# design 1

Figure 1. Register map, names as in the netlist (design 1).
The bar under the picture is 50 um long. Other sequential cells in the stronger grey, the rest of the logic in the fainter grey.
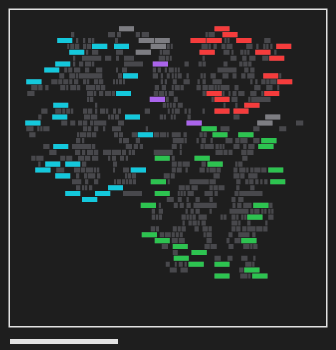

File: src/rtl/button_debounce_repeat.sv
// button_debounce_repeat
//   Turns one raw board push-button into clean single-cycle event pulses:
//   two-flop synchroniser, press/release debounce, and auto-repeat while held.
//   button_flag feeds the load/calculate strobe of the notation converter.
//
// Parameters
//   DEBOUNCE_CYCLES  stable cycles needed to accept a press or a release (>=1)
//   HOLD_CYCLES      held cycles after press acceptance before the first repeat (>=1)
//   REPEAT_CYCLES    cycles between repeat pulses; 0 disables auto-repeat
//   ACTIVE_LOW       1: button_signal==0 means pressed
//
// Ports
//   clock          in   system clock
//   reset          in   synchronous, active-low
//   button_signal  in   raw asynchronous button input
//   button_flag    out  1-cycle pulse on accepted press and on each auto-repeat
//   button_level   out  debounced pressed level
//   release_flag   out  1-cycle pulse on accepted release
//   repeat_active  out  high in REPEAT, or in DB_RELEASE entered from REPEAT
//
// state      | meaning
// -----------+-------------------------------------------------------------
// IDLE       | released, waiting for the synchronised input to read pressed
// DB_PRESS   | counting stable pressed cycles
// HELD       | press accepted, counting towards the first repeat
// REPEAT     | auto-repeating every REPEAT_CYCLES
// DB_RELEASE | counting stable released cycles; hold/repeat counters frozen

module button_debounce_repeat #(
   parameter int DEBOUNCE_CYCLES = 50_000,
   parameter int HOLD_CYCLES     = 25_000_000,
   parameter int REPEAT_CYCLES   = 5_000_000,
   parameter bit ACTIVE_LOW      = 1'b1
) (
   input  logic clock,
   input  logic reset,
   input  logic button_signal,
   output logic button_flag,
   output logic button_level,
   output logic release_flag,
   output logic repeat_active
);

   localparam int CW = $clog2(DEBOUNCE_CYCLES) + 1;
   localparam int HW = $clog2(HOLD_CYCLES) + 1;
   localparam int RW = $clog2(REPEAT_CYCLES) + 1;

   localparam logic [CW-1:0] DB_TC     = CW'(DEBOUNCE_CYCLES);
   localparam logic [HW-1:0] HOLD_TC   = HW'(HOLD_CYCLES);
   localparam logic [RW-1:0] REP_TC    = RW'(REPEAT_CYCLES);
   localparam bit            REPEAT_EN = (REPEAT_CYCLES != 0);
   localparam logic          RELEASED  = ACTIVE_LOW ? 1'b1 : 1'b0;

   typedef enum logic [2:0] {
      IDLE,
      DB_PRESS,
      HELD,
      REPEAT,
      DB_RELEASE
   } state_t;

   state_t        state, state_n;
   logic [CW-1:0] cnt, cnt_n;
   logic [HW-1:0] hcnt, hcnt_n, hcnt_inc;
   logic [RW-1:0] rcnt, rcnt_n, rcnt_inc;
   logic          from_repeat, from_repeat_n;
   logic          press_pulse, release_pulse;
   logic          hold_step, repeat_step;

   logic sync_a, sync_b;
   logic pressed;

   always_ff @(posedge clock) begin
      if (!reset) begin
         sync_a <= RELEASED;
         sync_b <= RELEASED;
      end else begin
         sync_a <= button_signal;
         sync_b <= sync_a;
      end
   end

   assign pressed  = ACTIVE_LOW ? ~sync_b : sync_b;
   assign hcnt_inc = hcnt + 1'b1;
   assign rcnt_inc = rcnt + 1'b1;

   always_ff @(posedge clock) begin
      if (!reset) begin
         state         <= IDLE;
         cnt           <= '0;
         hcnt          <= '0;
         rcnt          <= '0;
         from_repeat   <= 1'b0;
         button_flag   <= 1'b0;
         release_flag  <= 1'b0;
         button_level  <= 1'b0;
         repeat_active <= 1'b0;
      end else begin
         state         <= state_n;
         cnt           <= cnt_n;
         hcnt          <= hcnt_n;
         rcnt          <= rcnt_n;
         from_repeat   <= from_repeat_n;
         button_flag   <= press_pulse;
         release_flag  <= release_pulse;
         button_level  <= (state_n == HELD) || (state_n == REPEAT) || (state_n == DB_RELEASE);
         repeat_active <= (state_n == REPEAT) || ((state_n == DB_RELEASE) && from_repeat_n);
      end
   end

   always_comb begin
      state_n       = state;
      cnt_n         = cnt;
      hcnt_n        = hcnt;
      rcnt_n        = rcnt;
      from_repeat_n = from_repeat;
      press_pulse   = 1'b0;
      release_pulse = 1'b0;
      hold_step     = 1'b0;
      repeat_step   = 1'b0;

      case (state)
         IDLE: begin
            cnt_n  = '0;
            hcnt_n = '0;
            rcnt_n = '0;
            if (pressed) begin
               state_n = DB_PRESS;
               cnt_n   = CW'(1);
            end
         end
         DB_PRESS: begin
            if (!pressed) begin
               state_n = IDLE;
               cnt_n   = '0;
            end else if (cnt == DB_TC) begin
               state_n     = HELD;
               cnt_n       = '0;
               hcnt_n      = '0;
               press_pulse = 1'b1;
            end else begin
               cnt_n = cnt + 1'b1;
            end
         end
         HELD: begin
            if (!pressed) begin
               state_n       = DB_RELEASE;
               cnt_n         = CW'(1);
               from_repeat_n = 1'b0;
            end else begin
               hold_step = 1'b1;
            end
         end
         REPEAT: begin
            if (!pressed) begin
               state_n       = DB_RELEASE;
               cnt_n         = CW'(1);
               from_repeat_n = 1'b1;
            end else begin
               repeat_step = 1'b1;
            end
         end
         DB_RELEASE: begin
            if (pressed) begin
               // The cycle that leaves HELD/REPEAT is not counted, the cycle
               // that returns is, so a glitch delays the next repeat by
               // exactly the cycles spent here.
               cnt_n = '0;
               if (from_repeat) repeat_step = 1'b1;
               else             hold_step   = 1'b1;
            end else if (cnt == DB_TC) begin
               state_n       = IDLE;
               cnt_n         = '0;
               release_pulse = 1'b1;
            end else begin
               cnt_n = cnt + 1'b1;
            end
         end
         default: begin
            state_n = IDLE;
            cnt_n   = '0;
            hcnt_n  = '0;
            rcnt_n  = '0;
         end
      endcase

      if (hold_step) begin
         state_n = HELD;
         if (REPEAT_EN && (hcnt_inc == HOLD_TC)) begin
            state_n     = REPEAT;
            rcnt_n      = '0;
            press_pulse = 1'b1;
         end else if (hcnt != HOLD_TC) begin
            // saturates at HOLD_CYCLES when auto-repeat is disabled
            hcnt_n = hcnt_inc;
         end
      end

      if (repeat_step) begin
         state_n = REPEAT;
         if (rcnt_inc == REP_TC) begin
            rcnt_n      = '0;
            press_pulse = 1'b1;
         end else begin
            rcnt_n = rcnt_inc;
         end
      end
   end

endmodule

File: config.mk
export PLATFORM = sky130hd
export DESIGN_NAME = button_debounce_repeat
export DESIGN_NICKNAME = d
export VERILOG_FILES = /design/src/rtl/button_debounce_repeat.sv
export SDC_FILE = /design/constraint.sdc
export NUM_CORES = 1
export LEC_CHECK = 0
export CORE_MARGIN = 5
export CORE_UTILIZATION = 25
export DETAILED_ROUTE_END_ITERATION = 8
export PLACE_DENSITY_LB_ADDON = 0.2
export REMOVE_ABC_BUFFERS = 1
export SLEW_MARGIN = 0
export SYNTH_ARGS = -nofsm -noshare
export SYNTH_HDL_FRONTEND = slang
export SYNTH_SLANG_ARGS = --single-unit
File: constraint.sdc
create_clock -name clock -period 3.8 [get_ports clock]
set_clock_uncertainty 0.2 [all_clocks]
set_input_delay 0.76 -clock clock [delete_from_list [all_inputs] [get_ports clock]]
set_output_delay 0.76 -clock clock [all_outputs]
set_load 0.1 [all_outputs]
# design 2

==> config.mk <==
export PLATFORM = sky130hd
export DESIGN_NAME = uart_tx_buffered_flat
export DESIGN_NICKNAME = d
export VERILOG_FILES = /design/src/rtl/uart_tx_buffered_if.sv /design/src/rtl/uart_tx_buffered.sv /design/src/flat_wrapper.sv
export SDC_FILE = /design/constraint.sdc
export NUM_CORES = 1
export LEC_CHECK = 0
export CAP_MARGIN = 5
export CORE_ASPECT_RATIO = 0.5
export CORE_MARGIN = 5
export CORE_UTILIZATION = 30
export DETAILED_ROUTE_END_ITERATION = 6
export GPL_TIMING_DRIVEN = 0
export SLEW_MARGIN = 0
export SYNTH_ARGS = -nofsm -noshare
export SYNTH_HDL_FRONTEND = slang
export SYNTH_SLANG_ARGS = --single-unit
==> constraint.sdc <==
create_clock -name clk -period 3.9 [get_ports clk]
set_input_delay 0.39 -clock clk [delete_from_list [all_inputs] [get_ports clk]]
set_output_delay 0.39 -clock clk [all_outputs]
set_load 0.005 [all_outputs]
==> src/rtl/uart_tx_buffered_if.sv <==
// Byte-push handshake and status bundle between a producer and uart_tx_buffered.
// master = producer side, slave = transmitter side.
interface uart_tx_buffered_if #(
    parameter int unsigned FIFO_DEPTH = 16
) ();
    localparam int unsigned AW = $clog2(FIFO_DEPTH);

    logic          txStart;
    logic [7:0]    txData;
    logic          tx;
    logic          txBusy;
    logic          txIdle;
    logic [AW:0]   fifoCount;
    logic          overflow;

    modport master (
        output txStart,
        output txData,
        input  tx,
        input  txBusy,
        input  txIdle,
        input  fifoCount,
        input  overflow
    );

    modport slave (
        input  txStart,
        input  txData,
        output tx,
        output txBusy,
        output txIdle,
        output fifoCount,
        output overflow
    );
endinterface

==> src/rtl/uart_tx_buffered.sv <==
// Buffered 8N1 UART transmitter, LSB first; push-to-start-bit latency 2 clocks, frames back-to-back.
// Backpressure: txBusy high after each push until txStart drops, and held while the FIFO is full.
module uart_tx_buffered #(
    parameter int unsigned CLK_FREQ   = 100000000,
    parameter int unsigned BAUD       = 115200,
    parameter int unsigned FIFO_DEPTH = 16
) (
    input  logic              clk,
    input  logic              uartTxRstN,
    uart_tx_buffered_if.slave bus
);
    localparam int unsigned DIV = CLK_FREQ / BAUD;
    localparam int unsigned AW  = $clog2(FIFO_DEPTH);
    localparam int unsigned BW  = (DIV > 1) ? $clog2(DIV) : 1;
    localparam logic [AW:0]   FULL_CNT  = (AW+1)'(FIFO_DEPTH);
    localparam logic [BW-1:0] BAUD_LAST = BW'(DIV - 1);

    typedef enum logic [1:0] {
        S_IDLE,
        S_START,
        S_DATA,
        S_STOP
    } state_t;

    state_t          state_q,    state_d;
    logic [BW-1:0]   baud_q,     baud_d;
    logic [2:0]      bit_idx_q,  bit_idx_d;
    logic [7:0]      shift_q,    shift_d;
    logic            tx_q,       tx_d;
    logic            start_q,    start_d;
    logic            ack_pend_q, ack_pend_d;
    logic            busy_q,     busy_d;
    logic            idle_q,     idle_d;
    logic            ovf_q,      ovf_d;
    logic [AW:0]     count_q,    count_d;
    logic [AW-1:0]   wr_ptr_q,   wr_ptr_d;
    logic [AW-1:0]   rd_ptr_q,   rd_ptr_d;
    logic [7:0]      mem_q [FIFO_DEPTH];

    logic            push;
    logic            accept;
    logic            pop;
    logic            bit_done;
    logic            fifo_empty;

    assign push       = bus.txStart && !start_q;
    assign bit_done   = (baud_q == BAUD_LAST);
    assign fifo_empty = (count_q == '0);

    // Serializer: each state holds for exactly DIV clocks; STOP may chain straight into START.
    always_comb begin
        state_d   = state_q;
        baud_d    = baud_q;
        bit_idx_d = bit_idx_q;
        shift_d   = shift_q;
        pop       = 1'b0;
        case (state_q)
            S_IDLE: begin
                if (!fifo_empty) begin
                    pop     = 1'b1;
                    shift_d = mem_q[rd_ptr_q];
                    baud_d  = '0;
                    state_d = S_START;
                end
            end
            S_START: begin
                if (bit_done) begin
                    baud_d    = '0;
                    bit_idx_d = '0;
                    state_d   = S_DATA;
                end else begin
                    baud_d = baud_q + BW'(1);
                end
            end
            S_DATA: begin
                if (bit_done) begin
                    baud_d  = '0;
                    shift_d = {1'b0, shift_q[7:1]};
                    if (bit_idx_q == 3'd7) begin
                        state_d = S_STOP;
                    end else begin
                        bit_idx_d = bit_idx_q + 3'd1;
                    end
                end else begin
                    baud_d = baud_q + BW'(1);
                end
            end
            S_STOP: begin
                if (bit_done) begin
                    baud_d = '0;
                    if (!fifo_empty) begin
                        pop     = 1'b1;
                        shift_d = mem_q[rd_ptr_q];
                        state_d = S_START;
                    end else begin
                        state_d = S_IDLE;
                    end
                end else begin
                    baud_d = baud_q + BW'(1);
                end
            end
            default: begin
                state_d = S_IDLE;
            end
        endcase
    end

    // A same-cycle pop frees a slot, so a push at full is still accepted then.
    always_comb begin
        start_d    = bus.txStart;
        accept     = push && ((count_q != FULL_CNT) || pop);
        ovf_d      = ovf_q || (push && !accept);
        wr_ptr_d   = accept ? (wr_ptr_q + AW'(1)) : wr_ptr_q;
        rd_ptr_d   = pop    ? (rd_ptr_q + AW'(1)) : rd_ptr_q;
        count_d    = count_q + (AW+1)'(accept) - (AW+1)'(pop);
        ack_pend_d = ack_pend_q;
        if (push) begin
            ack_pend_d = 1'b1;
        end else if (!bus.txStart) begin
            ack_pend_d = 1'b0;
        end
        busy_d = ack_pend_d || (count_d == FULL_CNT);
        idle_d = (count_d == '0) && (state_d == S_IDLE);
        case (state_d)
            S_START: tx_d = 1'b0;
            S_DATA:  tx_d = shift_d[0];
            default: tx_d = 1'b1;
        endcase
    end

    always_ff @(posedge clk or negedge uartTxRstN) begin
        if (!uartTxRstN) begin
            state_q    <= S_IDLE;
            baud_q     <= '0;
            bit_idx_q  <= '0;
            shift_q    <= '0;
            tx_q       <= 1'b1;
            start_q    <= 1'b0;
            ack_pend_q <= 1'b0;
            busy_q     <= 1'b0;
            idle_q     <= 1'b1;
            ovf_q      <= 1'b0;
            count_q    <= '0;
            wr_ptr_q   <= '0;
            rd_ptr_q   <= '0;
        end else begin
            state_q    <= state_d;
            baud_q     <= baud_d;
            bit_idx_q  <= bit_idx_d;
            shift_q    <= shift_d;
            tx_q       <= tx_d;
            start_q    <= start_d;
            ack_pend_q <= ack_pend_d;
            busy_q     <= busy_d;
            idle_q     <= idle_d;
            ovf_q      <= ovf_d;
            count_q    <= count_d;
            wr_ptr_q   <= wr_ptr_d;
            rd_ptr_q   <= rd_ptr_d;
        end
    end

    // Storage needs no reset: entries are only read after being written.
    always_ff @(posedge clk) begin
        if (accept) begin
            mem_q[wr_ptr_q] <= bus.txData;
        end
    end

    assign bus.tx        = tx_q;
    assign bus.txBusy    = busy_q;
    assign bus.txIdle    = idle_q;
    assign bus.fifoCount = count_q;
    assign bus.overflow  = ovf_q;

    a_no_pop_empty: assert property (@(posedge clk) disable iff (!uartTxRstN) pop |-> !fifo_empty);
    a_count_range:  assert property (@(posedge clk) disable iff (!uartTxRstN) count_q <= FULL_CNT);
    a_ptr_match:    assert property (@(posedge clk) disable iff (!uartTxRstN)
                                     (wr_ptr_q - rd_ptr_q) == count_q[AW-1:0]);

endmodule

==> src/flat_wrapper.sv <==
// flat-port wrapper written by rule: the top's interface ports become plain ports
module uart_tx_buffered_flat 
#(
    parameter int unsigned CLK_FREQ   = 100000000,
    parameter int unsigned BAUD       = 115200,
    parameter int unsigned FIFO_DEPTH = 16
)
  (clk, uartTxRstN, bus_txStart, bus_txData, bus_tx, bus_txBusy, bus_txIdle, bus_fifoCount, bus_overflow);
  uart_tx_buffered_if #(.FIFO_DEPTH(FIFO_DEPTH)) bus_i ();
  input  logic clk;
  input  logic uartTxRstN;
  input wire logic [$bits(bus_i.txStart)-1:0] bus_txStart;
  input wire logic [$bits(bus_i.txData)-1:0] bus_txData;
  output wire logic [$bits(bus_i.tx)-1:0] bus_tx;
  output wire logic [$bits(bus_i.txBusy)-1:0] bus_txBusy;
  output wire logic [$bits(bus_i.txIdle)-1:0] bus_txIdle;
  output wire logic [$bits(bus_i.fifoCount)-1:0] bus_fifoCount;
  output wire logic [$bits(bus_i.overflow)-1:0] bus_overflow;
  assign bus_i.txStart = bus_txStart;
  assign bus_i.txData = bus_txData;
  assign bus_tx = bus_i.tx;
  assign bus_txBusy = bus_i.txBusy;
  assign bus_txIdle = bus_i.txIdle;
  assign bus_fifoCount = bus_i.fifoCount;
  assign bus_overflow = bus_i.overflow;
  uart_tx_buffered #(.CLK_FREQ(CLK_FREQ), .BAUD(BAUD), .FIFO_DEPTH(FIFO_DEPTH)) u_core (.clk(clk), .uartTxRstN(uartTxRstN), .bus(bus_i));
endmodule
Figure 2. Drive-strength map (design 2).
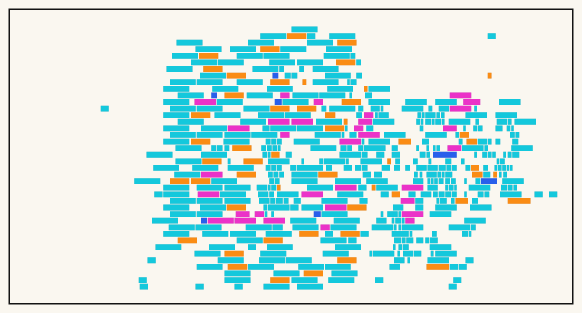
| size | colour | cells |
|---|---|---|
| x2 | orange | 52 |
| x3 and x4 | blue | 7 |
| x6 and larger | magenta | 32 |
| x1 and smaller | cyan | 412 |
worst setup margin: 0.347 ns
area grow syn2layout: 17.2%
cell area after layout: 8650 um2

Figure 3. Pin placement (design 2).
The bar under the picture is 50 um long. Pins as bars across the die edge, other pins in grey.
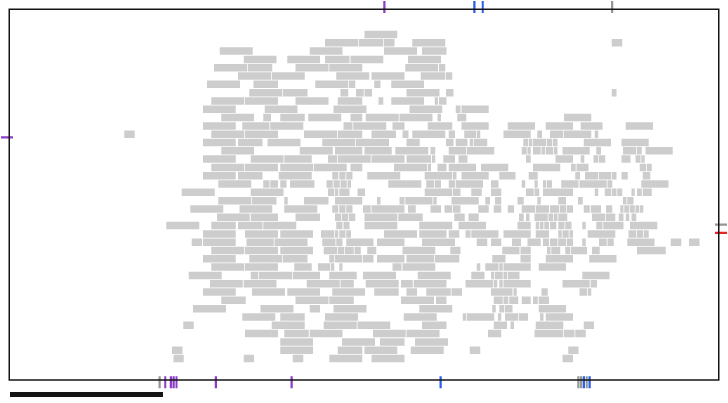
| port | colour | pins | direction | edge |
|---|---|---|---|---|
| `bus_txData` | purple | 8 | input | 6 bottom, 1 top, 1 left |
| `bus_fifoCount` | blue | 5 | output | 3 bottom, 2 top |
| `bus_overflow` | red | 1 | output | right |
all pins by edge: 13 bottom, 4 top, 2 right, 1 left
IO Port Bufs: 19
die x size: 232 um
die height: 121 um

==> metrics.cfg, design 2 <==
[outcome]
status = finished clean

[critical_path]
reg2regPathDepth = 14
max_stage_delay_ns = 0.84
required_ns = 4.21
cp-endpoint = u_core.bus.txIdle$_DFF_PN1_

[cells_and_area]
finalNonFillerCells = 839
clock_buffers = 17
nonClkBufAreaFrac = 0.0363
n_all_inverters = 22
final-clk-cell-share = 0.0724

[yosys]
ys_cells = 450
avgSynthCellArea_um2 = 16.4
yosys_warnings = 0

[global_route]
grt_use_met3 = 0.0283
met1_usage = 0.153

[clocking]
path_clk_slew_ns = 0.07
cts_buffer_depth = 2
clock-sinks = 170

[pwr]
vdd_drop_max_v = 0.000310
power.total_uw = 4490
power.leakage_uw = 0.00296

[place]
dp_cells = 806

==> design 2: placed cells by master (no fill, tap or decap), types with 12 or more instances in the layout <==
master           instances
edfxtp_1               128
and3_1                  16
nor2b_1                 12
ha_1                    20
nor2_1                  14
clkbuf_16               17
nand2_1                 13
mux4_2                  33
inv_1                   21
clkdlybuf4s50_1         18
dfrtp_1                 40
o21ai_0                 17
a211oi_1                12
==> design 2: sequential cells by signal, indices dropped and copies added (netlist names) <==
name and cells:
u_core.bus.tx 1, u_core.bus.overflow 1, u_core.state_q 2, u_core.shift_q 8
u_core.bus.fifoCount 5, u_core.wr_ptr_q 4, u_core.ack_pend_q 1, u_core.bus.txIdle 1
u_core.bus.txBusy 1, u_core.rd_ptr_q 4, u_core.mem_q 128, u_core.bit_idx_q 3
u_core.start_q 1, u_core.baud_q 10
==> design 2: power by group <==
| part | switching (uW) | internal [uW] | total, uW | leakage (uW) |
|---|---|---|---|---|
| sequential | 90.4 | 2080 | 2170 | 0.00167 |
| clock | 815 | 930 | 1740 | 0.000297 |
| combinational | 319 | 253 | 572 | 0.000997 |
| total | 1220 | 3260 | 4490 | 0.00296 |
Figure 4. Cell area per tile (design 1).
The die is cut into 15 by 15 equal tiles; white is low, dark blue is high, 0 to 100% covered.
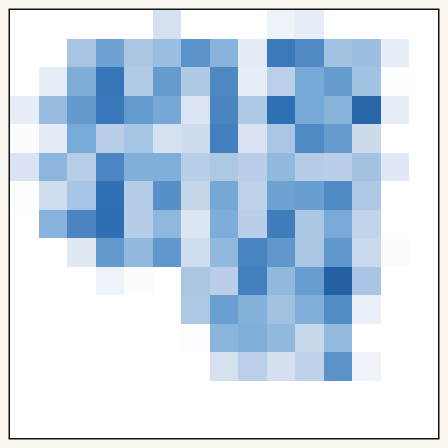
tiles over 75% full: 1.3%
emptiest ninth of the die: bottom left
densest ninth of the die: middle
mean over tiles: 23%
post-layout util: 0.288
core footprint: 18100 um2
Starting Density: 0.256

About Figure 1:
| netlist name | colour | placed flops |
|---|---|---|
| `cnt` | red | 17 |
| `state` | purple | 3 |
| `hcnt` | green | 26 |
| `rcnt` | cyan | 24 |
not coloured: 7
Reg area: 1540 um2
seq pwr: 811 uW
Seq/total area: 0.296

==> metrics.cfg, design 1 <==
[outcome]
status = finished clean

[cells_and_area]
synthToLayoutAreaGrowth_pct = 12.4
finalNonFillerCells = 807
dominant_cells = combinational gates
logic_gates = 454

[die]
io_pins = 7
die_y_um = 146
die_w_um = 146

[global_route]
grt_antenna_before_repair = 0
top_usage_layer = met2
use_met2 = 0.181

[critical_path]
timing.rr.start = rcnt[0]$_SDFF_PN0_
crit_chain = ha_1 -> nand3_2 -> or3_1 -> nor2_1 -> a31oi_1 -> nor4_2 -> a31oi_1 -> and3_1 -> a221o_1

[clocking]
clkLatencyLatePin_ns = 0.35
cts_made_buffers = 9

[yosys]
mux_share = 0.00703
most_common_cell = dfxtp_1

[pwr]
clkPwrFrac = 0.548
p_switching_uw = 364

[route]
drt_iter0_drc = 207

[design 1: power groups by stage]
stage | Clock (uW) | Sequential (uW) | Combinational (uW)
after floorplan | 0 | 829 | 9.93
after global placement | 0 | 829 | 22.5
after detailed placement | 0 | 829 | 22.5
after CTS | 1040 | 811 | 22.5
after global routing | 1070 | 811 | 24.2
final | 1010 | 811 | 22.2
[design 1: worst max path at each step]
| stage | startpoint | to | slack (ns) |
|---|---|---|---|
| 2_1_floorplan | hcnt[0]$_SDFF_PN0_ | hcnt[2]$_SDFF_PN0_ | 0.73 |
| 3_3_place_gp | hcnt[3]$_SDFF_PN0_ | hcnt[22]$_SDFF_PN0_ | 0.35 |
| 3_5_place_dp | hcnt[0]$_SDFF_PN0_ | hcnt[22]$_SDFF_PN0_ | 0.33 |
| 4_1_cts | hcnt[0]$_SDFF_PN0_ | hcnt[15]$_SDFF_PN0_ | 0.32 |
| 5_1_grt | rcnt[0]$_SDFF_PN0_ | rcnt[9]$_SDFF_PN0_ | 0.03 |
| 6_report | rcnt[0]$_SDFF_PN0_ | rcnt[9]$_SDFF_PN0_ | 0.34 |

==> notes/layouts.md <==
Pictures saved along the way, in no particular order.

Cell placement.
shot_01.png
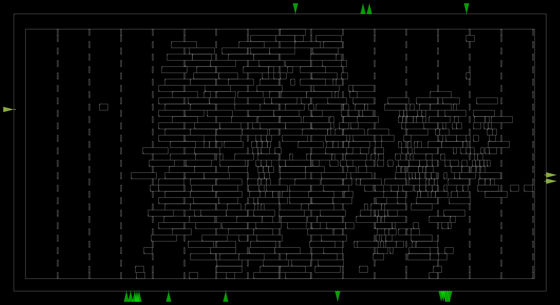
shot_02.png
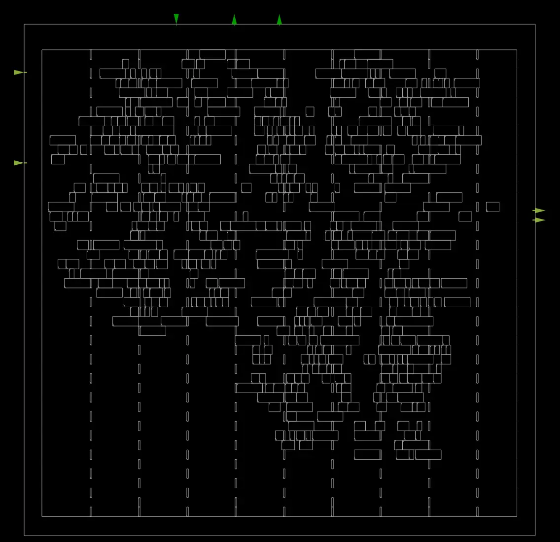
shot_01.png is design 2.
shot_02.png is design 1.


# design 3

Figure 5. Drive-strength map (design 3).
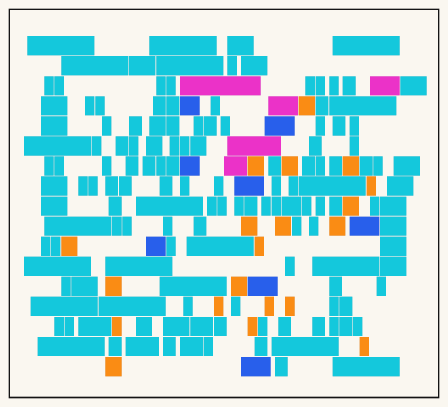

### src/rtl/tx_enable_sequencer.sv
// Purpose : sequences the per-stage enables of the TX pipeline. It ramps them up one
//           stage at a time (thermometer code from bit 0) and ramps them down in reverse.
//           An abort forces every enable low.
// Latency : every output is registered. An input change is visible after the next
//           i_clock edge. Enable changes are spaced STAGE_DELAY cycles apart.
// Backpressure: none. i_start, i_stop and i_abort are sampled as levels on every edge.
//
// Ports:
//   i_clock, i_reset        clock and asynchronous active-high reset
//   i_start, i_stop, i_abort  level requests; priority is abort, then stop, then start
//   o_enb[N_STAGES-1:0]     stage enables (bit 0 = valid gen ... bit N-1 = pc 20-to-1)
//   o_state[1:0]            IDLE=0, RAMP_UP=1, RUN=2, RAMP_DOWN=3
//   o_up_done, o_down_done  one-cycle pulses on entry to RUN / completion of ramp-down
module tx_enable_sequencer #(
  parameter int N_STAGES    = 8,
  parameter int STAGE_DELAY = 4
) (
  input  logic                i_clock,
  input  logic                i_reset,
  input  logic                i_start,
  input  logic                i_stop,
  input  logic                i_abort,
  output logic [N_STAGES-1:0] o_enb,
  output logic [1:0]          o_state,
  output logic                o_up_done,
  output logic                o_down_done
);

  typedef enum logic [1:0] {
    IDLE      = 2'd0,
    RAMP_UP   = 2'd1,
    RUN       = 2'd2,
    RAMP_DOWN = 2'd3
  } state_t;

  localparam logic [7:0] CNT_LAST = 8'(STAGE_DELAY - 1);

  state_t              r_state;
  logic [N_STAGES-1:0] r_enb;
  logic [7:0]          r_cnt;
  logic                r_up_done;
  logic                r_down_done;

  state_t              w_state_nxt;
  logic [N_STAGES-1:0] w_enb_nxt;
  logic [7:0]          w_cnt_nxt;
  logic                w_up_nxt;
  logic                w_down_nxt;
  logic                w_cnt_hit;
  logic [N_STAGES-1:0] w_enb_up;
  logic [N_STAGES-1:0] w_enb_dn;

  // Shifting keeps o_enb a thermometer code by construction.
  // w_enb_up sets the lowest zero bit, and w_enb_dn clears the highest set bit.
  assign w_enb_up  = {r_enb[N_STAGES-2:0], 1'b1};
  assign w_enb_dn  = {1'b0, r_enb[N_STAGES-1:1]};
  assign w_cnt_hit = (r_cnt == CNT_LAST);

  always_ff @(posedge i_clock or posedge i_reset) begin
    if (i_reset) begin
      r_state     <= IDLE;
      r_enb       <= '0;
      r_cnt       <= 8'd0;
      r_up_done   <= 1'b0;
      r_down_done <= 1'b0;
    end else begin
      r_state     <= w_state_nxt;
      r_enb       <= w_enb_nxt;
      r_cnt       <= w_cnt_nxt;
      r_up_done   <= w_up_nxt;
      r_down_done <= w_down_nxt;
    end
  end

  always_comb begin
    w_state_nxt = r_state;
    w_enb_nxt   = r_enb;
    w_cnt_nxt   = r_cnt;
    w_up_nxt    = 1'b0;
    w_down_nxt  = 1'b0;

    if (i_abort) begin
      w_state_nxt = IDLE;
      w_enb_nxt   = '0;
      w_cnt_nxt   = 8'd0;
    end else begin
      case (r_state)
        IDLE: begin
          w_cnt_nxt = 8'd0;
          if (i_start && !i_stop) begin
            w_state_nxt = RAMP_UP;
            w_enb_nxt   = {{(N_STAGES-1){1'b0}}, 1'b1};
          end
        end
        RAMP_UP: begin
          if (i_stop) begin
            // Turn around right away from the current level.
            // If only stage 0 is on, the ramp-down is already complete.
            w_enb_nxt = w_enb_dn;
            w_cnt_nxt = 8'd0;
            if (w_enb_dn == '0) begin
              w_state_nxt = IDLE;
              w_down_nxt  = 1'b1;
            end else begin
              w_state_nxt = RAMP_DOWN;
            end
          end else if (w_cnt_hit) begin
            w_enb_nxt = w_enb_up;
            w_cnt_nxt = 8'd0;
            if (w_enb_up[N_STAGES-1]) begin
              w_state_nxt = RUN;
              w_up_nxt    = 1'b1;
            end
          end else begin
            w_cnt_nxt = r_cnt + 8'd1;
          end
        end
        RUN: begin
          w_cnt_nxt = 8'd0;
          if (i_stop) begin
            w_state_nxt = RAMP_DOWN;
            w_enb_nxt   = w_enb_dn;
          end
        end
        RAMP_DOWN: begin
          if (w_cnt_hit) begin
            w_enb_nxt = w_enb_dn;
            w_cnt_nxt = 8'd0;
            if (w_enb_dn == '0) begin
              w_state_nxt = IDLE;
              w_down_nxt  = 1'b1;
            end
          end else begin
            w_cnt_nxt = r_cnt + 8'd1;
          end
        end
        default: begin
          w_state_nxt = IDLE;
          w_enb_nxt   = '0;
          w_cnt_nxt   = 8'd0;
        end
      endcase
    end
  end

  assign o_enb       = r_enb;
  assign o_state     = r_state;
  assign o_up_done   = r_up_done;
  assign o_down_done = r_down_done;

endmodule

### config.mk
export PLATFORM = sky130hd
export DESIGN_NAME = tx_enable_sequencer
export DESIGN_NICKNAME = d
export VERILOG_FILES = /design/src/rtl/tx_enable_sequencer.sv
export SDC_FILE = /design/constraint.sdc
export NUM_CORES = 1
export LEC_CHECK = 0
export ABC_AREA = 1
export CELL_PAD_IN_SITES_DETAIL_PLACEMENT = 0
export CELL_PAD_IN_SITES_GLOBAL_PLACEMENT = 1
export CORE_ASPECT_RATIO = 0.9
export CORE_MARGIN = 1
export CORE_UTILIZATION = 42
export DETAILED_ROUTE_END_ITERATION = 6
export GPL_TIMING_DRIVEN = 0
export PLACE_DENSITY_LB_ADDON = 0.15
export SYNTH_ARGS = -nofsm -noshare
export SYNTH_HDL_FRONTEND = slang
export SYNTH_SLANG_ARGS = --single-unit
export TNS_END_PERCENT = 100
### constraint.sdc
create_clock -name i_clock -period 3.44 [get_ports i_clock]
set_input_delay 0.86 -clock i_clock [delete_from_list [all_inputs] [get_ports i_clock]]
set_output_delay 0.86 -clock i_clock [all_outputs]
set_load 0.01 [all_outputs]
# design 4

## src/rtl/shift_add_multiplier.sv

```systemverilog
// Sequential 4x4 unsigned shift-add multiplier around one four_bit_full_adder.
// Optional macro SHIFT_ADD_EARLY_EXIT_EN: finish as soon as the remaining multiplier bits are zero.
`default_nettype none

module four_bit_full_adder (
  input  logic [3:0] a,
  input  logic [3:0] b,
  input  logic       cin,
  output logic [3:0] sum,
  output logic       cout
);
  assign {cout, sum} = {1'b0, a} + {1'b0, b} + {4'b0000, cin};
endmodule

module shift_add_multiplier (
  input  logic       clk,
  input  logic       rst,
  input  logic       start,
  input  logic [3:0] a,
  input  logic [3:0] b,
  output logic       busy,
  output logic       done,
  output logic [7:0] product
);
  typedef enum logic [1:0] {
    S_IDLE = 2'd0,
    S_RUN  = 2'd1,
    S_DONE = 2'd2
  } state_t;

  state_t     r_state, w_state_nxt;
  logic [3:0] r_mcand, w_mcand_nxt;
  logic [7:0] r_p, w_p_nxt;
  logic [1:0] r_cnt, w_cnt_nxt;
  logic [7:0] r_product, w_product_nxt;

  logic [3:0] w_add_b;
  logic [3:0] w_sum;
  logic       w_cout;
  logic [7:0] w_p_iter;
  logic       w_finish;
  logic [7:0] w_result;

  assign w_add_b = r_p[0] ? r_mcand : 4'h0;

  four_bit_full_adder u_adder (
    .a    (r_p[7:4]),
    .b    (w_add_b),
    .cin  (1'b0),
    .sum  (w_sum),
    .cout (w_cout)
  );

  // Carry lands in p[7]; the consumed multiplier bit falls off p[0].
  assign w_p_iter = {w_cout, w_sum, r_p[3:1]};

`ifdef SHIFT_ADD_EARLY_EXIT_EN
  logic [2:0] w_live;
  // Only the low 3-cnt bits of p[3:1] are still multiplier bits; the rest are product bits.
  assign w_live   = r_p[3:1] & (3'b111 >> r_cnt);
  assign w_finish = (w_live == 3'b000);
  assign w_result = w_p_iter >> (2'd3 - r_cnt);
`else
  assign w_finish = (r_cnt == 2'd3);
  assign w_result = w_p_iter;
`endif

  always_ff @(posedge clk) begin
    if (rst) begin
      r_state   <= S_IDLE;
      r_mcand   <= 4'h0;
      r_p       <= 8'h00;
      r_cnt     <= 2'd0;
      r_product <= 8'h00;
    end else begin
      r_state   <= w_state_nxt;
      r_mcand   <= w_mcand_nxt;
      r_p       <= w_p_nxt;
      r_cnt     <= w_cnt_nxt;
      r_product <= w_product_nxt;
    end
  end

  always_comb begin
    w_state_nxt   = r_state;
    w_mcand_nxt   = r_mcand;
    w_p_nxt       = r_p;
    w_cnt_nxt     = r_cnt;
    w_product_nxt = r_product;
    case (r_state)
      S_IDLE: begin
        if (start) begin
          w_mcand_nxt = a;
          w_p_nxt     = {4'h0, b};
          w_cnt_nxt   = 2'd0;
          w_state_nxt = S_RUN;
        end
      end
      S_RUN: begin
        w_p_nxt   = w_p_iter;
        w_cnt_nxt = r_cnt + 2'd1;
        if (w_finish) begin
          w_product_nxt = w_result;
          w_state_nxt   = S_DONE;
        end
      end
      S_DONE: begin
        // Leaving DONE doubles as an accept edge so a held start repeats every 5 cycles.
        if (start) begin
          w_mcand_nxt = a;
          w_p_nxt     = {4'h0, b};
          w_cnt_nxt   = 2'd0;
          w_state_nxt = S_RUN;
        end else begin
          w_state_nxt = S_IDLE;
        end
      end
      default: w_state_nxt = S_IDLE;
    endcase
  end

  assign busy    = (r_state == S_RUN);
  assign done    = (r_state == S_DONE);
  assign product = r_product;

endmodule

`default_nettype wire

```

## config.mk

```make
export PLATFORM = sky130hd
export DESIGN_NAME = shift_add_multiplier
export DESIGN_NICKNAME = d
export VERILOG_FILES = /design/src/rtl/shift_add_multiplier.sv
export SDC_FILE = /design/constraint.sdc
export NUM_CORES = 1
export LEC_CHECK = 0
export ABC_AREA = 1
export CORE_MARGIN = 5
export CORE_UTILIZATION = 48
export CTS_BUF_LIST = sky130_fd_sc_hd__clkbuf_8
export DETAILED_ROUTE_END_ITERATION = 8
export PLACE_DENSITY = 0.86
export REMOVE_ABC_BUFFERS = 1
export SLEW_MARGIN = 30
export SYNTH_ARGS = -nofsm -noshare
export SYNTH_HDL_FRONTEND = slang
export SYNTH_SLANG_ARGS = --single-unit
```

## constraint.sdc

```tcl
create_clock -name clk -period 1.55 [get_ports clk]
set_input_delay 0.2325 -clock clk [delete_from_list [all_inputs] [get_ports clk]]
set_output_delay 0.2325 -clock clk [all_outputs]
set_load 0.05 [all_outputs]
```

# design 5

<file path="config.mk">
export PLATFORM = sky130hd
export DESIGN_NAME = pipe_stage_skid_flat
export DESIGN_NICKNAME = d
export VERILOG_FILES = /design/src/rtl/pipe_stage_skid_pkg.sv /design/src/rtl/pipe_stage_skid_if.sv /design/src/rtl/pipe_stage_skid_sat_counter.sv /design/src/rtl/pipe_stage_skid.sv /design/src/flat_wrapper.sv
export SDC_FILE = /design/constraint.sdc
export NUM_CORES = 1
export LEC_CHECK = 0
export ABC_AREA = 0
export CORE_MARGIN = 2
export CORE_UTILIZATION = 52
export CTS_CLUSTER_DIAMETER = 200
export DETAILED_ROUTE_END_ITERATION = 7
export HOLD_SLACK_MARGIN = 0.05
export PLACE_DENSITY = 0.89
export SYNTH_ARGS = -nofsm -noshare
export SYNTH_HDL_FRONTEND = slang
export SYNTH_HIERARCHICAL = 1
export SYNTH_SLANG_ARGS = --single-unit
export TNS_END_PERCENT = 1
</file>
<file path="constraint.sdc">
create_clock -name clk -period 2.3 [get_ports clk]
set_input_delay 0.46 -clock clk [delete_from_list [all_inputs] [get_ports clk]]
set_output_delay 0.46 -clock clk [all_outputs]
set_load 0.01 [all_outputs]
</file>
<file path="src/rtl/pipe_stage_skid_pkg.sv">
// Shared definitions for elastic pipeline stage registers: state encodings
// (which double as the occupancy count) and the standard bubble payloads.
package pipe_pkg;

  typedef enum logic [1:0] {
    ST_EMPTY = 2'd0,
    ST_ONE   = 2'd1,
    ST_FULL  = 2'd2
  } state_t;

  // Bubble for 32-bit instruction payloads (addi x0, x0, 0).
  localparam logic [31:0] NOP_INSN = 32'h0000_0013;
  // Bubble for plain control/data bundles.
  localparam logic [31:0] NOP_ZERO = 32'h0000_0000;

endpackage

</file>
<file path="src/rtl/pipe_stage_skid_if.sv">
// One valid/ready/data channel. The producer side uses the master modport,
// the consumer side uses the slave modport.
interface pipe_stage_skid_if #(
  parameter int WIDTH = 32
) ();

  logic             valid;
  logic             ready;
  logic [WIDTH-1:0] data;

  modport master (output valid, output data, input ready);
  modport slave  (input valid, input data, output ready);

endinterface

</file>
<file path="src/rtl/pipe_stage_skid_sat_counter.sv">
// Saturating up-counter with synchronous clear; clear wins over increment.
module sat_counter #(
  parameter int W = 16
) (
  input  logic         clk,
  input  logic         rstn,
  input  logic         clr,
  input  logic         inc,
  output logic [W-1:0] count
);

  logic [W-1:0] count_r;

  // Count qualifying cycles, parking at all-ones instead of wrapping.
  always_ff @(posedge clk or negedge rstn) begin
    if (!rstn) begin
      count_r <= {W{1'b0}};
    end else if (clr) begin
      count_r <= {W{1'b0}};
    end else if (inc && (count_r != {W{1'b1}})) begin
      count_r <= count_r + W'(1);
    end
  end

  assign count = count_r;

endmodule

</file>
<file path="src/rtl/pipe_stage_skid.sv">
// Elastic pipeline stage register: one head entry plus one skid entry so
// downstream back-pressure is absorbed locally. in_ready depends only on the
// registered state and flush; all out_* signals come straight from flops.
module pipe_stage_skid
  import pipe_pkg::*;
#(
  parameter int               WIDTH = 32,
  parameter logic [WIDTH-1:0] NOP   = {WIDTH{1'b0}},
  parameter int               CNT_W = 16
) (
  input  logic                clk,
  input  logic                rstn,
  pipe_stage_skid_if.slave    up,
  pipe_stage_skid_if.master   dn,
  input  logic                flush,
  input  logic                cnt_clr,
  output logic [1:0]          occupancy,
  output logic [CNT_W-1:0]    stall_cnt,
  output logic [CNT_W-1:0]    flush_cnt
);

  state_t           state_r;
  logic [WIDTH-1:0] main_r;
  logic [WIDTH-1:0] skid_r;
  logic             valid_r;

  logic in_ready_s;
  logic accept_s;
  logic emit_s;
  logic stall_s;

  assign in_ready_s = ~flush & (state_r != ST_FULL);
  assign accept_s   = up.valid & in_ready_s;
  assign emit_s     = valid_r & dn.ready;
  assign stall_s    = valid_r & ~dn.ready;

  assign up.ready   = in_ready_s;
  assign dn.valid   = valid_r;
  // main_r is reloaded with NOP whenever the stage drains, so it already
  // reads as the bubble while empty and needs no output mux.
  assign dn.data    = main_r;
  assign occupancy  = state_r;

  // Handshake state machine: flush kills both entries, otherwise move data
  // between input, skid and head according to accept/emit.
  always_ff @(posedge clk or negedge rstn) begin
    if (!rstn) begin
      state_r <= ST_EMPTY;
      main_r  <= NOP;
      skid_r  <= NOP;
      valid_r <= 1'b0;
    end else if (flush) begin
      state_r <= ST_EMPTY;
      main_r  <= NOP;
      skid_r  <= NOP;
      valid_r <= 1'b0;
    end else begin
      case (state_r)
        ST_EMPTY: begin
          if (accept_s) begin
            main_r  <= up.data;
            state_r <= ST_ONE;
            valid_r <= 1'b1;
          end
        end
        ST_ONE: begin
          if (accept_s && emit_s) begin
            main_r <= up.data;
          end else if (accept_s) begin
            skid_r  <= up.data;
            state_r <= ST_FULL;
          end else if (emit_s) begin
            main_r  <= NOP;
            state_r <= ST_EMPTY;
            valid_r <= 1'b0;
          end
        end
        ST_FULL: begin
          // in_ready is low here, so only the skid-to-head move can happen.
          if (emit_s) begin
            main_r  <= skid_r;
            skid_r  <= NOP;
            state_r <= ST_ONE;
          end
        end
        default: begin
          state_r <= ST_EMPTY;
          main_r  <= NOP;
          skid_r  <= NOP;
          valid_r <= 1'b0;
        end
      endcase
    end
  end

  sat_counter #(.W(CNT_W)) u_stall_cnt (
    .clk   (clk),
    .rstn  (rstn),
    .clr   (cnt_clr),
    .inc   (stall_s),
    .count (stall_cnt)
  );

  sat_counter #(.W(CNT_W)) u_flush_cnt (
    .clk   (clk),
    .rstn  (rstn),
    .clr   (cnt_clr),
    .inc   (flush),
    .count (flush_cnt)
  );

endmodule

</file>
<file path="src/flat_wrapper.sv">
// flat-port wrapper written by rule: the top's interface ports become plain ports
module pipe_stage_skid_flat import pipe_pkg::*;
#(
  parameter int               WIDTH = 32,
  parameter logic [WIDTH-1:0] NOP   = {WIDTH{1'b0}},
  parameter int               CNT_W = 16
)
  (clk, rstn, flush, cnt_clr, occupancy, stall_cnt, flush_cnt, up_valid, up_data, up_ready, dn_valid, dn_data, dn_ready);
  pipe_stage_skid_if #(.WIDTH(WIDTH)) up_i ();
  pipe_stage_skid_if #(.WIDTH(WIDTH)) dn_i ();
  input  logic clk;
  input  logic rstn;
  input  logic flush;
  input  logic cnt_clr;
  output logic [1:0] occupancy;
  output logic [CNT_W-1:0] stall_cnt;
  output logic [CNT_W-1:0] flush_cnt;
  input wire logic [$bits(up_i.valid)-1:0] up_valid;
  input wire logic [$bits(up_i.data)-1:0] up_data;
  output wire logic [$bits(up_i.ready)-1:0] up_ready;
  output wire logic [$bits(dn_i.valid)-1:0] dn_valid;
  output wire logic [$bits(dn_i.data)-1:0] dn_data;
  input wire logic [$bits(dn_i.ready)-1:0] dn_ready;
  assign up_i.valid = up_valid;
  assign up_i.data = up_data;
  assign up_ready = up_i.ready;
  assign dn_valid = dn_i.valid;
  assign dn_data = dn_i.data;
  assign dn_i.ready = dn_ready;
  pipe_stage_skid #(.WIDTH(WIDTH), .NOP(NOP), .CNT_W(CNT_W)) u_core (.clk(clk), .rstn(rstn), .up(up_i), .dn(dn_i), .flush(flush), .cnt_clr(cnt_clr), .occupancy(occupancy), .stall_cnt(stall_cnt), .flush_cnt(flush_cnt));
endmodule
</file>
# design 6

<file path="src/rtl/spi_frame_sequencer.sv">
// -----------------------------------------------------------------------------
// spi_frame_sequencer
//
// Control sequencer for the SPI peripheral datapath. It counts conditioned SCLK
// rising edges while chip select is low, decodes the command byte
// {address, rw}, and drives the shift-register mode, address-latch and
// data-memory strobes that move one data byte per frame. If chip select rises
// mid-frame, the frame is dropped cleanly.
//
// Ports
//   clk           system clock, rising edge
//   rst_n         asynchronous active-low reset
//   cs_n          conditioned chip select, active low, synchronous to clk
//   sclk_posedge  one-cycle strobe per SCLK rising edge
//   sr_lsb        shift register bit 0 (rw bit once the command is shifted in)
//   sr_mode       shift register mode: 00 HOLD, 01 SHIFT, 10 LOAD
//   addr_we       address latch write enable (one-cycle pulse)
//   dm_we         data memory write enable (one-cycle pulse)
//   miso_oe       MISO buffer enable
//   busy          high whenever the sequencer is not idle
//   frame_done    one-cycle pulse when a read or write completes
//   frame_abort   one-cycle pulse, first idle cycle after an early cs_n rise
// -----------------------------------------------------------------------------
module spi_frame_sequencer #(
    parameter int unsigned ADDR_W = 7,
    parameter int unsigned DATA_W = 8
) (
    input  logic       clk,
    input  logic       rst_n,
    input  logic       cs_n,
    input  logic       sclk_posedge,
    input  logic       sr_lsb,
    output logic [1:0] sr_mode,
    output logic       addr_we,
    output logic       dm_we,
    output logic       miso_oe,
    output logic       busy,
    output logic       frame_done,
    output logic       frame_abort
);

    // Command phase length follows the command byte layout {address, rw}.
    localparam int unsigned CMD_BITS = ADDR_W + 1;
    localparam int unsigned MAX_BITS = (CMD_BITS > DATA_W) ? CMD_BITS : DATA_W;
    localparam int unsigned CNT_W    = $clog2(MAX_BITS) + 1;

    typedef enum logic [3:0] {
        IDLE,
        GET_CMD,
        LATCH_ADDR,
        MEM_WAIT,
        LOAD,
        READ_SHIFT,
        WRITE_SHIFT,
        COMMIT,
        DONE
    } state_e;

    typedef enum logic [1:0] {
        SR_HOLD  = 2'b00,
        SR_SHIFT = 2'b01,
        SR_LOAD  = 2'b10
    } sr_mode_e;

    state_e           state_q, state_d;
    logic [CNT_W-1:0] cnt_q, cnt_d;
    logic [CNT_W-1:0] cnt_inc;
    logic             armed_q, armed_d;
    logic             abort_q, abort_d;
    logic             rd_done_q, rd_done_d;
    logic             counting;
    sr_mode_e         sr_mode_s;

    assign cnt_inc  = cnt_q + 1'b1;
    assign counting = (state_q == GET_CMD) || (state_q == READ_SHIFT) ||
                      (state_q == WRITE_SHIFT);

    // ------------------------------------------------------------------
    // State register
    // ------------------------------------------------------------------
    always_ff @(posedge clk or negedge rst_n) begin
        if (!rst_n) begin
            state_q   <= IDLE;
            cnt_q     <= '0;
            armed_q   <= 1'b0;
            abort_q   <= 1'b0;
            rd_done_q <= 1'b0;
        end else begin
            state_q   <= state_d;
            cnt_q     <= cnt_d;
            armed_q   <= armed_d;
            abort_q   <= abort_d;
            rd_done_q <= rd_done_d;
        end
    end

    // ------------------------------------------------------------------
    // Next-state logic
    // ------------------------------------------------------------------
    always_comb begin
        state_d = state_q;
        unique case (state_q)
            IDLE: begin
                if (!cs_n && armed_q) state_d = GET_CMD;
            end
            GET_CMD: begin
                if (cs_n)
                    state_d = IDLE;
                else if (sclk_posedge && (cnt_inc == CNT_W'(CMD_BITS)))
                    state_d = LATCH_ADDR;
            end
            LATCH_ADDR: begin
                if (cs_n)        state_d = IDLE;
                else if (sr_lsb) state_d = MEM_WAIT;
                else             state_d = WRITE_SHIFT;
            end
            MEM_WAIT: state_d = cs_n ? IDLE : LOAD;
            LOAD:     state_d = cs_n ? IDLE : READ_SHIFT;
            READ_SHIFT: begin
                if (cs_n)
                    state_d = IDLE;
                else if (sclk_posedge && (cnt_inc == CNT_W'(DATA_W)))
                    state_d = DONE;
            end
            WRITE_SHIFT: begin
                if (cs_n)
                    state_d = IDLE;
                else if (sclk_posedge && (cnt_inc == CNT_W'(DATA_W)))
                    state_d = COMMIT;
            end
            COMMIT: state_d = cs_n ? IDLE : DONE;
            DONE:   if (cs_n) state_d = IDLE;
            default: state_d = IDLE;
        endcase

        // Counter restarts on every phase change so each phase counts from 0.
        if (state_d != state_q)
            cnt_d = '0;
        else if (counting && sclk_posedge)
            cnt_d = cnt_inc;
        else
            cnt_d = cnt_q;

        // A frame may only start after cs_n has been seen high (also after
        // reset), so one chip-select assertion yields at most one frame.
        if (cs_n)
            armed_d = 1'b1;
        else if ((state_q == IDLE) && (state_d == GET_CMD))
            armed_d = 1'b0;
        else
            armed_d = armed_q;

        abort_d   = cs_n && (state_q != IDLE) && (state_q != DONE);
        rd_done_d = (state_q == READ_SHIFT) && (state_d == DONE);
    end

    // ------------------------------------------------------------------
    // Output decode
    // ------------------------------------------------------------------
    always_comb begin
        sr_mode_s  = SR_HOLD;
        addr_we    = 1'b0;
        dm_we      = 1'b0;
        miso_oe    = 1'b0;
        frame_done = rd_done_q;
        busy       = (state_q != IDLE);
        unique case (state_q)
            GET_CMD:     sr_mode_s = SR_SHIFT;
            // Write strobes are withheld in a cycle where cs_n has already
            // risen, so an aborted frame never touches the latch or memory.
            LATCH_ADDR:  addr_we = !cs_n;
            LOAD: begin
                sr_mode_s = SR_LOAD;
                miso_oe   = 1'b1;
            end
            READ_SHIFT: begin
                sr_mode_s = SR_SHIFT;
                miso_oe   = 1'b1;
            end
            WRITE_SHIFT: sr_mode_s = SR_SHIFT;
            COMMIT: begin
                dm_we      = !cs_n;
                frame_done = !cs_n;
            end
            default: ;
        endcase
    end

    assign sr_mode     = sr_mode_s;
    assign frame_abort = abort_q;

endmodule
</file>
<file path="config.mk">
export PLATFORM = sky130hd
export DESIGN_NAME = spi_frame_sequencer
export DESIGN_NICKNAME = d
export VERILOG_FILES = /design/src/rtl/spi_frame_sequencer.sv
export SDC_FILE = /design/constraint.sdc
export NUM_CORES = 1
export LEC_CHECK = 0
export CAP_MARGIN = 20
export CORE_AREA = 5 5 47 49
export CTS_CLUSTER_SIZE = 20
export DETAILED_ROUTE_END_ITERATION = 8
export DIE_AREA = 0 0 52 54
export PLACE_DENSITY = 0.77
export SLEW_MARGIN = 20
export SYNTH_ARGS = -nofsm -noshare
export SYNTH_HDL_FRONTEND = slang
export SYNTH_SLANG_ARGS = --single-unit
</file>
<file path="constraint.sdc">
create_clock -name clk -period 2 [get_ports clk]
set_clock_uncertainty 0.05 [all_clocks]
set_input_delay 0.5 -clock clk [delete_from_list [all_inputs] [get_ports clk]]
set_output_delay 0.5 -clock clk [all_outputs]
set_load 0.05 [all_outputs]
</file>
Figure 6. Layout detail (design 5).
Region (68, 68) to (88, 88) um. Cells in grey, sequential cells in the stronger grey; small squares are vias.
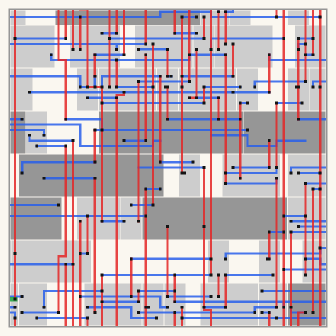
| layer | colour |
|---|---|
| M2 | red |
| M3 | green |
| M1 | blue |
sequential cells in the window: 4
most frequent: mux2i_1 (10), inv_1 (5), nand2_1 (5)
netlist names of flops here include: `u_core/skid_r` (4)
cells with their middle in the window: 33

Figure 7. Cell area per tile (design 5).
The die is cut into 10 by 10 equal tiles; white is low, dark blue is high, 0 to 100% covered.
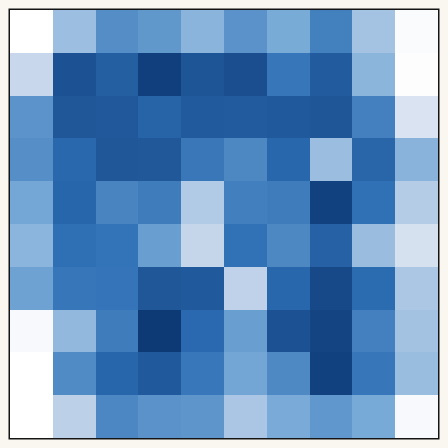
fullest tile: 97%
densest ninth of the die: top middle
mean over tiles: 60%
core footprint: 9730 um2
Starting Density: 0.531
post-layout util: 0.678

==> metrics.cfg, design 5 <==
[outcome]
status = finished clean

[critical_path]
timing.rr.start = u_core/u_stall_cnt/count[0]$_DFFE_PN0P_
cp_top_family = buffers and inverters
required_ns = 1.84
cpMaxStageDelayCell = clkdlybuf4s50_1
rrSetupSlack_ns = 0.24
crit_cells = 2
crit_fanout = 22

[yosys]
netlist_area_um2 = 5160
ys_cells = 504
most_common_cell = dfrtp_1

[clocking]
cts-root-buf = clkbuf_8
post-cts-setup-buffer-count = 0
holdBufCountCts = 1

[sta]
fin_setup_tns_ns = 0
finalHoldViolCount = 0
timing.fmax_ghz = 0.480

[cells_and_area]
drive_gt1_frac = 0.106
regArea_um2 = 2480
clock_buffers = 10
n_antenna_cell = 0

[global_route]
grt_pass1_vias = 4416

[route]
routed_wl_mm = 13.1

design 5: state kept, by name, summed over array words and instances (netlist names):
name / count
u_core/dn.data: 32
u_core/dn.valid: 1
u_core/skid_r: 32
u_core/occupancy: 2
u_core/u_stall_cnt/count: 16
u_core/u_flush_cnt/count: 16
design 5: layer usage:
metal | GRT usage | wire (um)
met1 | 0.323 | 5630
met2 | 0.415 | 6660
met5 | 0 | 0
met4 | 0.0878 | 155
met3 | 0.0428 | 660
design 5: power breakdown:
group          switching (uW)  internal (uW)  total (uW)
Clock                     605            396        1000
Sequential               61.3           1820        1880
Combinational             367            327         694
design 5: kinds of logic after synthesis:
kind of cell | Yosys count | synth area share
AND/OR/NAND/NOR | 154 | 0.166
AND-OR/OR-AND | 124 | 0.178
flip-flops | 99 | 0.480
buffers and inverters | 72 | 0.0666
multiplexers | 53 | 0.105
adder cells (fa/ha/maj) | 2 | 0.00484
design 5: through the flow:
stage / instances / total power, uW / instance area [um2]
6_report: 747 / 3580 / 6600
5_1_grt: 747 / 3750 / 6600
4_1_cts: 747 / 3610 / 6600
3_5_place_dp: 730 / 2610 / 6420
3_3_place_gp: 730 / 2570 / 6420
2_1_floorplan: 504 / 2260 / 5160
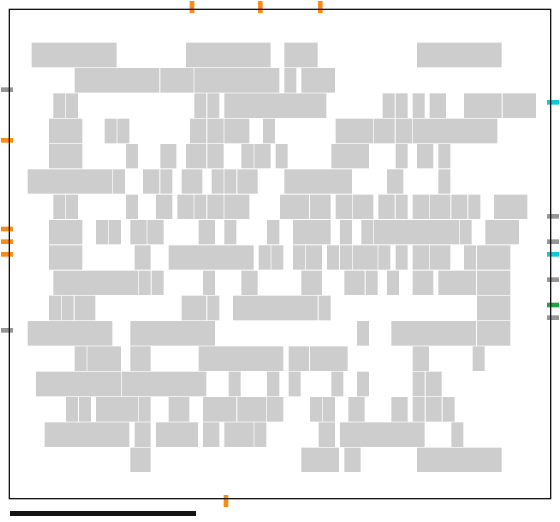
Figure 8: design 3, pin placement.
The bar under the picture is 20 um long. Pins as bars across the die edge, other pins in grey.
| port | colour | pins | direction | edge |
|---|---|---|---|---|
| `o_state` | cyan | 2 | output | right |
| `o_down_done` | green | 1 | output | right |
| `o_enb` | orange | 8 | output | 4 left, 3 top, 1 bottom |
die x size: 58.0 um
die height: 52.4 um
IO Port Bufs: 16

Figure 9. Cell placement (design 3).
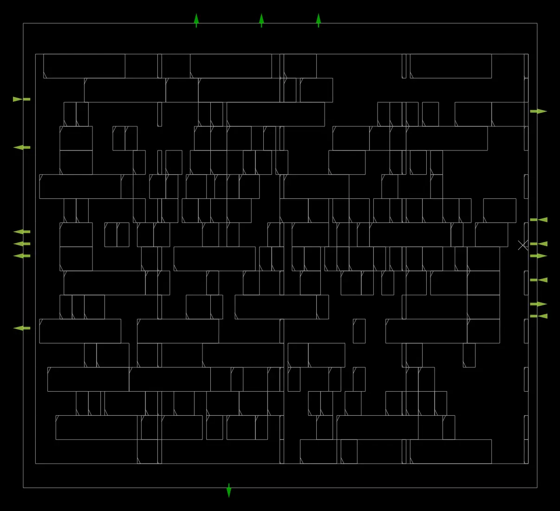
FP Rows: 17
post-layout util: 0.562

About Figure 5:
| size | colour | cells |
|---|---|---|
| x1 and smaller | cyan | 140 |
| x6 and larger | magenta | 5 |
| x2 | orange | 20 |
| x3 and x4 | blue | 8 |
area grow syn2layout: 21.9%
cell area after layout: 1450 um2
worst setup margin: 1.19 ns
non-clock buffer count: 18

==> metrics.cfg, design 3 <==
[global_route]
grt_antenna_before_repair = 0
use_met2 = 0.316

[sta]
tightest_slew_ns = 0.782
setup_viol = 0
finalHoldViolCount = 0

[route]
routed_wl_mm = 2.53
wl_per_cell_um = 12.0
top_layer = met4
route.detailed.drc = 1
ant_nets = 0
viasPerCell = 4.96

[outcome]
status = complete, but fails checks
violations = DRC

[min_path]
worstHoldPathType = reg2reg
worstHoldEndpoint = r_cnt[0]$_DFF_PP0_

[cells_and_area]
final_cell_mix = 36 x nand2_1, 20 x dfrtp_1, 16 x nand3_1, 16 x clkdlybuf4s50_1, 14 x nor2_1
drive_gt1_frac = 0.191
seq_share = 0.346
finalNonFillerCells = 211
nonClkBufAreaFrac = 0.126
logic_area_um2 = 584
regArea_um2 = 500

[critical_path]
reg2regPathDepth = 11
crit_fanout = 8
start_kind = register
cp_top_family = buffers and inverters

[pwr]
power.total_uw = 754
swShare = 0.357

[clocking]
cts_resized = 0
cts_tree = done

design 3: kinds of logic after synthesis:
kind of cell / count (synthesis) / synth area share
buf+inv: 22 / 0.0864
compound gates: 20 / 0.0896
flops: 20 / 0.421
simple gates: 87 / 0.367
xor+xnor: 2 / 0.0148
fa+ha+maj: 2 / 0.0211
design 3: per-stage QoR:
| step | utilization | cell area (um2) |
|---|---|---|
| after floorplan | - | 1190 |
| after global placement | 0.542 | 1400 |
| after detailed placement | 0.542 | 1400 |
| after CTS | 0.562 | 1450 |
| after global routing | 0.562 | 1450 |
| final | 0.562 | 1450 |
design 3: worst max-delay path by stage:
stage                      startpoint                      to  slack [ns]  depth (start not counted)
2_1_floorplan                  i_stop  o_state[0]$_DFFE_PP0P_        1.84                          9
3_3_place_gp                  i_abort  o_state[0]$_DFFE_PP0P_        1.10                         10
3_5_place_dp                  i_abort  o_state[0]$_DFFE_PP0P_        1.08                         10
4_1_cts        o_state[0]$_DFFE_PP0P_              o_state[0]        1.18                          1
5_1_grt        o_state[0]$_DFFE_PP0P_              o_state[0]        1.12                          1
6_report       o_state[0]$_DFFE_PP0P_              o_state[0]        1.19                          1
Figure 10. Layout detail (design 6).
Region (29, 30) to (49, 50) um. Cells in grey, sequential cells in the stronger grey; small squares are vias.
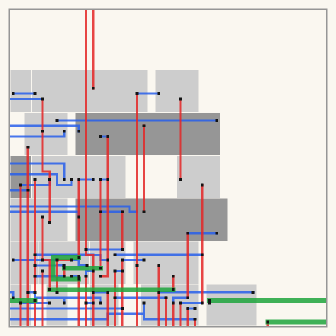
| layer | colour |
|---|---|
| M1 | blue |
| M2 | red |
| M3 | green |
most frequent: buf_4 (2)
netlist names of flops here include: `rd_done_q` (1), `state_q` (1)
sequential cells in the window: 2
cells with their middle in the window: 17

Figure 11. Cell placement (design 6).
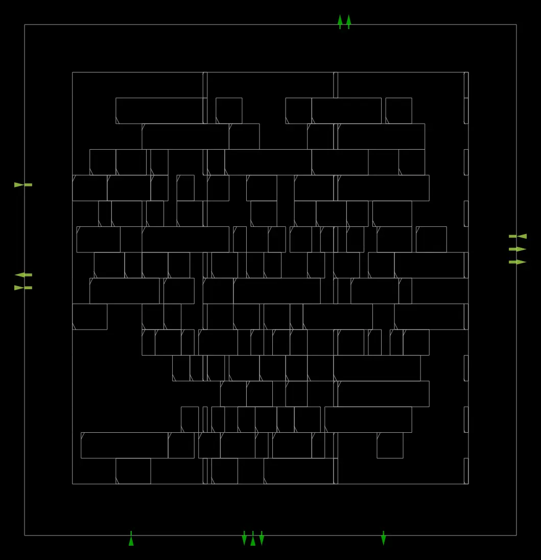
seq_cells: 11
post-route insts no fill: 135
core footprint: 1820 um2
FP Rows: 16

==> metrics.cfg, design 6 <==
[sta]
hold_ws_ns = 0.441
rsz0062_at_grt = yes
fin_ws_ns = -0.0957
setup_viol = 3
drv_slew = 0
period_used_share = 1.05
slew_headroom = 0.638
timing.fmax_ghz = 0.477

[clocking]
post-cts-setup-buffer-count = 1
cts_resized = 3
cts_buffer_depth = 2
cts_tree = done

[outcome]
violations = setup timing
status = complete, but fails checks

[yosys]
yosys_warnings = 0
synthTopLogicFamily = simple AND/OR/NAND/NOR gates
mux_share = 0.0139
simple_gate_share = 0.293
synth.distinct_cells = 31
ys_cells = 82
area_leaders = dfrtp_1 38%, nor3_1 6.9%, nor2_1 4.7%
yosys-top-cells-count = 11 x dfrtp_1, 10 x nor3_1, 9 x nor2_1
ys_sh_aoi = 0.168
netlist_area_um2 = 721

[critical_path]
reg2regPathDepth = 6
crit_type = in2out
end_kind = primary output
start_kind = input port

[route]
top_layer = met4
wl_per_cell_um = 13.6
routed_wl_mm = 1.83
drt_iter0_drc = 8

[pwr]
p_comb_frac = 0.286
power.total_uw = 602
clk-power_uw = 161

[cells_and_area]
logic_area_um2 = 435
final-clk-cell-share = 0.0246
fin_util = 0.586
synthToLayoutAreaGrowth_pct = 48.1

[global_route]
grt_pass1_wl_mm = 2.95
grt_use_met3 = 0.0277
grt_antenna_before_repair = 0
grt.total_usage = 0.142

[min_path]
worstHoldPathType = reg2reg
worstHoldEndpoint = armed_q$_DFFE_PN0P_

[place]
dp_cells = 128
pre_cts_ws_ns = -0.331

==> design 6: registers in the layout (all words and copies together), names as in the netlist <==
name	flops
armed_q	1
cnt_q	4
frame_abort	1
rd_done_q	1
state_q	4
==> design 6: how the worst max path moves through the flow <==
| stage | from | endpoint | slack (ns) | cells past startpoint |
|---|---|---|---|---|
| 2_1_floorplan | state_q[3]$_DFF_PN0_ | frame_done | -0.20 | 5 |
| 3_3_place_gp | cs_n | cnt_q[3]$_DFFE_PN0P_ | -0.28 | 5 |
| 3_5_place_dp | cs_n | cnt_q[2]$_DFFE_PN0P_ | -0.33 | 5 |
| 4_1_cts | state_q[3]$_DFF_PN0_ | frame_done | -0.17 | 5 |
| 5_1_grt | state_q[3]$_DFF_PN0_ | frame_done | -0.13 | 5 |
| 6_report | cs_n | frame_done | -0.1 | 5 |
==> design 6: worst reg2reg max path, stage by stage, from the launching register on <==
cell and delay [ns]:
dfrtp_1 0.43, ha_1 0.24, xnor2_1 0.15, nand3_1 0.13
or3_1 0.35, a32oi_2 0.30, nor3_1 0.10
Figure 12. Cell placement (design 4).
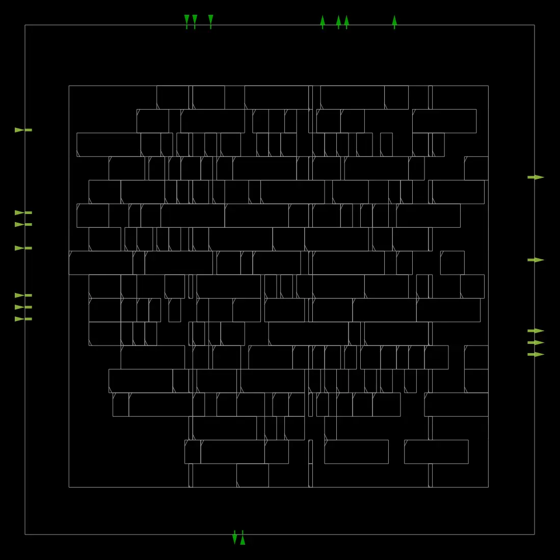
post-route insts no fill: 190
filler cell count: 198
FP Rows: 17

Figure 13. Pin placement (design 4).
The bar under the picture is 20 um long. Pins as bars across the die edge, other pins in grey.
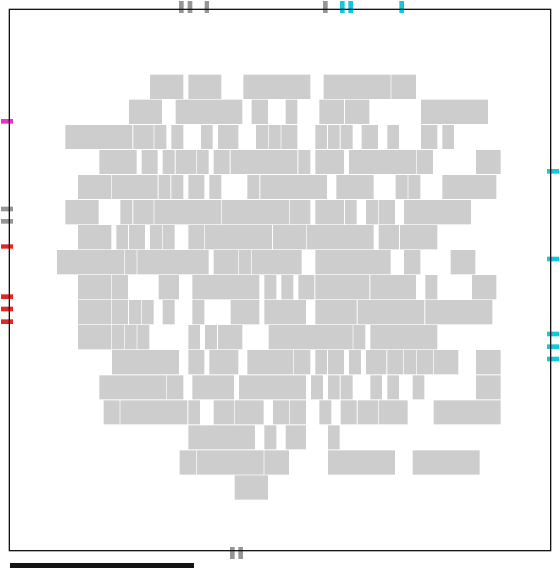
| port | colour | pins | direction | edge |
|---|---|---|---|---|
| `product` | cyan | 8 | output | 5 right, 3 top |
| `a` | red | 4 | input | left |
| `clk` | magenta | 1 | input | left |
all pins by edge: 7 left, 7 top, 5 right, 2 bottom
die x size: 58.7 um
die height: 58.7 um

==> metrics.cfg, design 4 <==
[outcome]
status = finished clean

[clocking]
clkLatencyLatePin_ns = 0.27
cts_made_buffers = 3
holdBufCountCts = 0

[yosys]
ys_area_um2 = 1140
ys_cells = 139
edf_count = 0

[critical_path]
r2r-end = r_p[4]$_SDFFE_PP0P_
crit_type = reg2reg
arrival_ns = 1.71
crit_path_start = r_mcand[0]$_SDFFE_PP0P_
reg2regPathDepth = 7

[route]
wl_met2_mm = 1.30
vias = 982
top_layer = met4
routedLengthMet1_mm = 1.01

[place]
pre_cts_ws_ns = -0.0669
dp_cells = 187
dpl_cell_area_um2 = 1380
io_buffers = 20

[cells_and_area]
final-clk-cell-share = 0.0283
flop-count = 24
drive_gt1_frac = 0.259
seq_share = 0.330
n_all_inverters = 17
synthToLayoutAreaGrowth_pct = 28.3
logic_area_um2 = 598

[die]
die_area_um2 = 3440
core_util_floorplan = 0.509

[global_route]
grt_antenna_before_repair = 0
use_met2 = 0.282
top_usage_layer = met2

[pwr]
seqPwrFrac = 0.547
internal_power_uw = 898
power.total_uw = 1220
clkPwrFrac = 0.303

[sta]
tightest_slew_ns = 0.307
timing.fmax_ghz = 0.664
finalHoldViolCount = 0

==> design 4: cells in the final DEF (no fill, tap or decap), types with 2 or more instances in the layout <==
cell | synthesis | final
ha_1 | 5 | 3
a21oi_1 | 10 | 10
inv_6 | 2 | 2
nand2_8 | 2 | 2
o21ai_0 | 10 | 9
nand2_1 | 33 | 32
buf_4 | 0 | 10
nand2_4 | 3 | 3
a21oi_2 | 3 | 3
clkdlybuf4s50_1 | 0 | 10
nor2_1 | 9 | 9
buf_12 | 0 | 2
nand2_2 | 5 | 6
inv_2 | 2 | 2
a31oi_1 | 4 | 4
clkbuf_8 | 0 | 3
dfxtp_1 | 24 | 23
inv_1 | 11 | 11
nand3_1 | 6 | 5
==> design 4: logic make-up (layout without fill, tap and decap cells) <==
family          Yosys count  after routing  synth area share
xor+xnor                  1              1           0.00770
fa+ha+maj                 6              6            0.0726
simple gates             59             59             0.263
flops                    24             24             0.422
compound gates           30             30             0.151
buf+inv                  19             42            0.0836
==> design 4: sequential cells by signal, summed over array words and instances (netlist names) <==
| name | cells |
|---|---|
| r_p | 8 |
| r_mcand | 4 |
| product | 8 |
| r_state | 2 |
| r_cnt | 2 |

==> notes/layouts.md <==
Pictures saved along the way, in no particular order.

Drive-strength map.
(a)
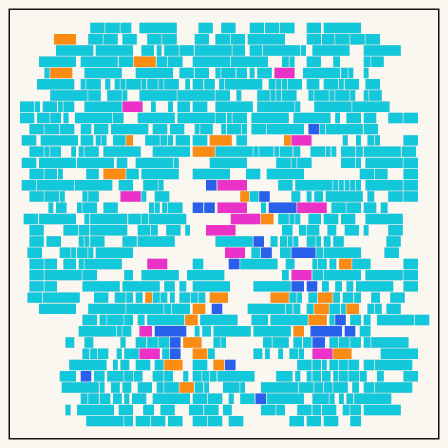
(b)
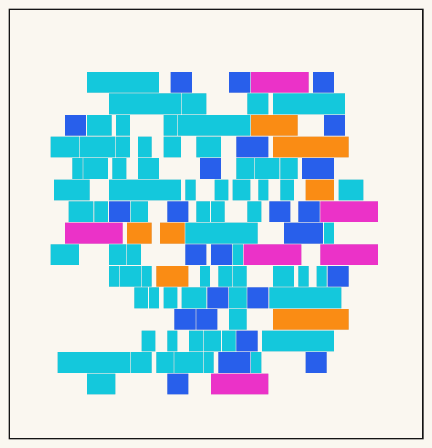
(c)
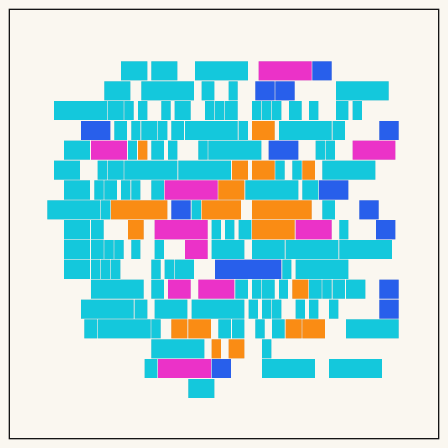
(a) -> design 5
(c) -> design 4
(b) -> design 6

Key to (a):
| size | colour | cells |
|---|---|---|
| x6 and larger | magenta | 15 |
| x3 and x4 | blue | 23 |
| x1 and smaller | cyan | 549 |
| x2 | orange | 27 |


# design 7

Figure 14. Cell area per tile (design 7).
The die is cut into 14 by 12 equal tiles; white is low, dark blue is high, 0 to 100% covered.
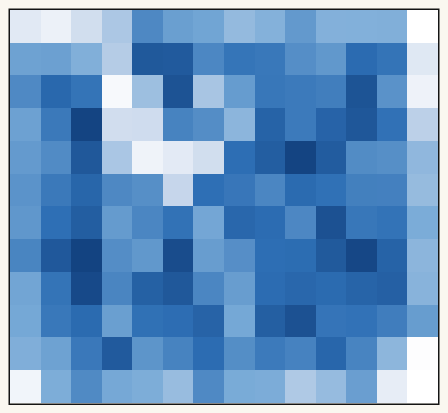

===== src/rtl/fetch_pkg.sv =====
// Shared definitions for the instruction-fetch stage.
// Latency: n/a (types and constants only).
// Backpressure: n/a.
package fetch_pkg;

    // Fetch controller states
    typedef enum logic [1:0] {
        ST_BOOT = 2'd0,
        ST_RUN  = 2'd1,
        ST_HALT = 2'd2
    } fetch_state_t;

    // addi x0,x0,0 -- the bubble held in IF/ID when it is empty or flushed
    localparam logic [31:0] FETCH_NOP = 32'h0000_0013;

    // Low two bits of every uncompressed RV32 encoding
    localparam logic [1:0] OPC_LOW = 2'b11;

    // Instruction words whose low bits are not 2'b11 are compressed and unsupported
    function automatic logic is_illegal(input logic [31:0] instr);
        return instr[1:0] != OPC_LOW;
    endfunction

endpackage


===== src/rtl/fetch_stage_if_id_reg.sv =====
// IF/ID pipeline register: captures pc/instruction on load, clears to NOP on flush.
// Latency: 1 cycle from load to outputs.
// Backpressure: holds contents whenever neither load nor flush is asserted.
module if_id_reg
    import fetch_pkg::*;
#(
    parameter int          XLEN      = 32,
    parameter logic [31:0] NOP_INSTR = FETCH_NOP
) (
    input  logic            clk,
    input  logic            rst,
    input  logic            load,
    input  logic            flush,
    input  logic [XLEN-1:0] pc,
    input  logic [31:0]     instr,
    output logic            id_valid,
    output logic [XLEN-1:0] id_pc,
    output logic [XLEN-1:0] id_pc_plus4,
    output logic [31:0]     id_instr,
    output logic            id_illegal
);

    // Load has priority over flush; the controller never asserts both at once
    always_ff @(posedge clk) begin
        if (!rst) begin
            id_valid    <= 1'b0;
            id_pc       <= '0;
            id_pc_plus4 <= '0;
            id_instr    <= NOP_INSTR;
            id_illegal  <= 1'b0;
        end else if (load) begin
            id_valid    <= 1'b1;
            id_pc       <= pc;
            id_pc_plus4 <= pc + XLEN'(4);
            id_instr    <= instr;
            id_illegal  <= is_illegal(instr);
        end else if (flush) begin
            id_valid    <= 1'b0;
            id_instr    <= NOP_INSTR;
        end
    end

endmodule


===== src/rtl/fetch_stage.sv =====
// Instruction fetch: owns the pc, drives imem, feeds decode through IF/ID with redirect/halt.
// Latency: instruction at pc appears on id_* one cycle after pc is on imem_addr; 1 instr/cycle.
// Backpressure: id_valid && !id_ready freezes pc and IF/ID; redirect always wins and flushes.
module fetch_stage
    import fetch_pkg::*;
#(
    parameter int            XLEN      = 32,
    parameter logic [XLEN-1:0] RESET_PC = '0,
    parameter logic [31:0]   NOP_INSTR = FETCH_NOP
) (
    input  logic            clk,
    input  logic            rst,
    output logic [XLEN-1:0] imem_addr,
    input  logic [31:0]     imem_data,
    input  logic            redirect_valid,
    input  logic [XLEN-1:0] redirect_pc,
    input  logic            halt_req,
    input  logic            id_ready,
    output logic            id_valid,
    output logic [XLEN-1:0] id_pc,
    output logic [XLEN-1:0] id_pc_plus4,
    output logic [31:0]     id_instr,
    output logic            id_illegal,
    output logic            misalign_err,
    output logic [31:0]     fetch_cnt
);

    fetch_state_t    state, state_nxt;
    logic [XLEN-1:0] pc, pc_nxt;
    logic            load, redir_flush, drain, misalign_nxt;
    logic            can_load, xfer;

    assign imem_addr = pc;
    assign can_load  = !id_valid || id_ready;
    assign xfer      = id_valid && id_ready;

    // Next-state, pc and IF/ID control decode
    always_comb begin
        state_nxt    = state;
        pc_nxt       = pc;
        load         = 1'b0;
        redir_flush  = 1'b0;
        misalign_nxt = 1'b0;
        drain        = 1'b0;
        if (redirect_valid && (state != ST_RUN || 1'b1)) begin
            // Redirect is honoured identically in every state and always lands in RUN
            pc_nxt       = redirect_pc & ~XLEN'(3);
            redir_flush  = 1'b1;
            misalign_nxt = |redirect_pc[1:0];
            state_nxt    = ST_RUN;
        end else begin
            case (state)
                ST_BOOT: state_nxt = ST_RUN;
                ST_RUN: begin
                    if (halt_req) begin
                        state_nxt = ST_HALT;
                    end else if (can_load) begin
                        load   = 1'b1;
                        pc_nxt = pc + XLEN'(4);
                    end
                end
                ST_HALT: begin
                    if (!halt_req) state_nxt = ST_RUN;
                end
                default: state_nxt = ST_RUN;
            endcase
        end
        // A consumed instruction not replaced by a new one leaves a bubble behind
        drain = !load && xfer;
    end

    // State, pc, misalign pulse and accepted-instruction counter
    always_ff @(posedge clk) begin
        if (!rst) begin
            state        <= ST_BOOT;
            pc           <= RESET_PC;
            misalign_err <= 1'b0;
            fetch_cnt    <= '0;
        end else begin
            state        <= state_nxt;
            pc           <= pc_nxt;
            misalign_err <= misalign_nxt;
            if (xfer) fetch_cnt <= fetch_cnt + 32'd1;
        end
    end

    if_id_reg #(
        .XLEN      (XLEN),
        .NOP_INSTR (NOP_INSTR)
    ) u_if_id (
        .clk         (clk),
        .rst         (rst),
        .load        (load),
        .flush       (redir_flush || drain),
        .pc          (pc),
        .instr       (imem_data),
        .id_valid    (id_valid),
        .id_pc       (id_pc),
        .id_pc_plus4 (id_pc_plus4),
        .id_instr    (id_instr),
        .id_illegal  (id_illegal)
    );

endmodule


===== config.mk =====
export PLATFORM = sky130hd
export DESIGN_NAME = fetch_stage
export DESIGN_NICKNAME = d
export VERILOG_FILES = /design/src/rtl/fetch_pkg.sv /design/src/rtl/fetch_stage_if_id_reg.sv /design/src/rtl/fetch_stage.sv
export SDC_FILE = /design/constraint.sdc
export NUM_CORES = 1
export LEC_CHECK = 0
export ABC_AREA = 1
export CAP_MARGIN = 30
export CORE_AREA = 2 2 134 123
export CTS_CLUSTER_SIZE = 8
export DETAILED_ROUTE_END_ITERATION = 8
export DIE_AREA = 0 0 136 125
export GPL_TIMING_DRIVEN = 0
export PLACE_DENSITY = 0.77
export SYNTH_ARGS = -nofsm -noshare
export SYNTH_HDL_FRONTEND = slang
export SYNTH_SLANG_ARGS = --single-unit

===== constraint.sdc =====
create_clock -name clk -period 1.7 [get_ports clk]
set_clock_uncertainty 0.05 [all_clocks]
set_input_delay 0.34 -clock clk [delete_from_list [all_inputs] [get_ports clk]]
set_output_delay 0.34 -clock clk [all_outputs]
set_load 0.01 [all_outputs]

# design 8

==> src/rtl/conv_maxpool_reader_if.sv <==
// Stream bundle for conv_maxpool_reader: frame control, input element stream,
// pooled output stream and status flags.
interface conv_maxpool_reader_if #(
    parameter int DATW = 10
);
    logic            start;
    logic            in_valid;
    logic            in_ready;
    logic [DATW-1:0] in_data;
    logic            out_valid;
    logic            out_ready;
    logic [DATW-1:0] out_data;
    logic            out_last;
    logic            busy;
    logic            done;

    modport master (
        output start, in_valid, in_data, out_ready,
        input  in_ready, out_valid, out_data, out_last, busy, done
    );

    modport slave (
        input  start, in_valid, in_data, out_ready,
        output in_ready, out_valid, out_data, out_last, busy, done
    );
endinterface

==> src/rtl/conv_maxpool_reader.sv <==
// Streaming 2x2 / stride-2 max-pool over an FW x FW row-major frame.
// Define MAXPOOL_SIGNED_EN to compare elements as two's-complement signed.
module conv_maxpool_reader #(
    parameter int FW   = 3,
    parameter int DATW = 10
) (
    input  logic                 clk,
    input  logic                 rst,
    conv_maxpool_reader_if.slave bus
);
    localparam int HW  = FW / 2;
    localparam int CW  = $clog2(FW);
    localparam int LW  = (HW > 1) ? $clog2(HW) : 1;
    localparam bit ODD = (FW % 2) != 0;
    localparam logic [CW-1:0] LAST_IDX = CW'(FW - 1);
    localparam logic [CW-1:0] POOL_END = CW'(2 * HW - 1);

    typedef enum logic [1:0] {S_IDLE, S_RECV, S_DRAIN, S_DONE} state_t;

    state_t          state, state_nxt;
    logic [CW-1:0]   col, row;
    logic [LW-1:0]   lb_idx;
    logic [DATW-1:0] held;
    logic [DATW-1:0] line_buf [HW];
    logic [DATW-1:0] pair_max, pool_max;
    logic [DATW-1:0] out_data_r;
    logic            out_valid_r, out_last_r;
    logic            in_ready_c, accept, in_pool, at_last, is_final;

    function automatic logic gt(input logic [DATW-1:0] a, input logic [DATW-1:0] b);
`ifdef MAXPOOL_SIGNED_EN
        return $signed(a) > $signed(b);
`else
        return a > b;
`endif
    endfunction

    // Output register may be refilled in the very cycle it is drained.
    assign in_ready_c = (state == S_RECV) && (!out_valid_r || bus.out_ready);
    assign accept     = bus.in_valid && in_ready_c;

    // Floor pooling: the trailing column/row of an odd frame is swallowed.
    assign in_pool  = !(ODD && ((col == LAST_IDX) || (row == LAST_IDX)));
    assign at_last  = (col == LAST_IDX) && (row == LAST_IDX);
    assign is_final = (col == POOL_END) && (row == POOL_END);
    assign lb_idx   = LW'(col >> 1);

    assign pair_max = gt(bus.in_data, held) ? bus.in_data : held;
    assign pool_max = gt(pair_max, line_buf[lb_idx]) ? pair_max : line_buf[lb_idx];

    always_comb begin
        state_nxt = state;
        case (state)
            S_IDLE:  if (bus.start) state_nxt = S_RECV;
            S_RECV:  if (accept && at_last) state_nxt = S_DRAIN;
            S_DRAIN: if (!out_valid_r || bus.out_ready) state_nxt = S_DONE;
            S_DONE:  state_nxt = S_IDLE;
            default: state_nxt = S_IDLE;
        endcase
    end

    // NOTE: state and every register below update with <= so all of them see
    // the same pre-edge values; = here would create order-dependent races.
    always_ff @(posedge clk or negedge rst) begin
        if (!rst) begin
            state <= S_IDLE;
        end else begin
            state <= state_nxt;
        end
    end

    always_ff @(posedge clk or negedge rst) begin
        if (!rst) begin
            col <= '0;
            row <= '0;
        end else if ((state == S_IDLE) && bus.start) begin
            col <= '0;
            row <= '0;
        end else if (accept) begin
            if (col == LAST_IDX) begin
                col <= '0;
                row <= (row == LAST_IDX) ? '0 : row + 1'b1;
            end else begin
                col <= col + 1'b1;
            end
        end
    end

    always_ff @(posedge clk or negedge rst) begin
        if (!rst) begin
            out_valid_r <= 1'b0;
            out_data_r  <= '0;
            out_last_r  <= 1'b0;
        end else if (accept && in_pool && col[0] && row[0]) begin
            out_valid_r <= 1'b1;
            out_data_r  <= pool_max;
            out_last_r  <= is_final;
        end else if (bus.out_ready) begin
            out_valid_r <= 1'b0;
        end
    end

    // NOTE: the pair register and line buffer carry no reset; each entry is
    // always rewritten before it is read, so a reset would only cost flops.
    always_ff @(posedge clk) begin
        if (accept && in_pool) begin
            if (!col[0]) begin
                held <= bus.in_data;
            end else if (!row[0]) begin
                line_buf[lb_idx] <= pair_max;
            end
        end
    end

    assign bus.in_ready  = in_ready_c;
    assign bus.out_valid = out_valid_r;
    assign bus.out_data  = out_data_r;
    assign bus.out_last  = out_last_r;
    assign bus.busy      = (state != S_IDLE);
    assign bus.done      = (state == S_DONE);
endmodule

==> src/flat_wrapper.sv <==
// flat-port wrapper written by rule: the top's interface ports become plain ports
module conv_maxpool_reader_flat 
#(
    parameter int FW   = 3,
    parameter int DATW = 10
)
  (clk, rst, bus_start, bus_in_valid, bus_in_data, bus_out_ready, bus_in_ready, bus_out_valid, bus_out_data, bus_out_last, bus_busy, bus_done);
  conv_maxpool_reader_if #(.DATW(DATW)) bus_i ();
  input  logic clk;
  input  logic rst;
  input wire logic [$bits(bus_i.start)-1:0] bus_start;
  input wire logic [$bits(bus_i.in_valid)-1:0] bus_in_valid;
  input wire logic [$bits(bus_i.in_data)-1:0] bus_in_data;
  input wire logic [$bits(bus_i.out_ready)-1:0] bus_out_ready;
  output wire logic [$bits(bus_i.in_ready)-1:0] bus_in_ready;
  output wire logic [$bits(bus_i.out_valid)-1:0] bus_out_valid;
  output wire logic [$bits(bus_i.out_data)-1:0] bus_out_data;
  output wire logic [$bits(bus_i.out_last)-1:0] bus_out_last;
  output wire logic [$bits(bus_i.busy)-1:0] bus_busy;
  output wire logic [$bits(bus_i.done)-1:0] bus_done;
  assign bus_i.start = bus_start;
  assign bus_i.in_valid = bus_in_valid;
  assign bus_i.in_data = bus_in_data;
  assign bus_i.out_ready = bus_out_ready;
  assign bus_in_ready = bus_i.in_ready;
  assign bus_out_valid = bus_i.out_valid;
  assign bus_out_data = bus_i.out_data;
  assign bus_out_last = bus_i.out_last;
  assign bus_busy = bus_i.busy;
  assign bus_done = bus_i.done;
  conv_maxpool_reader #(.FW(FW), .DATW(DATW)) u_core (.clk(clk), .rst(rst), .bus(bus_i));
endmodule
==> config.mk <==
export PLATFORM = sky130hd
export DESIGN_NAME = conv_maxpool_reader_flat
export DESIGN_NICKNAME = d
export VERILOG_FILES = /design/src/rtl/conv_maxpool_reader_if.sv /design/src/rtl/conv_maxpool_reader.sv /design/src/flat_wrapper.sv
export SDC_FILE = /design/constraint.sdc
export NUM_CORES = 1
export LEC_CHECK = 0
export CAP_MARGIN = 30
export CORE_ASPECT_RATIO = 0.6
export CORE_MARGIN = 4
export CORE_UTILIZATION = 49
export DETAILED_ROUTE_END_ITERATION = 8
export GPL_TIMING_DRIVEN = 0
export PLACE_DENSITY_LB_ADDON = 0.08
export SETUP_SLACK_MARGIN = 0.5
export SLEW_MARGIN = 20
export SYNTH_ARGS = -nofsm -noshare
export SYNTH_HDL_FRONTEND = slang
export SYNTH_SLANG_ARGS = --single-unit
==> constraint.sdc <==
create_clock -name clk -period 3.3 [get_ports clk]
set_clock_uncertainty 0.05 [all_clocks]
set_input_delay 0.33 -clock clk [delete_from_list [all_inputs] [get_ports clk]]
set_output_delay 0.33 -clock clk [all_outputs]
set_load 0.02 [all_outputs]

## Gallery

Cell placement.
Plate I
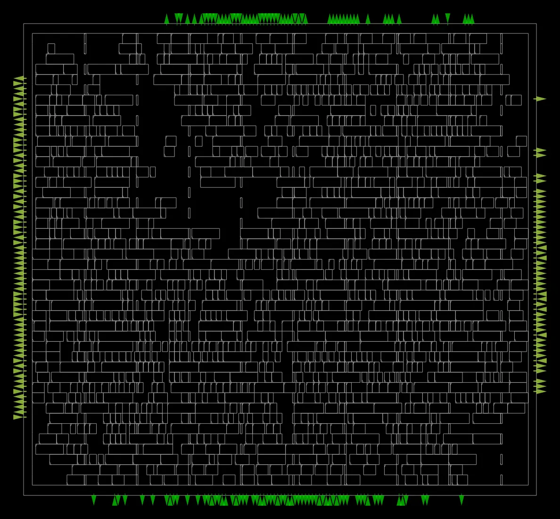
Plate II
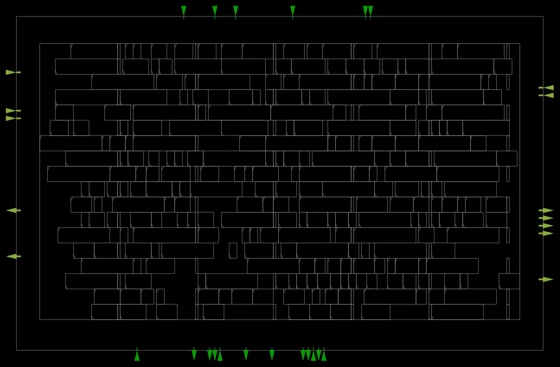
design 8 -> Plate II
design 7 -> Plate I
- most cells: Plate I

Figure 15. Pin placement (design 7).
The bar under the picture is 50 um long. Pins as bars across the die edge, other pins in grey.
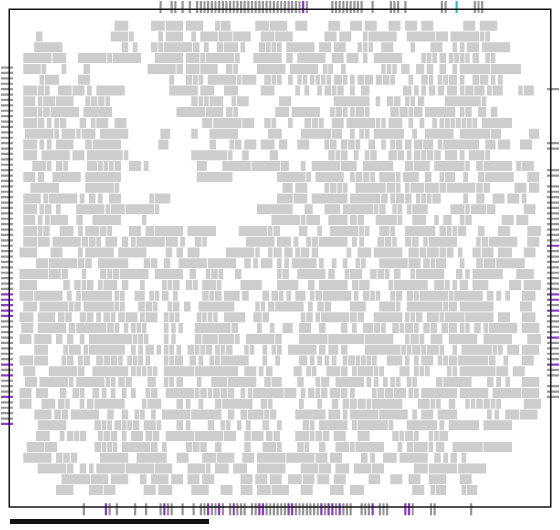
| port | colour | pins | direction | edge |
|---|---|---|---|---|
| `clk` | cyan | 1 | input | top |
| `redirect_pc` | purple | 32 | input | 16 bottom, 9 left, 6 right, 1 top |
all pins by edge: 67 left, 65 bottom, 56 top, 44 right
die height: 125 um
IO Port Bufs: 225
die x size: 136 um

## Picture notes: Figure 14
fullest tile: 93%
emptiest ninth of the die: top left
mean over tiles: 60%
Starting Density: 0.445
post-layout util: 0.661
core footprint: 15700 um2

==> metrics.cfg, design 7 <==
[outcome]
status = finished clean

[critical_path]
cpMaxStageDelayCell = clkdlybuf4s50_1
max_stage_delay_ns = 0.55
end_kind = primary output
crit_type = reg2out
crit_fanout = 2
crit_chain = clkdlybuf4s50_1
cp_top_family = buffers and inverters

[yosys]
netlist_area_um2 = 7000
adder_share = 0.00357
synth.distinct_cells = 35
simple_gate_share = 0.285
mux_share = 0
ys_sh_aoi = 0.157
yosysTopAreaCell = dfxtp_1

[place]
dp_cells = 1442
hpwl_mm = 17.4

[global_route]
grt_use_met3 = 0.0730
grt_pass1_wl_mm = 36.0
met1_usage = 0.362
grt_max_degree = 17
grt_antenna_before_repair = 1

[clocking]
cts_made_buffers = 17
clock-sinks = 159
path_clk_slew_ns = 0.06

[cells_and_area]
nonClkBufAreaFrac = 0.248
n_antenna_cell = 0
largestRegisters = fetch_cnt (32), u_if_id.id_instr (32)
final.fill_count = 1400

[die]
fp-row-count = 44

[job]
max_cap_viol_count = 0

[sta]
finalHoldViolCount = 0

[route]
wl_per_cell_um = 16.2
wl_met2_mm = 11.2
met3_wirelength_mm = 2.42
viasPerCell = 5.15
vias = 7638
top_layer = met5

[pwr]
power.leakage_uw = 0.00503

[min_path]
worstHoldPathType = reg2reg

## design 7: synth_stat cells
library cell,n
nand3_1,55
a21oi_1,119
or2_2,2
o21a_1,2
buf_1,2
inv_1,101
xnor2_1,3
nor3_2,1
o21bai_1,2
buf_2,8
o21ai_0,72
dfxtp_1,159
buf_4,11
buf_6,2
nand2_1,270
nand3_2,2
o211a_1,1
inv_2,3
o22ai_1,1
clkbuf_1,25
nor3_1,11
and3_1,1
nand2_2,7
ha_1,2
xor2_1,4
nor2_4,4
and2_1,5
a31oi_1,10
conb_1,1
nor2_2,15
clkinv_1,1
o21ai_1,5
nand4_1,9
nor2_1,88
o211ai_1,1
## design 7: power by group
group / total, uW / internal [uW] / switching (uW) / leakage (uW)
Sequential: 3950 / 3850 / 104 / 0.00131
Combinational: 912 / 421 / 490 / 0.00344
Clock: 3870 / 2290 / 1580 / 0.000278
## design 7: tightest hold or removal path, cell delays in order, from the launching register on
cell,delay [ns]
dfxtp_1,0.31
nand2_1,0.06
a21oi_1,0.05
## design 7: timing repair
item / in CTS / in global routing
endpoints found under the setup margin: 231 / 140
pin swaps: 2 / 11
endpoints found under the hold margin: 0 / 0
hold buffers: 0 / 0
buffers inserted: 1 / 8
gates resized: 157 / 98
Figure 16. Drive-strength map (design 8).
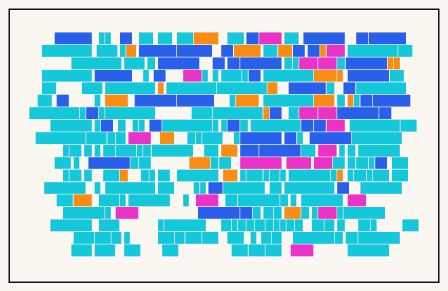
| size | colour | cells |
|---|---|---|
| x6 and larger | magenta | 18 |
| x2 | orange | 24 |
| x3 and x4 | blue | 47 |
| x1 and smaller | cyan | 187 |
non-clock buffer count: 68
worst setup margin: -0.757 ns
cell area after layout: 3220 um2
area grow syn2layout: 50.4%

Figure 17. Pin placement (design 8).
The bar under the picture is 20 um long. Pins as bars across the die edge, other pins in grey.
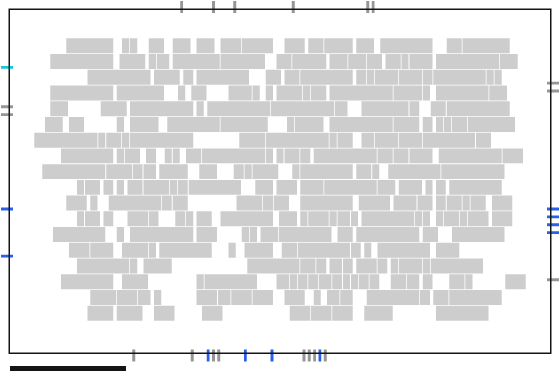
| port | colour | pins | direction | edge |
|---|---|---|---|---|
| `clk` | cyan | 1 | input | left |
| `bus_out_data` | blue | 10 | output | 4 bottom, 4 right, 2 left |
all pins by edge: 12 bottom, 7 right, 6 top, 5 left
die height: 59.2 um
IO Port Bufs: 29

==> metrics.cfg, design 8 <==
[sta]
fin_ws_ns = -0.757
slew_headroom = 0.409
timing.fmax_ghz = 0.246
setup_viol = 11
period_needed_ns = 4.06

[yosys]
yosys-top-cells-count = 35 x inv_1, 25 x ha_1, 20 x edfxtp_1, 20 x nand2_1, 18 x dfrtp_1
synth.cellmix.xorXnorShare = 0
ff_type = edfxtp_1
simple_gate_share = 0.119

[pwr]
powerComb_uw = 1120
vdd_drop_max_v = 0.000446
power.density_nw_per_um2 = 665

[route]
drtPass1Iterations = 4
route.detailed.drc = 0

[die]
io_pins = 30
die_w_um = 93.4

[critical_path]
crit_path_start = u_core.held[8]$_DFFE_PP_

[outcome]
violations = setup timing
status = complete, but fails checks

[cells_and_area]
logic_gates = 126
fin_nets = 315

[clocking]
clock-sinks = 38

[design 8: layer usage]
| metal | track usage | wire (um) | part of all wire | vias to the layer above |
|---|---|---|---|---|
| met5 | 0 | 0 | 0 | - |
| li1 | - | - | - | 864 |
| met2 | 0.339 | 3050 | 0.49 | 72 |
| met3 | 0.0470 | 335 | 0.054 | 15 |
| met1 | 0.299 | 2660 | 0.43 | 915 |
| met4 | 0.140 | 204 | 0.033 | 0 |
[design 8: flip-flops by register name, indices dropped and copies added, names as in the netlist]
signal	count
u_core.bus.out_data	10
u_core.held	10
u_core.line_buf	10
u_core.col	2
u_core.row	2
u_core.state	2
u_core.bus.out_last	1
u_core.bus.out_valid	1
[design 8: per-stage QoR]
| step | TNS (ns) | worst slack, ns |
|---|---|---|
| floorplan | 0 | 0.0996 |
| global placement | -7.03 | -0.719 |
| detailed placement | -7.86 | -0.796 |
| CTS | -3.10 | -0.322 |
| global route | -8.99 | -0.869 |
| finish | -7.67 | -0.757 |
[design 8: timing repair]
item | in CTS | in global routing
setup buffers | 25 | 8
pin swaps | 5 | 13
hold endpoints to repair | 0 | 0
setup endpoints to repair | 10 | 11
cloned | 2 | 0
gates resized | 48 | 23

# design 9

Figure 18. Pin placement (design 9).
The bar under the picture is 20 um long. Pins as bars across the die edge, other pins in grey.
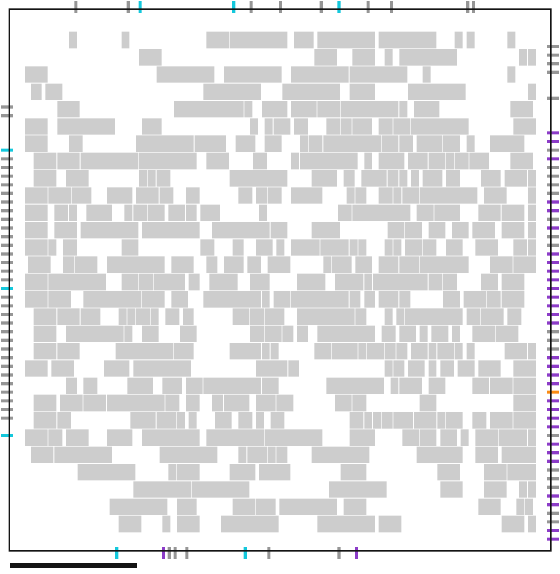

File: config.mk
export PLATFORM = sky130hd
export DESIGN_NAME = otter_intr_ctrl
export DESIGN_NICKNAME = d
export VERILOG_FILES = /design/src/rtl/otter_intc_pkg.sv /design/src/rtl/intc_prio_enc.sv /design/src/rtl/otter_intr_ctrl.sv
export SDC_FILE = /design/constraint.sdc
export NUM_CORES = 1
export LEC_CHECK = 0
export CORE_MARGIN = 2
export CORE_UTILIZATION = 45
export CTS_CLUSTER_DIAMETER = 200
export DETAILED_ROUTE_END_ITERATION = 7
export HOLD_SLACK_MARGIN = 0.15
export PLACE_DENSITY = 0.9
export SLEW_MARGIN = 20
export SYNTH_ARGS = -nofsm -noshare
export SYNTH_HDL_FRONTEND = slang
export SYNTH_SLANG_ARGS = --single-unit
File: constraint.sdc
create_clock -name clk -period 2.73 [get_ports clk]
set_input_delay 0.273 -clock clk [delete_from_list [all_inputs] [get_ports clk]]
set_output_delay 0.273 -clock clk [all_outputs]
set_load 0.02 [all_outputs]
File: src/rtl/otter_intc_pkg.sv
`default_nettype none
// ============================================================================
//  Module      : otter_intc_pkg
//  Description : Shared definitions for the OTTER interrupt controller.
//                Holds the IOBUS register word offsets and the controller
//                state encoding.
//  Revision    : 1.0  initial release
// ============================================================================
package otter_intc_pkg;

    // Byte offsets of each register from BASE_ADDR
    localparam logic [4:0] OFF_PENDING  = 5'h00;
    localparam logic [4:0] OFF_ENABLE   = 5'h04;
    localparam logic [4:0] OFF_MODE     = 5'h08;
    localparam logic [4:0] OFF_ID       = 5'h0C;
    localparam logic [4:0] OFF_COMPLETE = 5'h10;

    // Controller states
    typedef enum logic [1:0] {
        IDLE = 2'd0,
        REQ  = 2'd1,
        HOLD = 2'd2
    } intc_state_e;

endpackage : otter_intc_pkg
`default_nettype wire

File: src/rtl/intc_prio_enc.sv
`default_nettype none
// ============================================================================
//  Module      : intc_prio_enc
//  Description : Combinational fixed-priority encoder. The lowest set index
//                of req_i wins.
//  Ports       : req_i   [N-1:0]  request vector
//                valid_o          at least one request bit set
//                idx_o   [4:0]    index of the lowest set bit (0 when none)
//  Revision    : 1.0  initial release
// ============================================================================
module intc_prio_enc #(
    parameter int N = 8
) (
    input  logic [N-1:0] req_i,
    output logic         valid_o,
    output logic [4:0]   idx_o
);

    // Scan from the top down so the lowest set index is the last to assign.
    always_comb begin
        valid_o = 1'b0;
        idx_o   = 5'd0;
        for (int i = N - 1; i >= 0; i--) begin
            if (req_i[i]) begin
                valid_o = 1'b1;
                idx_o   = 5'(i);
            end
        end
    end

endmodule : intc_prio_enc
`default_nettype wire

File: src/rtl/otter_intr_ctrl.sv
`default_nettype none
// ============================================================================
//  Module      : otter_intr_ctrl
//  Description : Multi-source interrupt controller for the OTTER CPU.
//                Synchronises up to 32 sources, supports per-source enable
//                and level/edge mode, arbitrates by fixed priority (lowest
//                index wins) and runs a claim/complete handshake over IOBUS.
//  Ports       : clk         system clock
//                RST         asynchronous active-low reset
//                SRC         raw asynchronous interrupt sources
//                IOBUS_ADDR  CPU IOBUS byte address
//                IOBUS_OUT   CPU IOBUS write data
//                IOBUS_WR    CPU IOBUS write strobe
//                RD_DATA     combinational read data (0 outside the window)
//                RD_HIT      address lies in the register window
//                INTR        interrupt request to the CPU
//  Revision    : 1.0  initial release
// ============================================================================
module otter_intr_ctrl
    import otter_intc_pkg::*;
#(
    parameter int          N_SRC     = 8,
    parameter logic [31:0] BASE_ADDR = 32'h1100_0100
) (
    input  logic             clk,
    input  logic             RST,
    input  logic [N_SRC-1:0] SRC,
    input  logic [31:0]      IOBUS_ADDR,
    input  logic [31:0]      IOBUS_OUT,
    input  logic             IOBUS_WR,
    output logic [31:0]      RD_DATA,
    output logic             RD_HIT,
    output logic             INTR
);

    // ------------------------------------------------------------------
    // Synchroniser and edge-detect flops
    // ------------------------------------------------------------------
    logic [N_SRC-1:0] s1_q;
    logic [N_SRC-1:0] s_q;
    logic [N_SRC-1:0] sd_q;

    always_ff @(posedge clk or negedge RST) begin
        if (!RST) begin
            s1_q <= '0;
            s_q  <= '0;
            sd_q <= '0;
        end else begin
            s1_q <= SRC;
            s_q  <= s1_q;
            sd_q <= s_q;
        end
    end

    // ------------------------------------------------------------------
    // IOBUS decode
    // ------------------------------------------------------------------
    logic [4:0] off;
    logic       wr_pending;
    logic       wr_enable;
    logic       wr_mode;
    logic       wr_complete;

    assign off    = IOBUS_ADDR[4:0];
    assign RD_HIT = (IOBUS_ADDR[31:5] == BASE_ADDR[31:5]) &&
                    (off <= OFF_COMPLETE) && (off[1:0] == 2'b00);

    assign wr_pending  = IOBUS_WR && RD_HIT && (off == OFF_PENDING);
    assign wr_enable   = IOBUS_WR && RD_HIT && (off == OFF_ENABLE);
    assign wr_mode     = IOBUS_WR && RD_HIT && (off == OFF_MODE);
    assign wr_complete = IOBUS_WR && RD_HIT && (off == OFF_COMPLETE);

    // ------------------------------------------------------------------
    // Pending / enable / mode
    // ------------------------------------------------------------------
    logic [N_SRC-1:0] enable_q, enable_d;
    logic [N_SRC-1:0] mode_q,   mode_d;
    logic [N_SRC-1:0] edge_q,   edge_d;
    logic [N_SRC-1:0] pend;
    logic [N_SRC-1:0] req;
    logic [N_SRC-1:0] edge_set;
    logic [N_SRC-1:0] edge_clr;
    logic [N_SRC-1:0] cur_onehot;

    intc_state_e state_q, state_d;
    logic [4:0]  cur_id_q, cur_id_d;
    logic        complete_hit;
    logic        win_valid;
    logic [4:0]  win_idx;
    logic        cur_req;

    // Level channels read the third flop so level and edge requests reach
    // the arbiter with the same latency. Edge bits are held at zero while a
    // channel is in level mode, so a later switch to edge mode never
    // inherits stale state.
    assign pend     = (mode_q & edge_q) | (~mode_q & sd_q);
    assign req      = pend & enable_q;
    assign edge_set = mode_q & s_q & ~sd_q;

    always_comb begin
        cur_onehot = '0;
        for (int i = 0; i < N_SRC; i++) begin
            cur_onehot[i] = (cur_id_q == 5'(i));
        end
    end

    assign cur_req      = |(req & cur_onehot);
    assign complete_hit = wr_complete && (state_q == REQ) &&
                          (IOBUS_OUT == (32'(cur_id_q) + 32'd1));

    assign edge_clr = (wr_pending   ? IOBUS_OUT[N_SRC-1:0] : '0) |
                      (complete_hit ? cur_onehot           : '0);

    // A new edge in the same cycle as a clear keeps the bit set.
    assign edge_d   = mode_q & (edge_set | (edge_q & ~edge_clr));
    assign enable_d = wr_enable ? IOBUS_OUT[N_SRC-1:0] : enable_q;
    assign mode_d   = wr_mode   ? IOBUS_OUT[N_SRC-1:0] : mode_q;

    always_ff @(posedge clk or negedge RST) begin
        if (!RST) begin
            edge_q   <= '0;
            enable_q <= '0;
            mode_q   <= '0;
        end else begin
            edge_q   <= edge_d;
            enable_q <= enable_d;
            mode_q   <= mode_d;
        end
    end

    // ------------------------------------------------------------------
    // Arbitration and claim/complete FSM
    // ------------------------------------------------------------------
    intc_prio_enc #(
        .N (N_SRC)
    ) u_prio (
        .req_i   (req),
        .valid_o (win_valid),
        .idx_o   (win_idx)
    );

    always_ff @(posedge clk or negedge RST) begin
        if (!RST) begin
            state_q  <= IDLE;
            cur_id_q <= 5'd0;
        end else begin
            state_q  <= state_d;
            cur_id_q <= cur_id_d;
        end
    end

    // CUR_ID only loads on IDLE->REQ, so a higher-priority arrival while in
    // REQ waits for the next pass through IDLE.
    always_comb begin
        state_d  = state_q;
        cur_id_d = cur_id_q;
        case (state_q)
            IDLE: begin
                if (win_valid) begin
                    state_d  = REQ;
                    cur_id_d = win_idx;
                end
            end
            REQ: begin
                if (complete_hit) begin
                    state_d = HOLD;
                end else if (!cur_req) begin
                    state_d = IDLE;
                end
            end
            HOLD:    state_d = IDLE;
            default: state_d = IDLE;
        endcase
    end

    assign INTR = (state_q == REQ);

    // ------------------------------------------------------------------
    // Read mux
    // ------------------------------------------------------------------
    always_comb begin
        RD_DATA = 32'd0;
        if (RD_HIT) begin
            case (off)
                OFF_PENDING: RD_DATA[N_SRC-1:0] = pend;
                OFF_ENABLE:  RD_DATA[N_SRC-1:0] = enable_q;
                OFF_MODE:    RD_DATA[N_SRC-1:0] = mode_q;
                OFF_ID:      RD_DATA = (state_q == REQ) ? (32'(cur_id_q) + 32'd1) : 32'd0;
                default:     RD_DATA = 32'd0;
            endcase
        end
    end

endmodule : otter_intr_ctrl
`default_nettype wire
# design 10

File: src/rtl/id_ex_alu_stage.sv
// ID/EX pipeline register feeding ALU_32b: decodes the ALU operation at capture,
// forwards EX/MEM and MEM/WB results into the operands, and flags load-use hazards.
module id_ex_alu_stage #(
    parameter int DATA_W = 32,
    parameter int REG_AW = 5
) (
    input  logic              clock,
    input  logic              reset_n,
    input  logic              stall,
    input  logic              flush,
    input  logic              in_valid,
    input  logic [1:0]        in_alu_op,
    input  logic [5:0]        in_funct,
    input  logic              in_alu_src,
    input  logic              in_reg_dst,
    input  logic              in_reg_write,
    input  logic              in_mem_read,
    input  logic              in_mem_write,
    input  logic              in_mem_to_reg,
    input  logic [REG_AW-1:0] in_rs,
    input  logic [REG_AW-1:0] in_rt,
    input  logic [REG_AW-1:0] in_rd,
    input  logic [DATA_W-1:0] in_rs_data,
    input  logic [DATA_W-1:0] in_rt_data,
    input  logic [DATA_W-1:0] in_imm,
    input  logic              exmem_reg_write,
    input  logic              memwb_reg_write,
    input  logic [REG_AW-1:0] exmem_rd,
    input  logic [REG_AW-1:0] memwb_rd,
    input  logic [DATA_W-1:0] exmem_result,
    input  logic [DATA_W-1:0] memwb_result,
    output logic [3:0]        operation,
    output logic [DATA_W-1:0] data_0,
    output logic [DATA_W-1:0] data_1,
    output logic [DATA_W-1:0] store_data,
    output logic              out_valid,
    output logic [REG_AW-1:0] out_dest,
    output logic              out_reg_write,
    output logic              out_mem_read,
    output logic              out_mem_write,
    output logic              out_mem_to_reg,
    output logic              illegal_op,
    output logic              load_use_hazard
);

    // Returns {illegal, op[3:0]}; unsupported R-type funct falls back to add.
    function automatic logic [4:0] alu_decode(input logic [1:0] alu_op, input logic [5:0] funct);
        logic [4:0] res;
        res = 5'b0_0010;
        case (alu_op)
            2'b00: res = 5'b0_0010;
            2'b01: res = 5'b0_0110;
            2'b11: res = 5'b0_0001;
            default: begin
                case (funct)
                    6'b100000: res = 5'b0_0010;
                    6'b100010: res = 5'b0_0110;
                    6'b100100: res = 5'b0_0000;
                    6'b100101: res = 5'b0_0001;
                    6'b101010: res = 5'b0_0111;
                    6'b100111: res = 5'b0_1100;
                    default:   res = 5'b1_0010;
                endcase
            end
        endcase
        return res;
    endfunction

    function automatic logic [DATA_W-1:0] forward(
        input logic              en,
        input logic [REG_AW-1:0] src,
        input logic [DATA_W-1:0] file_val,
        input logic              ex_we,
        input logic [REG_AW-1:0] ex_rd,
        input logic [DATA_W-1:0] ex_val,
        input logic              wb_we,
        input logic [REG_AW-1:0] wb_rd,
        input logic [DATA_W-1:0] wb_val
    );
        logic [DATA_W-1:0] res;
        res = file_val;
        if (en && ex_we && (ex_rd != '0) && (ex_rd == src))
            res = ex_val;
        else if (en && wb_we && (wb_rd != '0) && (wb_rd == src))
            res = wb_val;
        return res;
    endfunction

    logic              r_valid;
    logic [3:0]        r_op;
    logic              r_illegal;
    logic              r_alu_src;
    logic [REG_AW-1:0] r_dest;
    logic              r_reg_write;
    logic              r_mem_read;
    logic              r_mem_write;
    logic              r_mem_to_reg;
    logic [REG_AW-1:0] r_rs;
    logic [REG_AW-1:0] r_rt;
    logic [DATA_W-1:0] r_rs_data;
    logic [DATA_W-1:0] r_rt_data;
    logic [DATA_W-1:0] r_imm;

    logic [4:0]        w_dec;
    logic              w_bubble;
    logic [DATA_W-1:0] w_fwd_a;
    logic [DATA_W-1:0] w_fwd_b;

    assign w_dec    = alu_decode(in_alu_op, in_funct);
    // Flush beats stall; an empty decode slot only becomes a bubble when not stalled.
    assign w_bubble = flush || (!stall && !in_valid);

    always_ff @(posedge clock or negedge reset_n) begin
        if (!reset_n) begin
            r_valid      <= 1'b0;
            r_op         <= '0;
            r_illegal    <= 1'b0;
            r_alu_src    <= 1'b0;
            r_dest       <= '0;
            r_reg_write  <= 1'b0;
            r_mem_read   <= 1'b0;
            r_mem_write  <= 1'b0;
            r_mem_to_reg <= 1'b0;
            r_rs         <= '0;
            r_rt         <= '0;
            r_rs_data    <= '0;
            r_rt_data    <= '0;
            r_imm        <= '0;
        end else if (w_bubble) begin
            r_valid      <= 1'b0;
            r_illegal    <= 1'b0;
            r_reg_write  <= 1'b0;
            r_mem_read   <= 1'b0;
            r_mem_write  <= 1'b0;
            r_mem_to_reg <= 1'b0;
        end else if (!stall) begin
            r_valid      <= 1'b1;
            r_op         <= w_dec[3:0];
            r_illegal    <= w_dec[4];
            r_alu_src    <= in_alu_src;
            r_dest       <= in_reg_dst ? in_rd : in_rt;
            r_reg_write  <= in_reg_write;
            r_mem_read   <= in_mem_read;
            r_mem_write  <= in_mem_write;
            r_mem_to_reg <= in_mem_to_reg;
            r_rs         <= in_rs;
            r_rt         <= in_rt;
            r_rs_data    <= in_rs_data;
            r_rt_data    <= in_rt_data;
            r_imm        <= in_imm;
        end
    end

    // EX stage: combinational operand forwarding
    assign w_fwd_a = forward(r_valid, r_rs, r_rs_data, exmem_reg_write, exmem_rd, exmem_result,
                             memwb_reg_write, memwb_rd, memwb_result);
    assign w_fwd_b = forward(r_valid, r_rt, r_rt_data, exmem_reg_write, exmem_rd, exmem_result,
                             memwb_reg_write, memwb_rd, memwb_result);

    assign data_0         = w_fwd_a;
    assign store_data     = w_fwd_b;
    assign data_1         = r_alu_src ? r_imm : w_fwd_b;
    assign operation      = r_op;
    assign out_valid      = r_valid;
    assign out_dest       = r_dest;
    assign out_reg_write  = r_reg_write;
    assign out_mem_read   = r_mem_read;
    assign out_mem_write  = r_mem_write;
    assign out_mem_to_reg = r_mem_to_reg;
    assign illegal_op     = r_illegal;

    assign load_use_hazard = r_valid && r_mem_read && (r_dest != '0) && in_valid &&
                             ((r_dest == in_rs) || (r_dest == in_rt));

endmodule
File: config.mk
export PLATFORM = sky130hd
export DESIGN_NAME = id_ex_alu_stage
export DESIGN_NICKNAME = d
export VERILOG_FILES = /design/src/rtl/id_ex_alu_stage.sv
export SDC_FILE = /design/constraint.sdc
export NUM_CORES = 1
export LEC_CHECK = 0
export ABC_AREA = 1
export CAP_MARGIN = 20
export CORE_MARGIN = 2
export CORE_UTILIZATION = 25
export CTS_CLUSTER_SIZE = 28
export DETAILED_ROUTE_END_ITERATION = 10
export HOLD_SLACK_MARGIN = 0.08
export PLACE_DENSITY = 0.62
export SLEW_MARGIN = 20
export SYNTH_ARGS = -nofsm -noshare
export SYNTH_HDL_FRONTEND = slang
export SYNTH_SLANG_ARGS = --single-unit
File: constraint.sdc
create_clock -name clock -period 4.3 [get_ports clock]
set_input_delay 0.86 -clock clock [delete_from_list [all_inputs] [get_ports clock]]
set_output_delay 0.86 -clock clock [all_outputs]
set_load 0.03 [all_outputs]
# design 11

### src/rtl/cpu_memory_arbiter.sv
// Two-requester arbiter for port A of the Chip-8 CPU memory. Each access runs IDLE -> ISSUE -> CAPTURE,
// returns read data with a one-cycle ack, and flags writes into the protected charset region.
module cpu_memory_arbiter #(
  parameter bit FIXED_PRIO = 1'b0,
  parameter int PROT_TOP   = 9
) (
  input  logic        clk,
  input  logic        reset,
  input  logic        r0_req,
  input  logic        r0_write,
  input  logic [11:0] r0_addr,
  input  logic [7:0]  r0_wdata,
  output logic        r0_ack,
  output logic [7:0]  r0_rdata,
  input  logic        r1_req,
  input  logic        r1_write,
  input  logic [11:0] r1_addr,
  input  logic [7:0]  r1_wdata,
  output logic        r1_ack,
  output logic [7:0]  r1_rdata,
  output logic        mem_en,
  output logic        mem_write,
  output logic [11:0] mem_addr,
  output logic [7:0]  mem_in,
  input  logic [7:0]  mem_out,
  output logic        wp_err,
  output logic        busy
);

  typedef enum logic [1:0] {IDLE, ISSUE, CAPTURE} state_t;

  state_t      state, state_d;
  logic        gnt, gnt_d;
  logic        last_grant, last_grant_d;
  logic        is_write, is_write_d;
  logic        pick_r1;
  logic        mem_en_d, mem_write_d, wp_err_d, busy_d;
  logic        r0_ack_d, r1_ack_d;
  logic [11:0] mem_addr_d;
  logic [7:0]  mem_in_d, r0_rdata_d, r1_rdata_d;

  // Tie-break: fixed priority favours r1; round-robin favours whoever was not granted last.
  assign pick_r1 = r1_req && (!r0_req || FIXED_PRIO || !last_grant);

  always_comb begin
    state_d      = state;
    gnt_d        = gnt;
    last_grant_d = last_grant;
    is_write_d   = is_write;
    mem_en_d     = 1'b0;
    mem_write_d  = 1'b0;
    mem_addr_d   = mem_addr;
    mem_in_d     = mem_in;
    wp_err_d     = 1'b0;
    r0_ack_d     = 1'b0;
    r1_ack_d     = 1'b0;
    r0_rdata_d   = r0_rdata;
    r1_rdata_d   = r1_rdata;
    case (state)
      IDLE: begin
        if (r0_req || r1_req) begin
          gnt_d        = pick_r1;
          last_grant_d = pick_r1;
          is_write_d   = pick_r1 ? r1_write : r0_write;
          mem_en_d     = 1'b1;
          mem_write_d  = pick_r1 ? r1_write : r0_write;
          mem_addr_d   = pick_r1 ? r1_addr  : r0_addr;
          mem_in_d     = pick_r1 ? r1_wdata : r0_wdata;
          state_d      = ISSUE;
        end
      end
      ISSUE: begin
        // The write still goes out; the memory itself ignores it.
        wp_err_d = mem_write && (mem_addr[11:PROT_TOP] == '0);
        state_d  = CAPTURE;
      end
      CAPTURE: begin
        if (gnt) begin
          r1_ack_d = 1'b1;
          if (!is_write) r1_rdata_d = mem_out;
        end else begin
          r0_ack_d = 1'b1;
          if (!is_write) r0_rdata_d = mem_out;
        end
        state_d = IDLE;
      end
      default: state_d = IDLE;
    endcase
    busy_d = (state_d != IDLE);
  end

  // last_grant resets to 1 so requester 0 takes the first contested grant.
  always_ff @(posedge clk or posedge reset) begin
    if (reset) begin
      state      <= IDLE;
      gnt        <= 1'b0;
      last_grant <= 1'b1;
      is_write   <= 1'b0;
      mem_en     <= 1'b0;
      mem_write  <= 1'b0;
      mem_addr   <= '0;
      mem_in     <= '0;
      wp_err     <= 1'b0;
      busy       <= 1'b0;
      r0_ack     <= 1'b0;
      r1_ack     <= 1'b0;
      r0_rdata   <= '0;
      r1_rdata   <= '0;
    end else begin
      state      <= state_d;
      gnt        <= gnt_d;
      last_grant <= last_grant_d;
      is_write   <= is_write_d;
      mem_en     <= mem_en_d;
      mem_write  <= mem_write_d;
      mem_addr   <= mem_addr_d;
      mem_in     <= mem_in_d;
      wp_err     <= wp_err_d;
      busy       <= busy_d;
      r0_ack     <= r0_ack_d;
      r1_ack     <= r1_ack_d;
      r0_rdata   <= r0_rdata_d;
      r1_rdata   <= r1_rdata_d;
    end
  end

endmodule

### config.mk
export PLATFORM = sky130hd
export DESIGN_NAME = cpu_memory_arbiter
export DESIGN_NICKNAME = d
export VERILOG_FILES = /design/src/rtl/cpu_memory_arbiter.sv
export SDC_FILE = /design/constraint.sdc
export NUM_CORES = 1
export LEC_CHECK = 0
export CORE_MARGIN = 2
export CORE_UTILIZATION = 41
export DETAILED_ROUTE_END_ITERATION = 6
export PLACE_DENSITY_LB_ADDON = 0.15
export SLEW_MARGIN = 20
export SYNTH_ARGS = -nofsm -noshare
export SYNTH_HDL_FRONTEND = slang
export SYNTH_SLANG_ARGS = --single-unit
### constraint.sdc
create_clock -name clk -period 2 [get_ports clk]
set_clock_uncertainty 0.2 [all_clocks]
set_input_delay 0.3 -clock clk [delete_from_list [all_inputs] [get_ports clk]]
set_output_delay 0.3 -clock clk [all_outputs]
set_load 0.02 [all_outputs]
Figure 19. Cell placement (design 10).
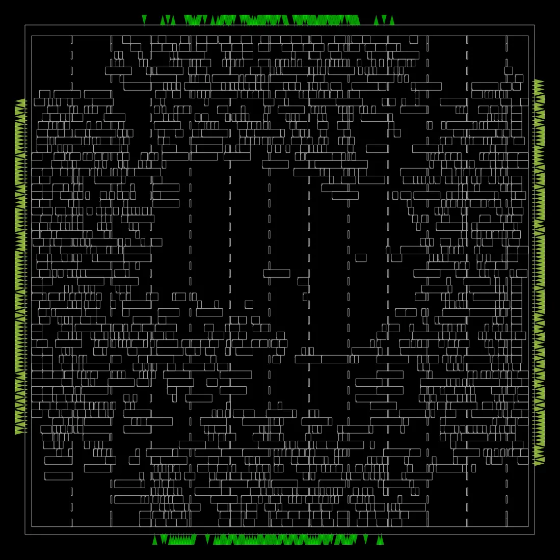
post-layout util: 0.395
Seq/total area: 0.260

Figure 20. Layout detail (design 10).
Region (123, 123) to (143, 143) um. Cells in grey, sequential cells in the stronger grey; small squares are vias.
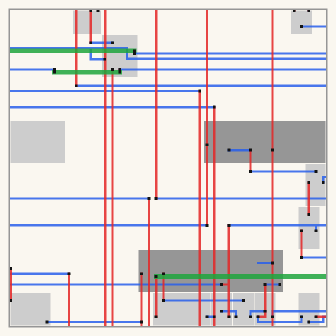
| layer | colour |
|---|---|
| M2 | red |
| M1 | blue |
| M3 | green |
netlist names of flops here include: `r_rt_data` (2)
cells with their middle in the window: 12
sequential cells in the window: 2
most frequent: nand2_1 (7), dfrtp_1 (2)

==> metrics.cfg, design 10 <==
[critical_path]
max_stage_delay_ns = 0.66
start_kind = input port
crit_fanout = 20
cpMaxStageDelayCell = clkdlybuf4s50_1

[clocking]
cts_made_buffers = 17
holdBufCountCts = 0

[route]
route.detailed.drc = 0
drtPass1Iterations = 5

[sta]
period_used_share = 0.951
finalHoldViolCount = 0

[yosys]
netlist_area_um2 = 7560
mux_share = 0
synth.top_cell.area_share = 0.404

[pwr]
power.density_nw_per_um2 = 409

[outcome]
status = finished clean

[job]
tool_warnings = 32

[cells_and_area]
synthToLayoutAreaGrowth_pct = 55.3
final_cell_mix = 406 x nand2_1, 272 x clkdlybuf4s50_1, 169 x nand3_1, 121 x inv_1, 121 x dfrtp_1

## design 10: worst max-delay path by stage
stage / cells after the start / to / from
2_1_floorplan: 5 / data_0[0] / exmem_rd[3]
3_5_place_dp: 10 / data_1[11] / exmem_rd[0]
3_3_place_gp: 12 / data_1[12] / memwb_rd[4]
6_report: 10 / data_1[11] / exmem_rd[0]
5_1_grt: 12 / data_1[14] / memwb_rd[2]
4_1_cts: 10 / data_1[11] / exmem_rd[0]
## design 10: per-layer routing
metal	wire length (um)	track usage
met5	9	0
met4	570	0.0567
met3	2290	0.0426
met2	14400	0.320
met1	14200	0.270
## design 10: worst max-delay path: cells and delay by family
family | cells | cell delay (ns)
buffers and inverters | 3 | 1.42
xor gates and xnor gates | 1 | 0.14
and+or+nand+nor | 6 | 0.78
## design 10: layout make-up
class                      count  area, um2  share of cell area
tap                          390        488              0.0416
sequential                   122       3050               0.260
antenna                        1       2.50            0.000213
timing repair buffer         340       3340               0.285
clock buffer                  19        453              0.0386
multi-input combinational    790       3710               0.317
clock inverter                13        215              0.0183
inverter                     124        467              0.0398
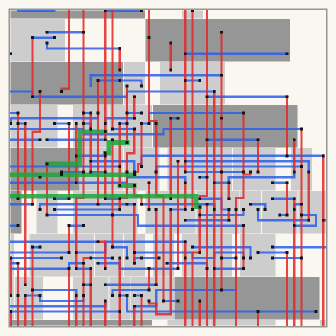
Figure 21: design 9, layout detail.
Region (54, 54) to (74, 74) um. Cells in grey, sequential cells in the stronger grey; small squares are vias.
| layer | colour |
|---|---|
| M3 | green |
| M1 | blue |
| M2 | red |
netlist names of flops here include: `mode_q` (2)
cells with their middle in the window: 32
sequential cells in the window: 4
most frequent: nand2_1 (6), mux2_2 (5)

About Figure 18:
| port | colour | pins | direction | edge |
|---|---|---|---|---|
| `SRC` | cyan | 8 | input | 3 top, 3 left, 2 bottom |
| `IOBUS_ADDR` | purple | 32 | input | 30 right, 2 bottom |
| `RD_HIT` | orange | 1 | output | right |
all pins by edge: 53 right, 35 left, 12 top, 9 bottom
die x size: 85.0 um
IO Port Bufs: 84

==> metrics.cfg, design 9 <==
[cells_and_area]
nonClkBufAreaFrac = 0.256
logic_area_um2 = 1500
n_antenna_cell = 0
clock_buffers = 7
final-clk-cell-share = 0.0283
logic_gates = 224
dominant_cells = combinational gates

[clocking]
holdBufCountCts = 1
clock-sinks = 53
cts_made_buffers = 5
cts_max_level = 2
cts_buffer_depth = 2
cts_tree = done

[yosys]
ys_async_sr_fraction = 1.00
yosysTopAreaCell = dfrtp_1
mux_share = 0.0764
yosys_warnings = 0
numSynthFlops = 53
synthCells = 291
adder_share = 0.0255
synth.top_cell.area_share = 0.450
ff_type = dfrtp_1

[job]
max_cap_viol_count = 0
tool_warnings = 30

[sta]
skew_ns = 0.00532
drv_slew = 0
fin_ws_ns = 0.121
hold_ws_ns = 0.353

[pwr]
swShare = 0.221
p_comb_frac = 0.132
powerComb_uw = 206
power.total_uw = 1560
clk-power_uw = 544
power_leader = registers
pg_seq_uw = 811
power.density_nw_per_um2 = 380

[die]
io_pins = 109
core_util_floorplan = 0.464
fp-row-count = 29
die_area_um2 = 7220
tapCellCount = 77
core_region_area_um2 = 6350

[critical_path]
crit_type = in2out
reg2regPathDepth = 8
cp-endpoint = RD_DATA[2]
crit_path_start = IOBUS_ADDR[2]

[route]
drtPass1Iterations = 4
ant_nets = 0

[global_route]
grt_pass1_vias = 2651

[outcome]
status = finished clean

[place]
place.gp.congestion = 0.904
dp_cells = 471

[min_path]
worstHoldPathType = reg2reg
min_delay_path_depth = 0

## design 9: layer usage
metal,track usage,up-vias,routed length [um]
li1,-,1249,-
met3,0.0496,10,593
met1,0.293,1242,3320
met5,0,-,0
met2,0.379,126,3810
met4,0.0534,0,88
## design 9: cells by family (layout without fill, tap and decap cells)
kind of cell             Yosys count  after routing
XOR/XNOR                           4              4
AND-OR/OR-AND                     59             59
multiplexers                      20             20
buffers and inverters             37            126
AND/OR/NAND/NOR                  111            111
other                              1             24
flip-flops                        53             53
adder cells (fa/ha/maj)            6              6
## design 9: layout by cell type, fill, tap and decap left out, types with 5 or more instances in the layout
cell type and n:
nand4_1 11, o2bb2ai_1 6, a31oi_1 11, dfrtp_1 53, mux2_2 20, a21o_1 9
nor2_1 16, a21oi_1 5, clkbuf_8 6, nor4_1 7, clkdlybuf4s50_1 76, dlygate4sd2_1 7
nand2_1 31, inv_1 6, nand3_1 10, ha_1 6, o21ai_0 6, buf_4 26
conb_1 24
## design 9: flip-flops by register name, summed over array words and instances, names as in the netlist
register and cells:
cur_id_q 3, edge_q 8, enable_q 8, mode_q 8
s1_q 8, s_q 8, sd_q 8, state_q 2
Figure 22. Pin placement (design 11).
The bar under the picture is 20 um long. Pins as bars across the die edge, other pins in grey.
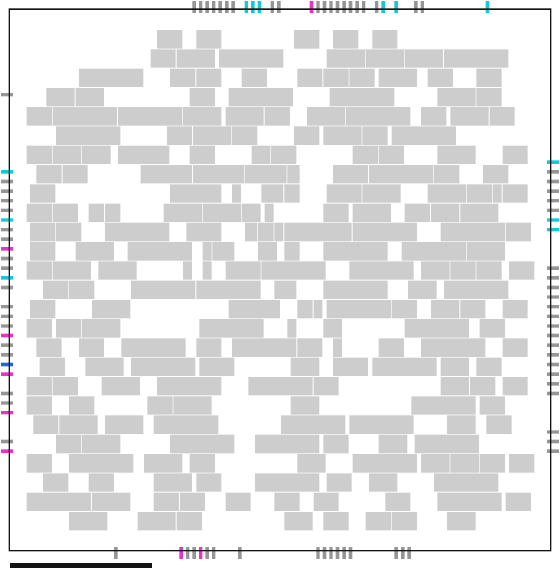
| port | colour | pins | direction | edge |
|---|---|---|---|---|
| `r0_wdata` | magenta | 8 | input | 5 left, 2 bottom, 1 top |
| `mem_addr` | cyan | 12 | output | 6 top, 3 left, 3 right |
| `r1_write` | blue | 1 | input | left |
all pins by edge: 27 top, 27 left, 25 right, 17 bottom
die height: 76.2 um
IO Port Bufs: 95
die x size: 76.2 um

==> metrics.cfg, design 11 <==
[outcome]
status = finished clean

[critical_path]
crit_chain = clkdlybuf4s50_1
max_stage_delay_ns = 0.62
rrSetupSlack_ns = 0.21

[global_route]
overflow = 0
grt_max_degree = 28
grt_use_met3 = 0.0450
grt_pass1_vias = 1627

[cells_and_area]
final_common_cell = clkdlybuf4s50_1
largest_register_ffs = 12
final_cell_mix = 95 x clkdlybuf4s50_1, 46 x dfrtp_1, 36 x mux2_4, 20 x mux2_2, 6 x clkbuf_8

[route]
drt_iter0_drc = 41
wl_met2_mm = 2.44

[pwr]
p_comb_frac = 0.544
powerComb_uw = 2730
power.leakage_uw = 0.00151
clkPwrFrac = 0.118

[clocking]
path_clk_slew_ns = 0.09
clock-sinks = 47

[place]
place.gp.congestion = 0.697

[sta]
fin_setup_tns_ns = 0

[yosys]
synth.distinct_cells = 22
ys_area_um2 = 2140

[design 11: per-stage QoR]
stage               hold slack (ns)  total power, uW  area [um2]  instances  utilization
global placement              0.265             4380        3260        300        0.642
CTS                           0.146             5090        3350        308        0.661
finish                        0.129             5010        3350        308        0.661
floorplan                     0.170             3210        2140        132            -
detailed placement            0.273             4480        3260        300        0.642
global route                  0.183             5290        3350        308        0.661
[design 11: cell usage after synthesis (all sizes together)]
library cell   n
dfstp          1
dfrtp         46
nor4           1
a31oi          1
mux2i          2
o21ai          1
a21bo          1
and3b          1
nand2          1
a21o           1
nor3           2
nand2b         3
inv            5
nor2           3
buf            5
and2           1
a21oi          1
mux2          56
[design 11: cells by family (layout without fill, tap and decap cells)]
| group | after synthesis | count (layout) | share of synthesized area |
|---|---|---|---|
| buffers and inverters | 10 | 116 | 0.0287 |
| AND-OR/OR-AND | 5 | 5 | 0.0205 |
| flip-flops | 47 | 47 | 0.551 |
| AND/OR/NAND/NOR | 12 | 12 | 0.0328 |
| multiplexers | 58 | 58 | 0.367 |


==> layout pictures side by side <==
Pin placement.
picture 1
The bar under the picture is 20 um long. Pins as bars across the die edge, other pins in grey.
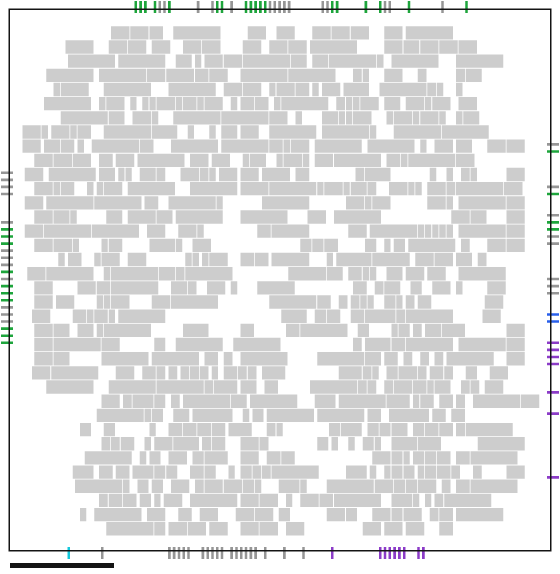
picture 2
The bar under the picture is 20 um long. Pins as bars across the die edge, other pins in grey.
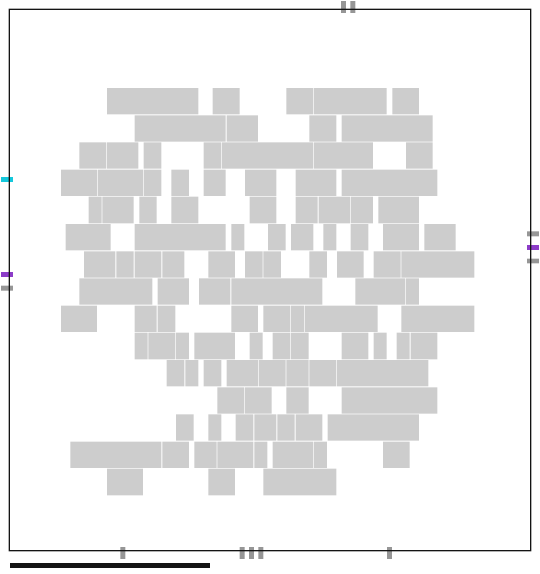
picture 3
The bar under the picture is 50 um long. Pins as bars across the die edge, other pins in grey.
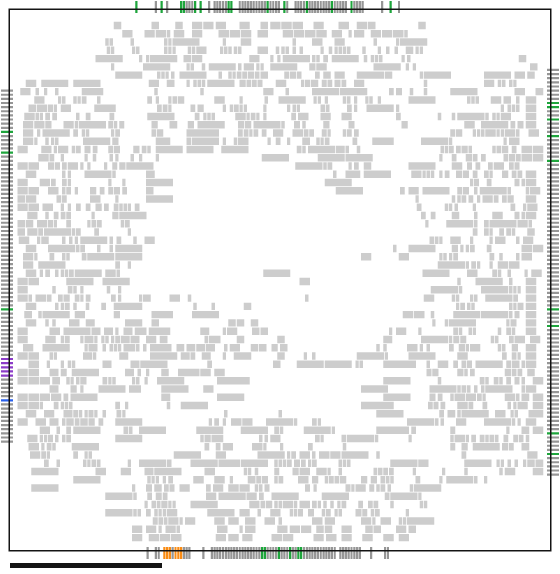
design 5: picture 1
design 10: picture 3
design 6: picture 2


## Gallery

Drive-strength map.
panel A
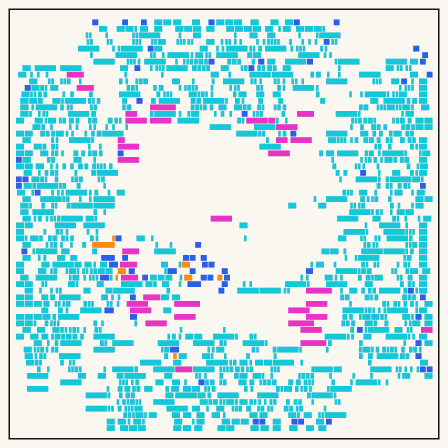
panel B
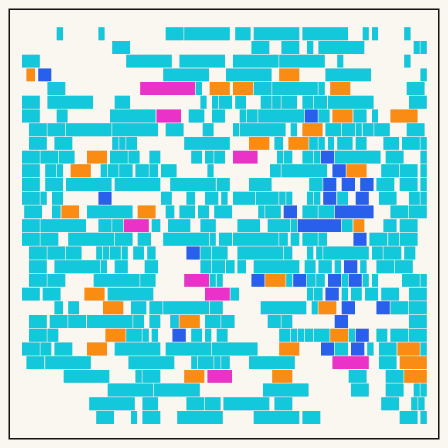
panel C
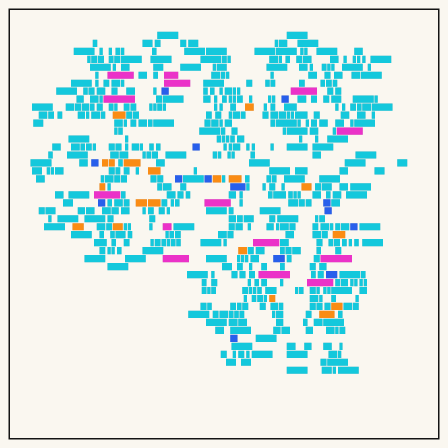
panel D
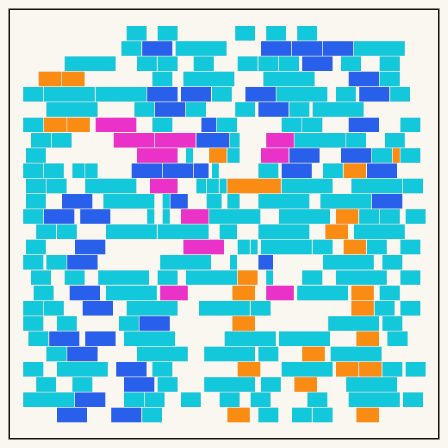
panel E
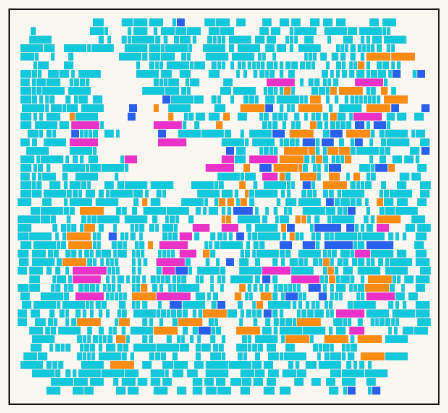
Design 10 is panel A.
Design 11 is panel D.
Design 9 is panel B.
Design 7 is panel E.
Design 1 is panel C.

Power figures rest on the tool's default switching activity, not on a simulated workload.
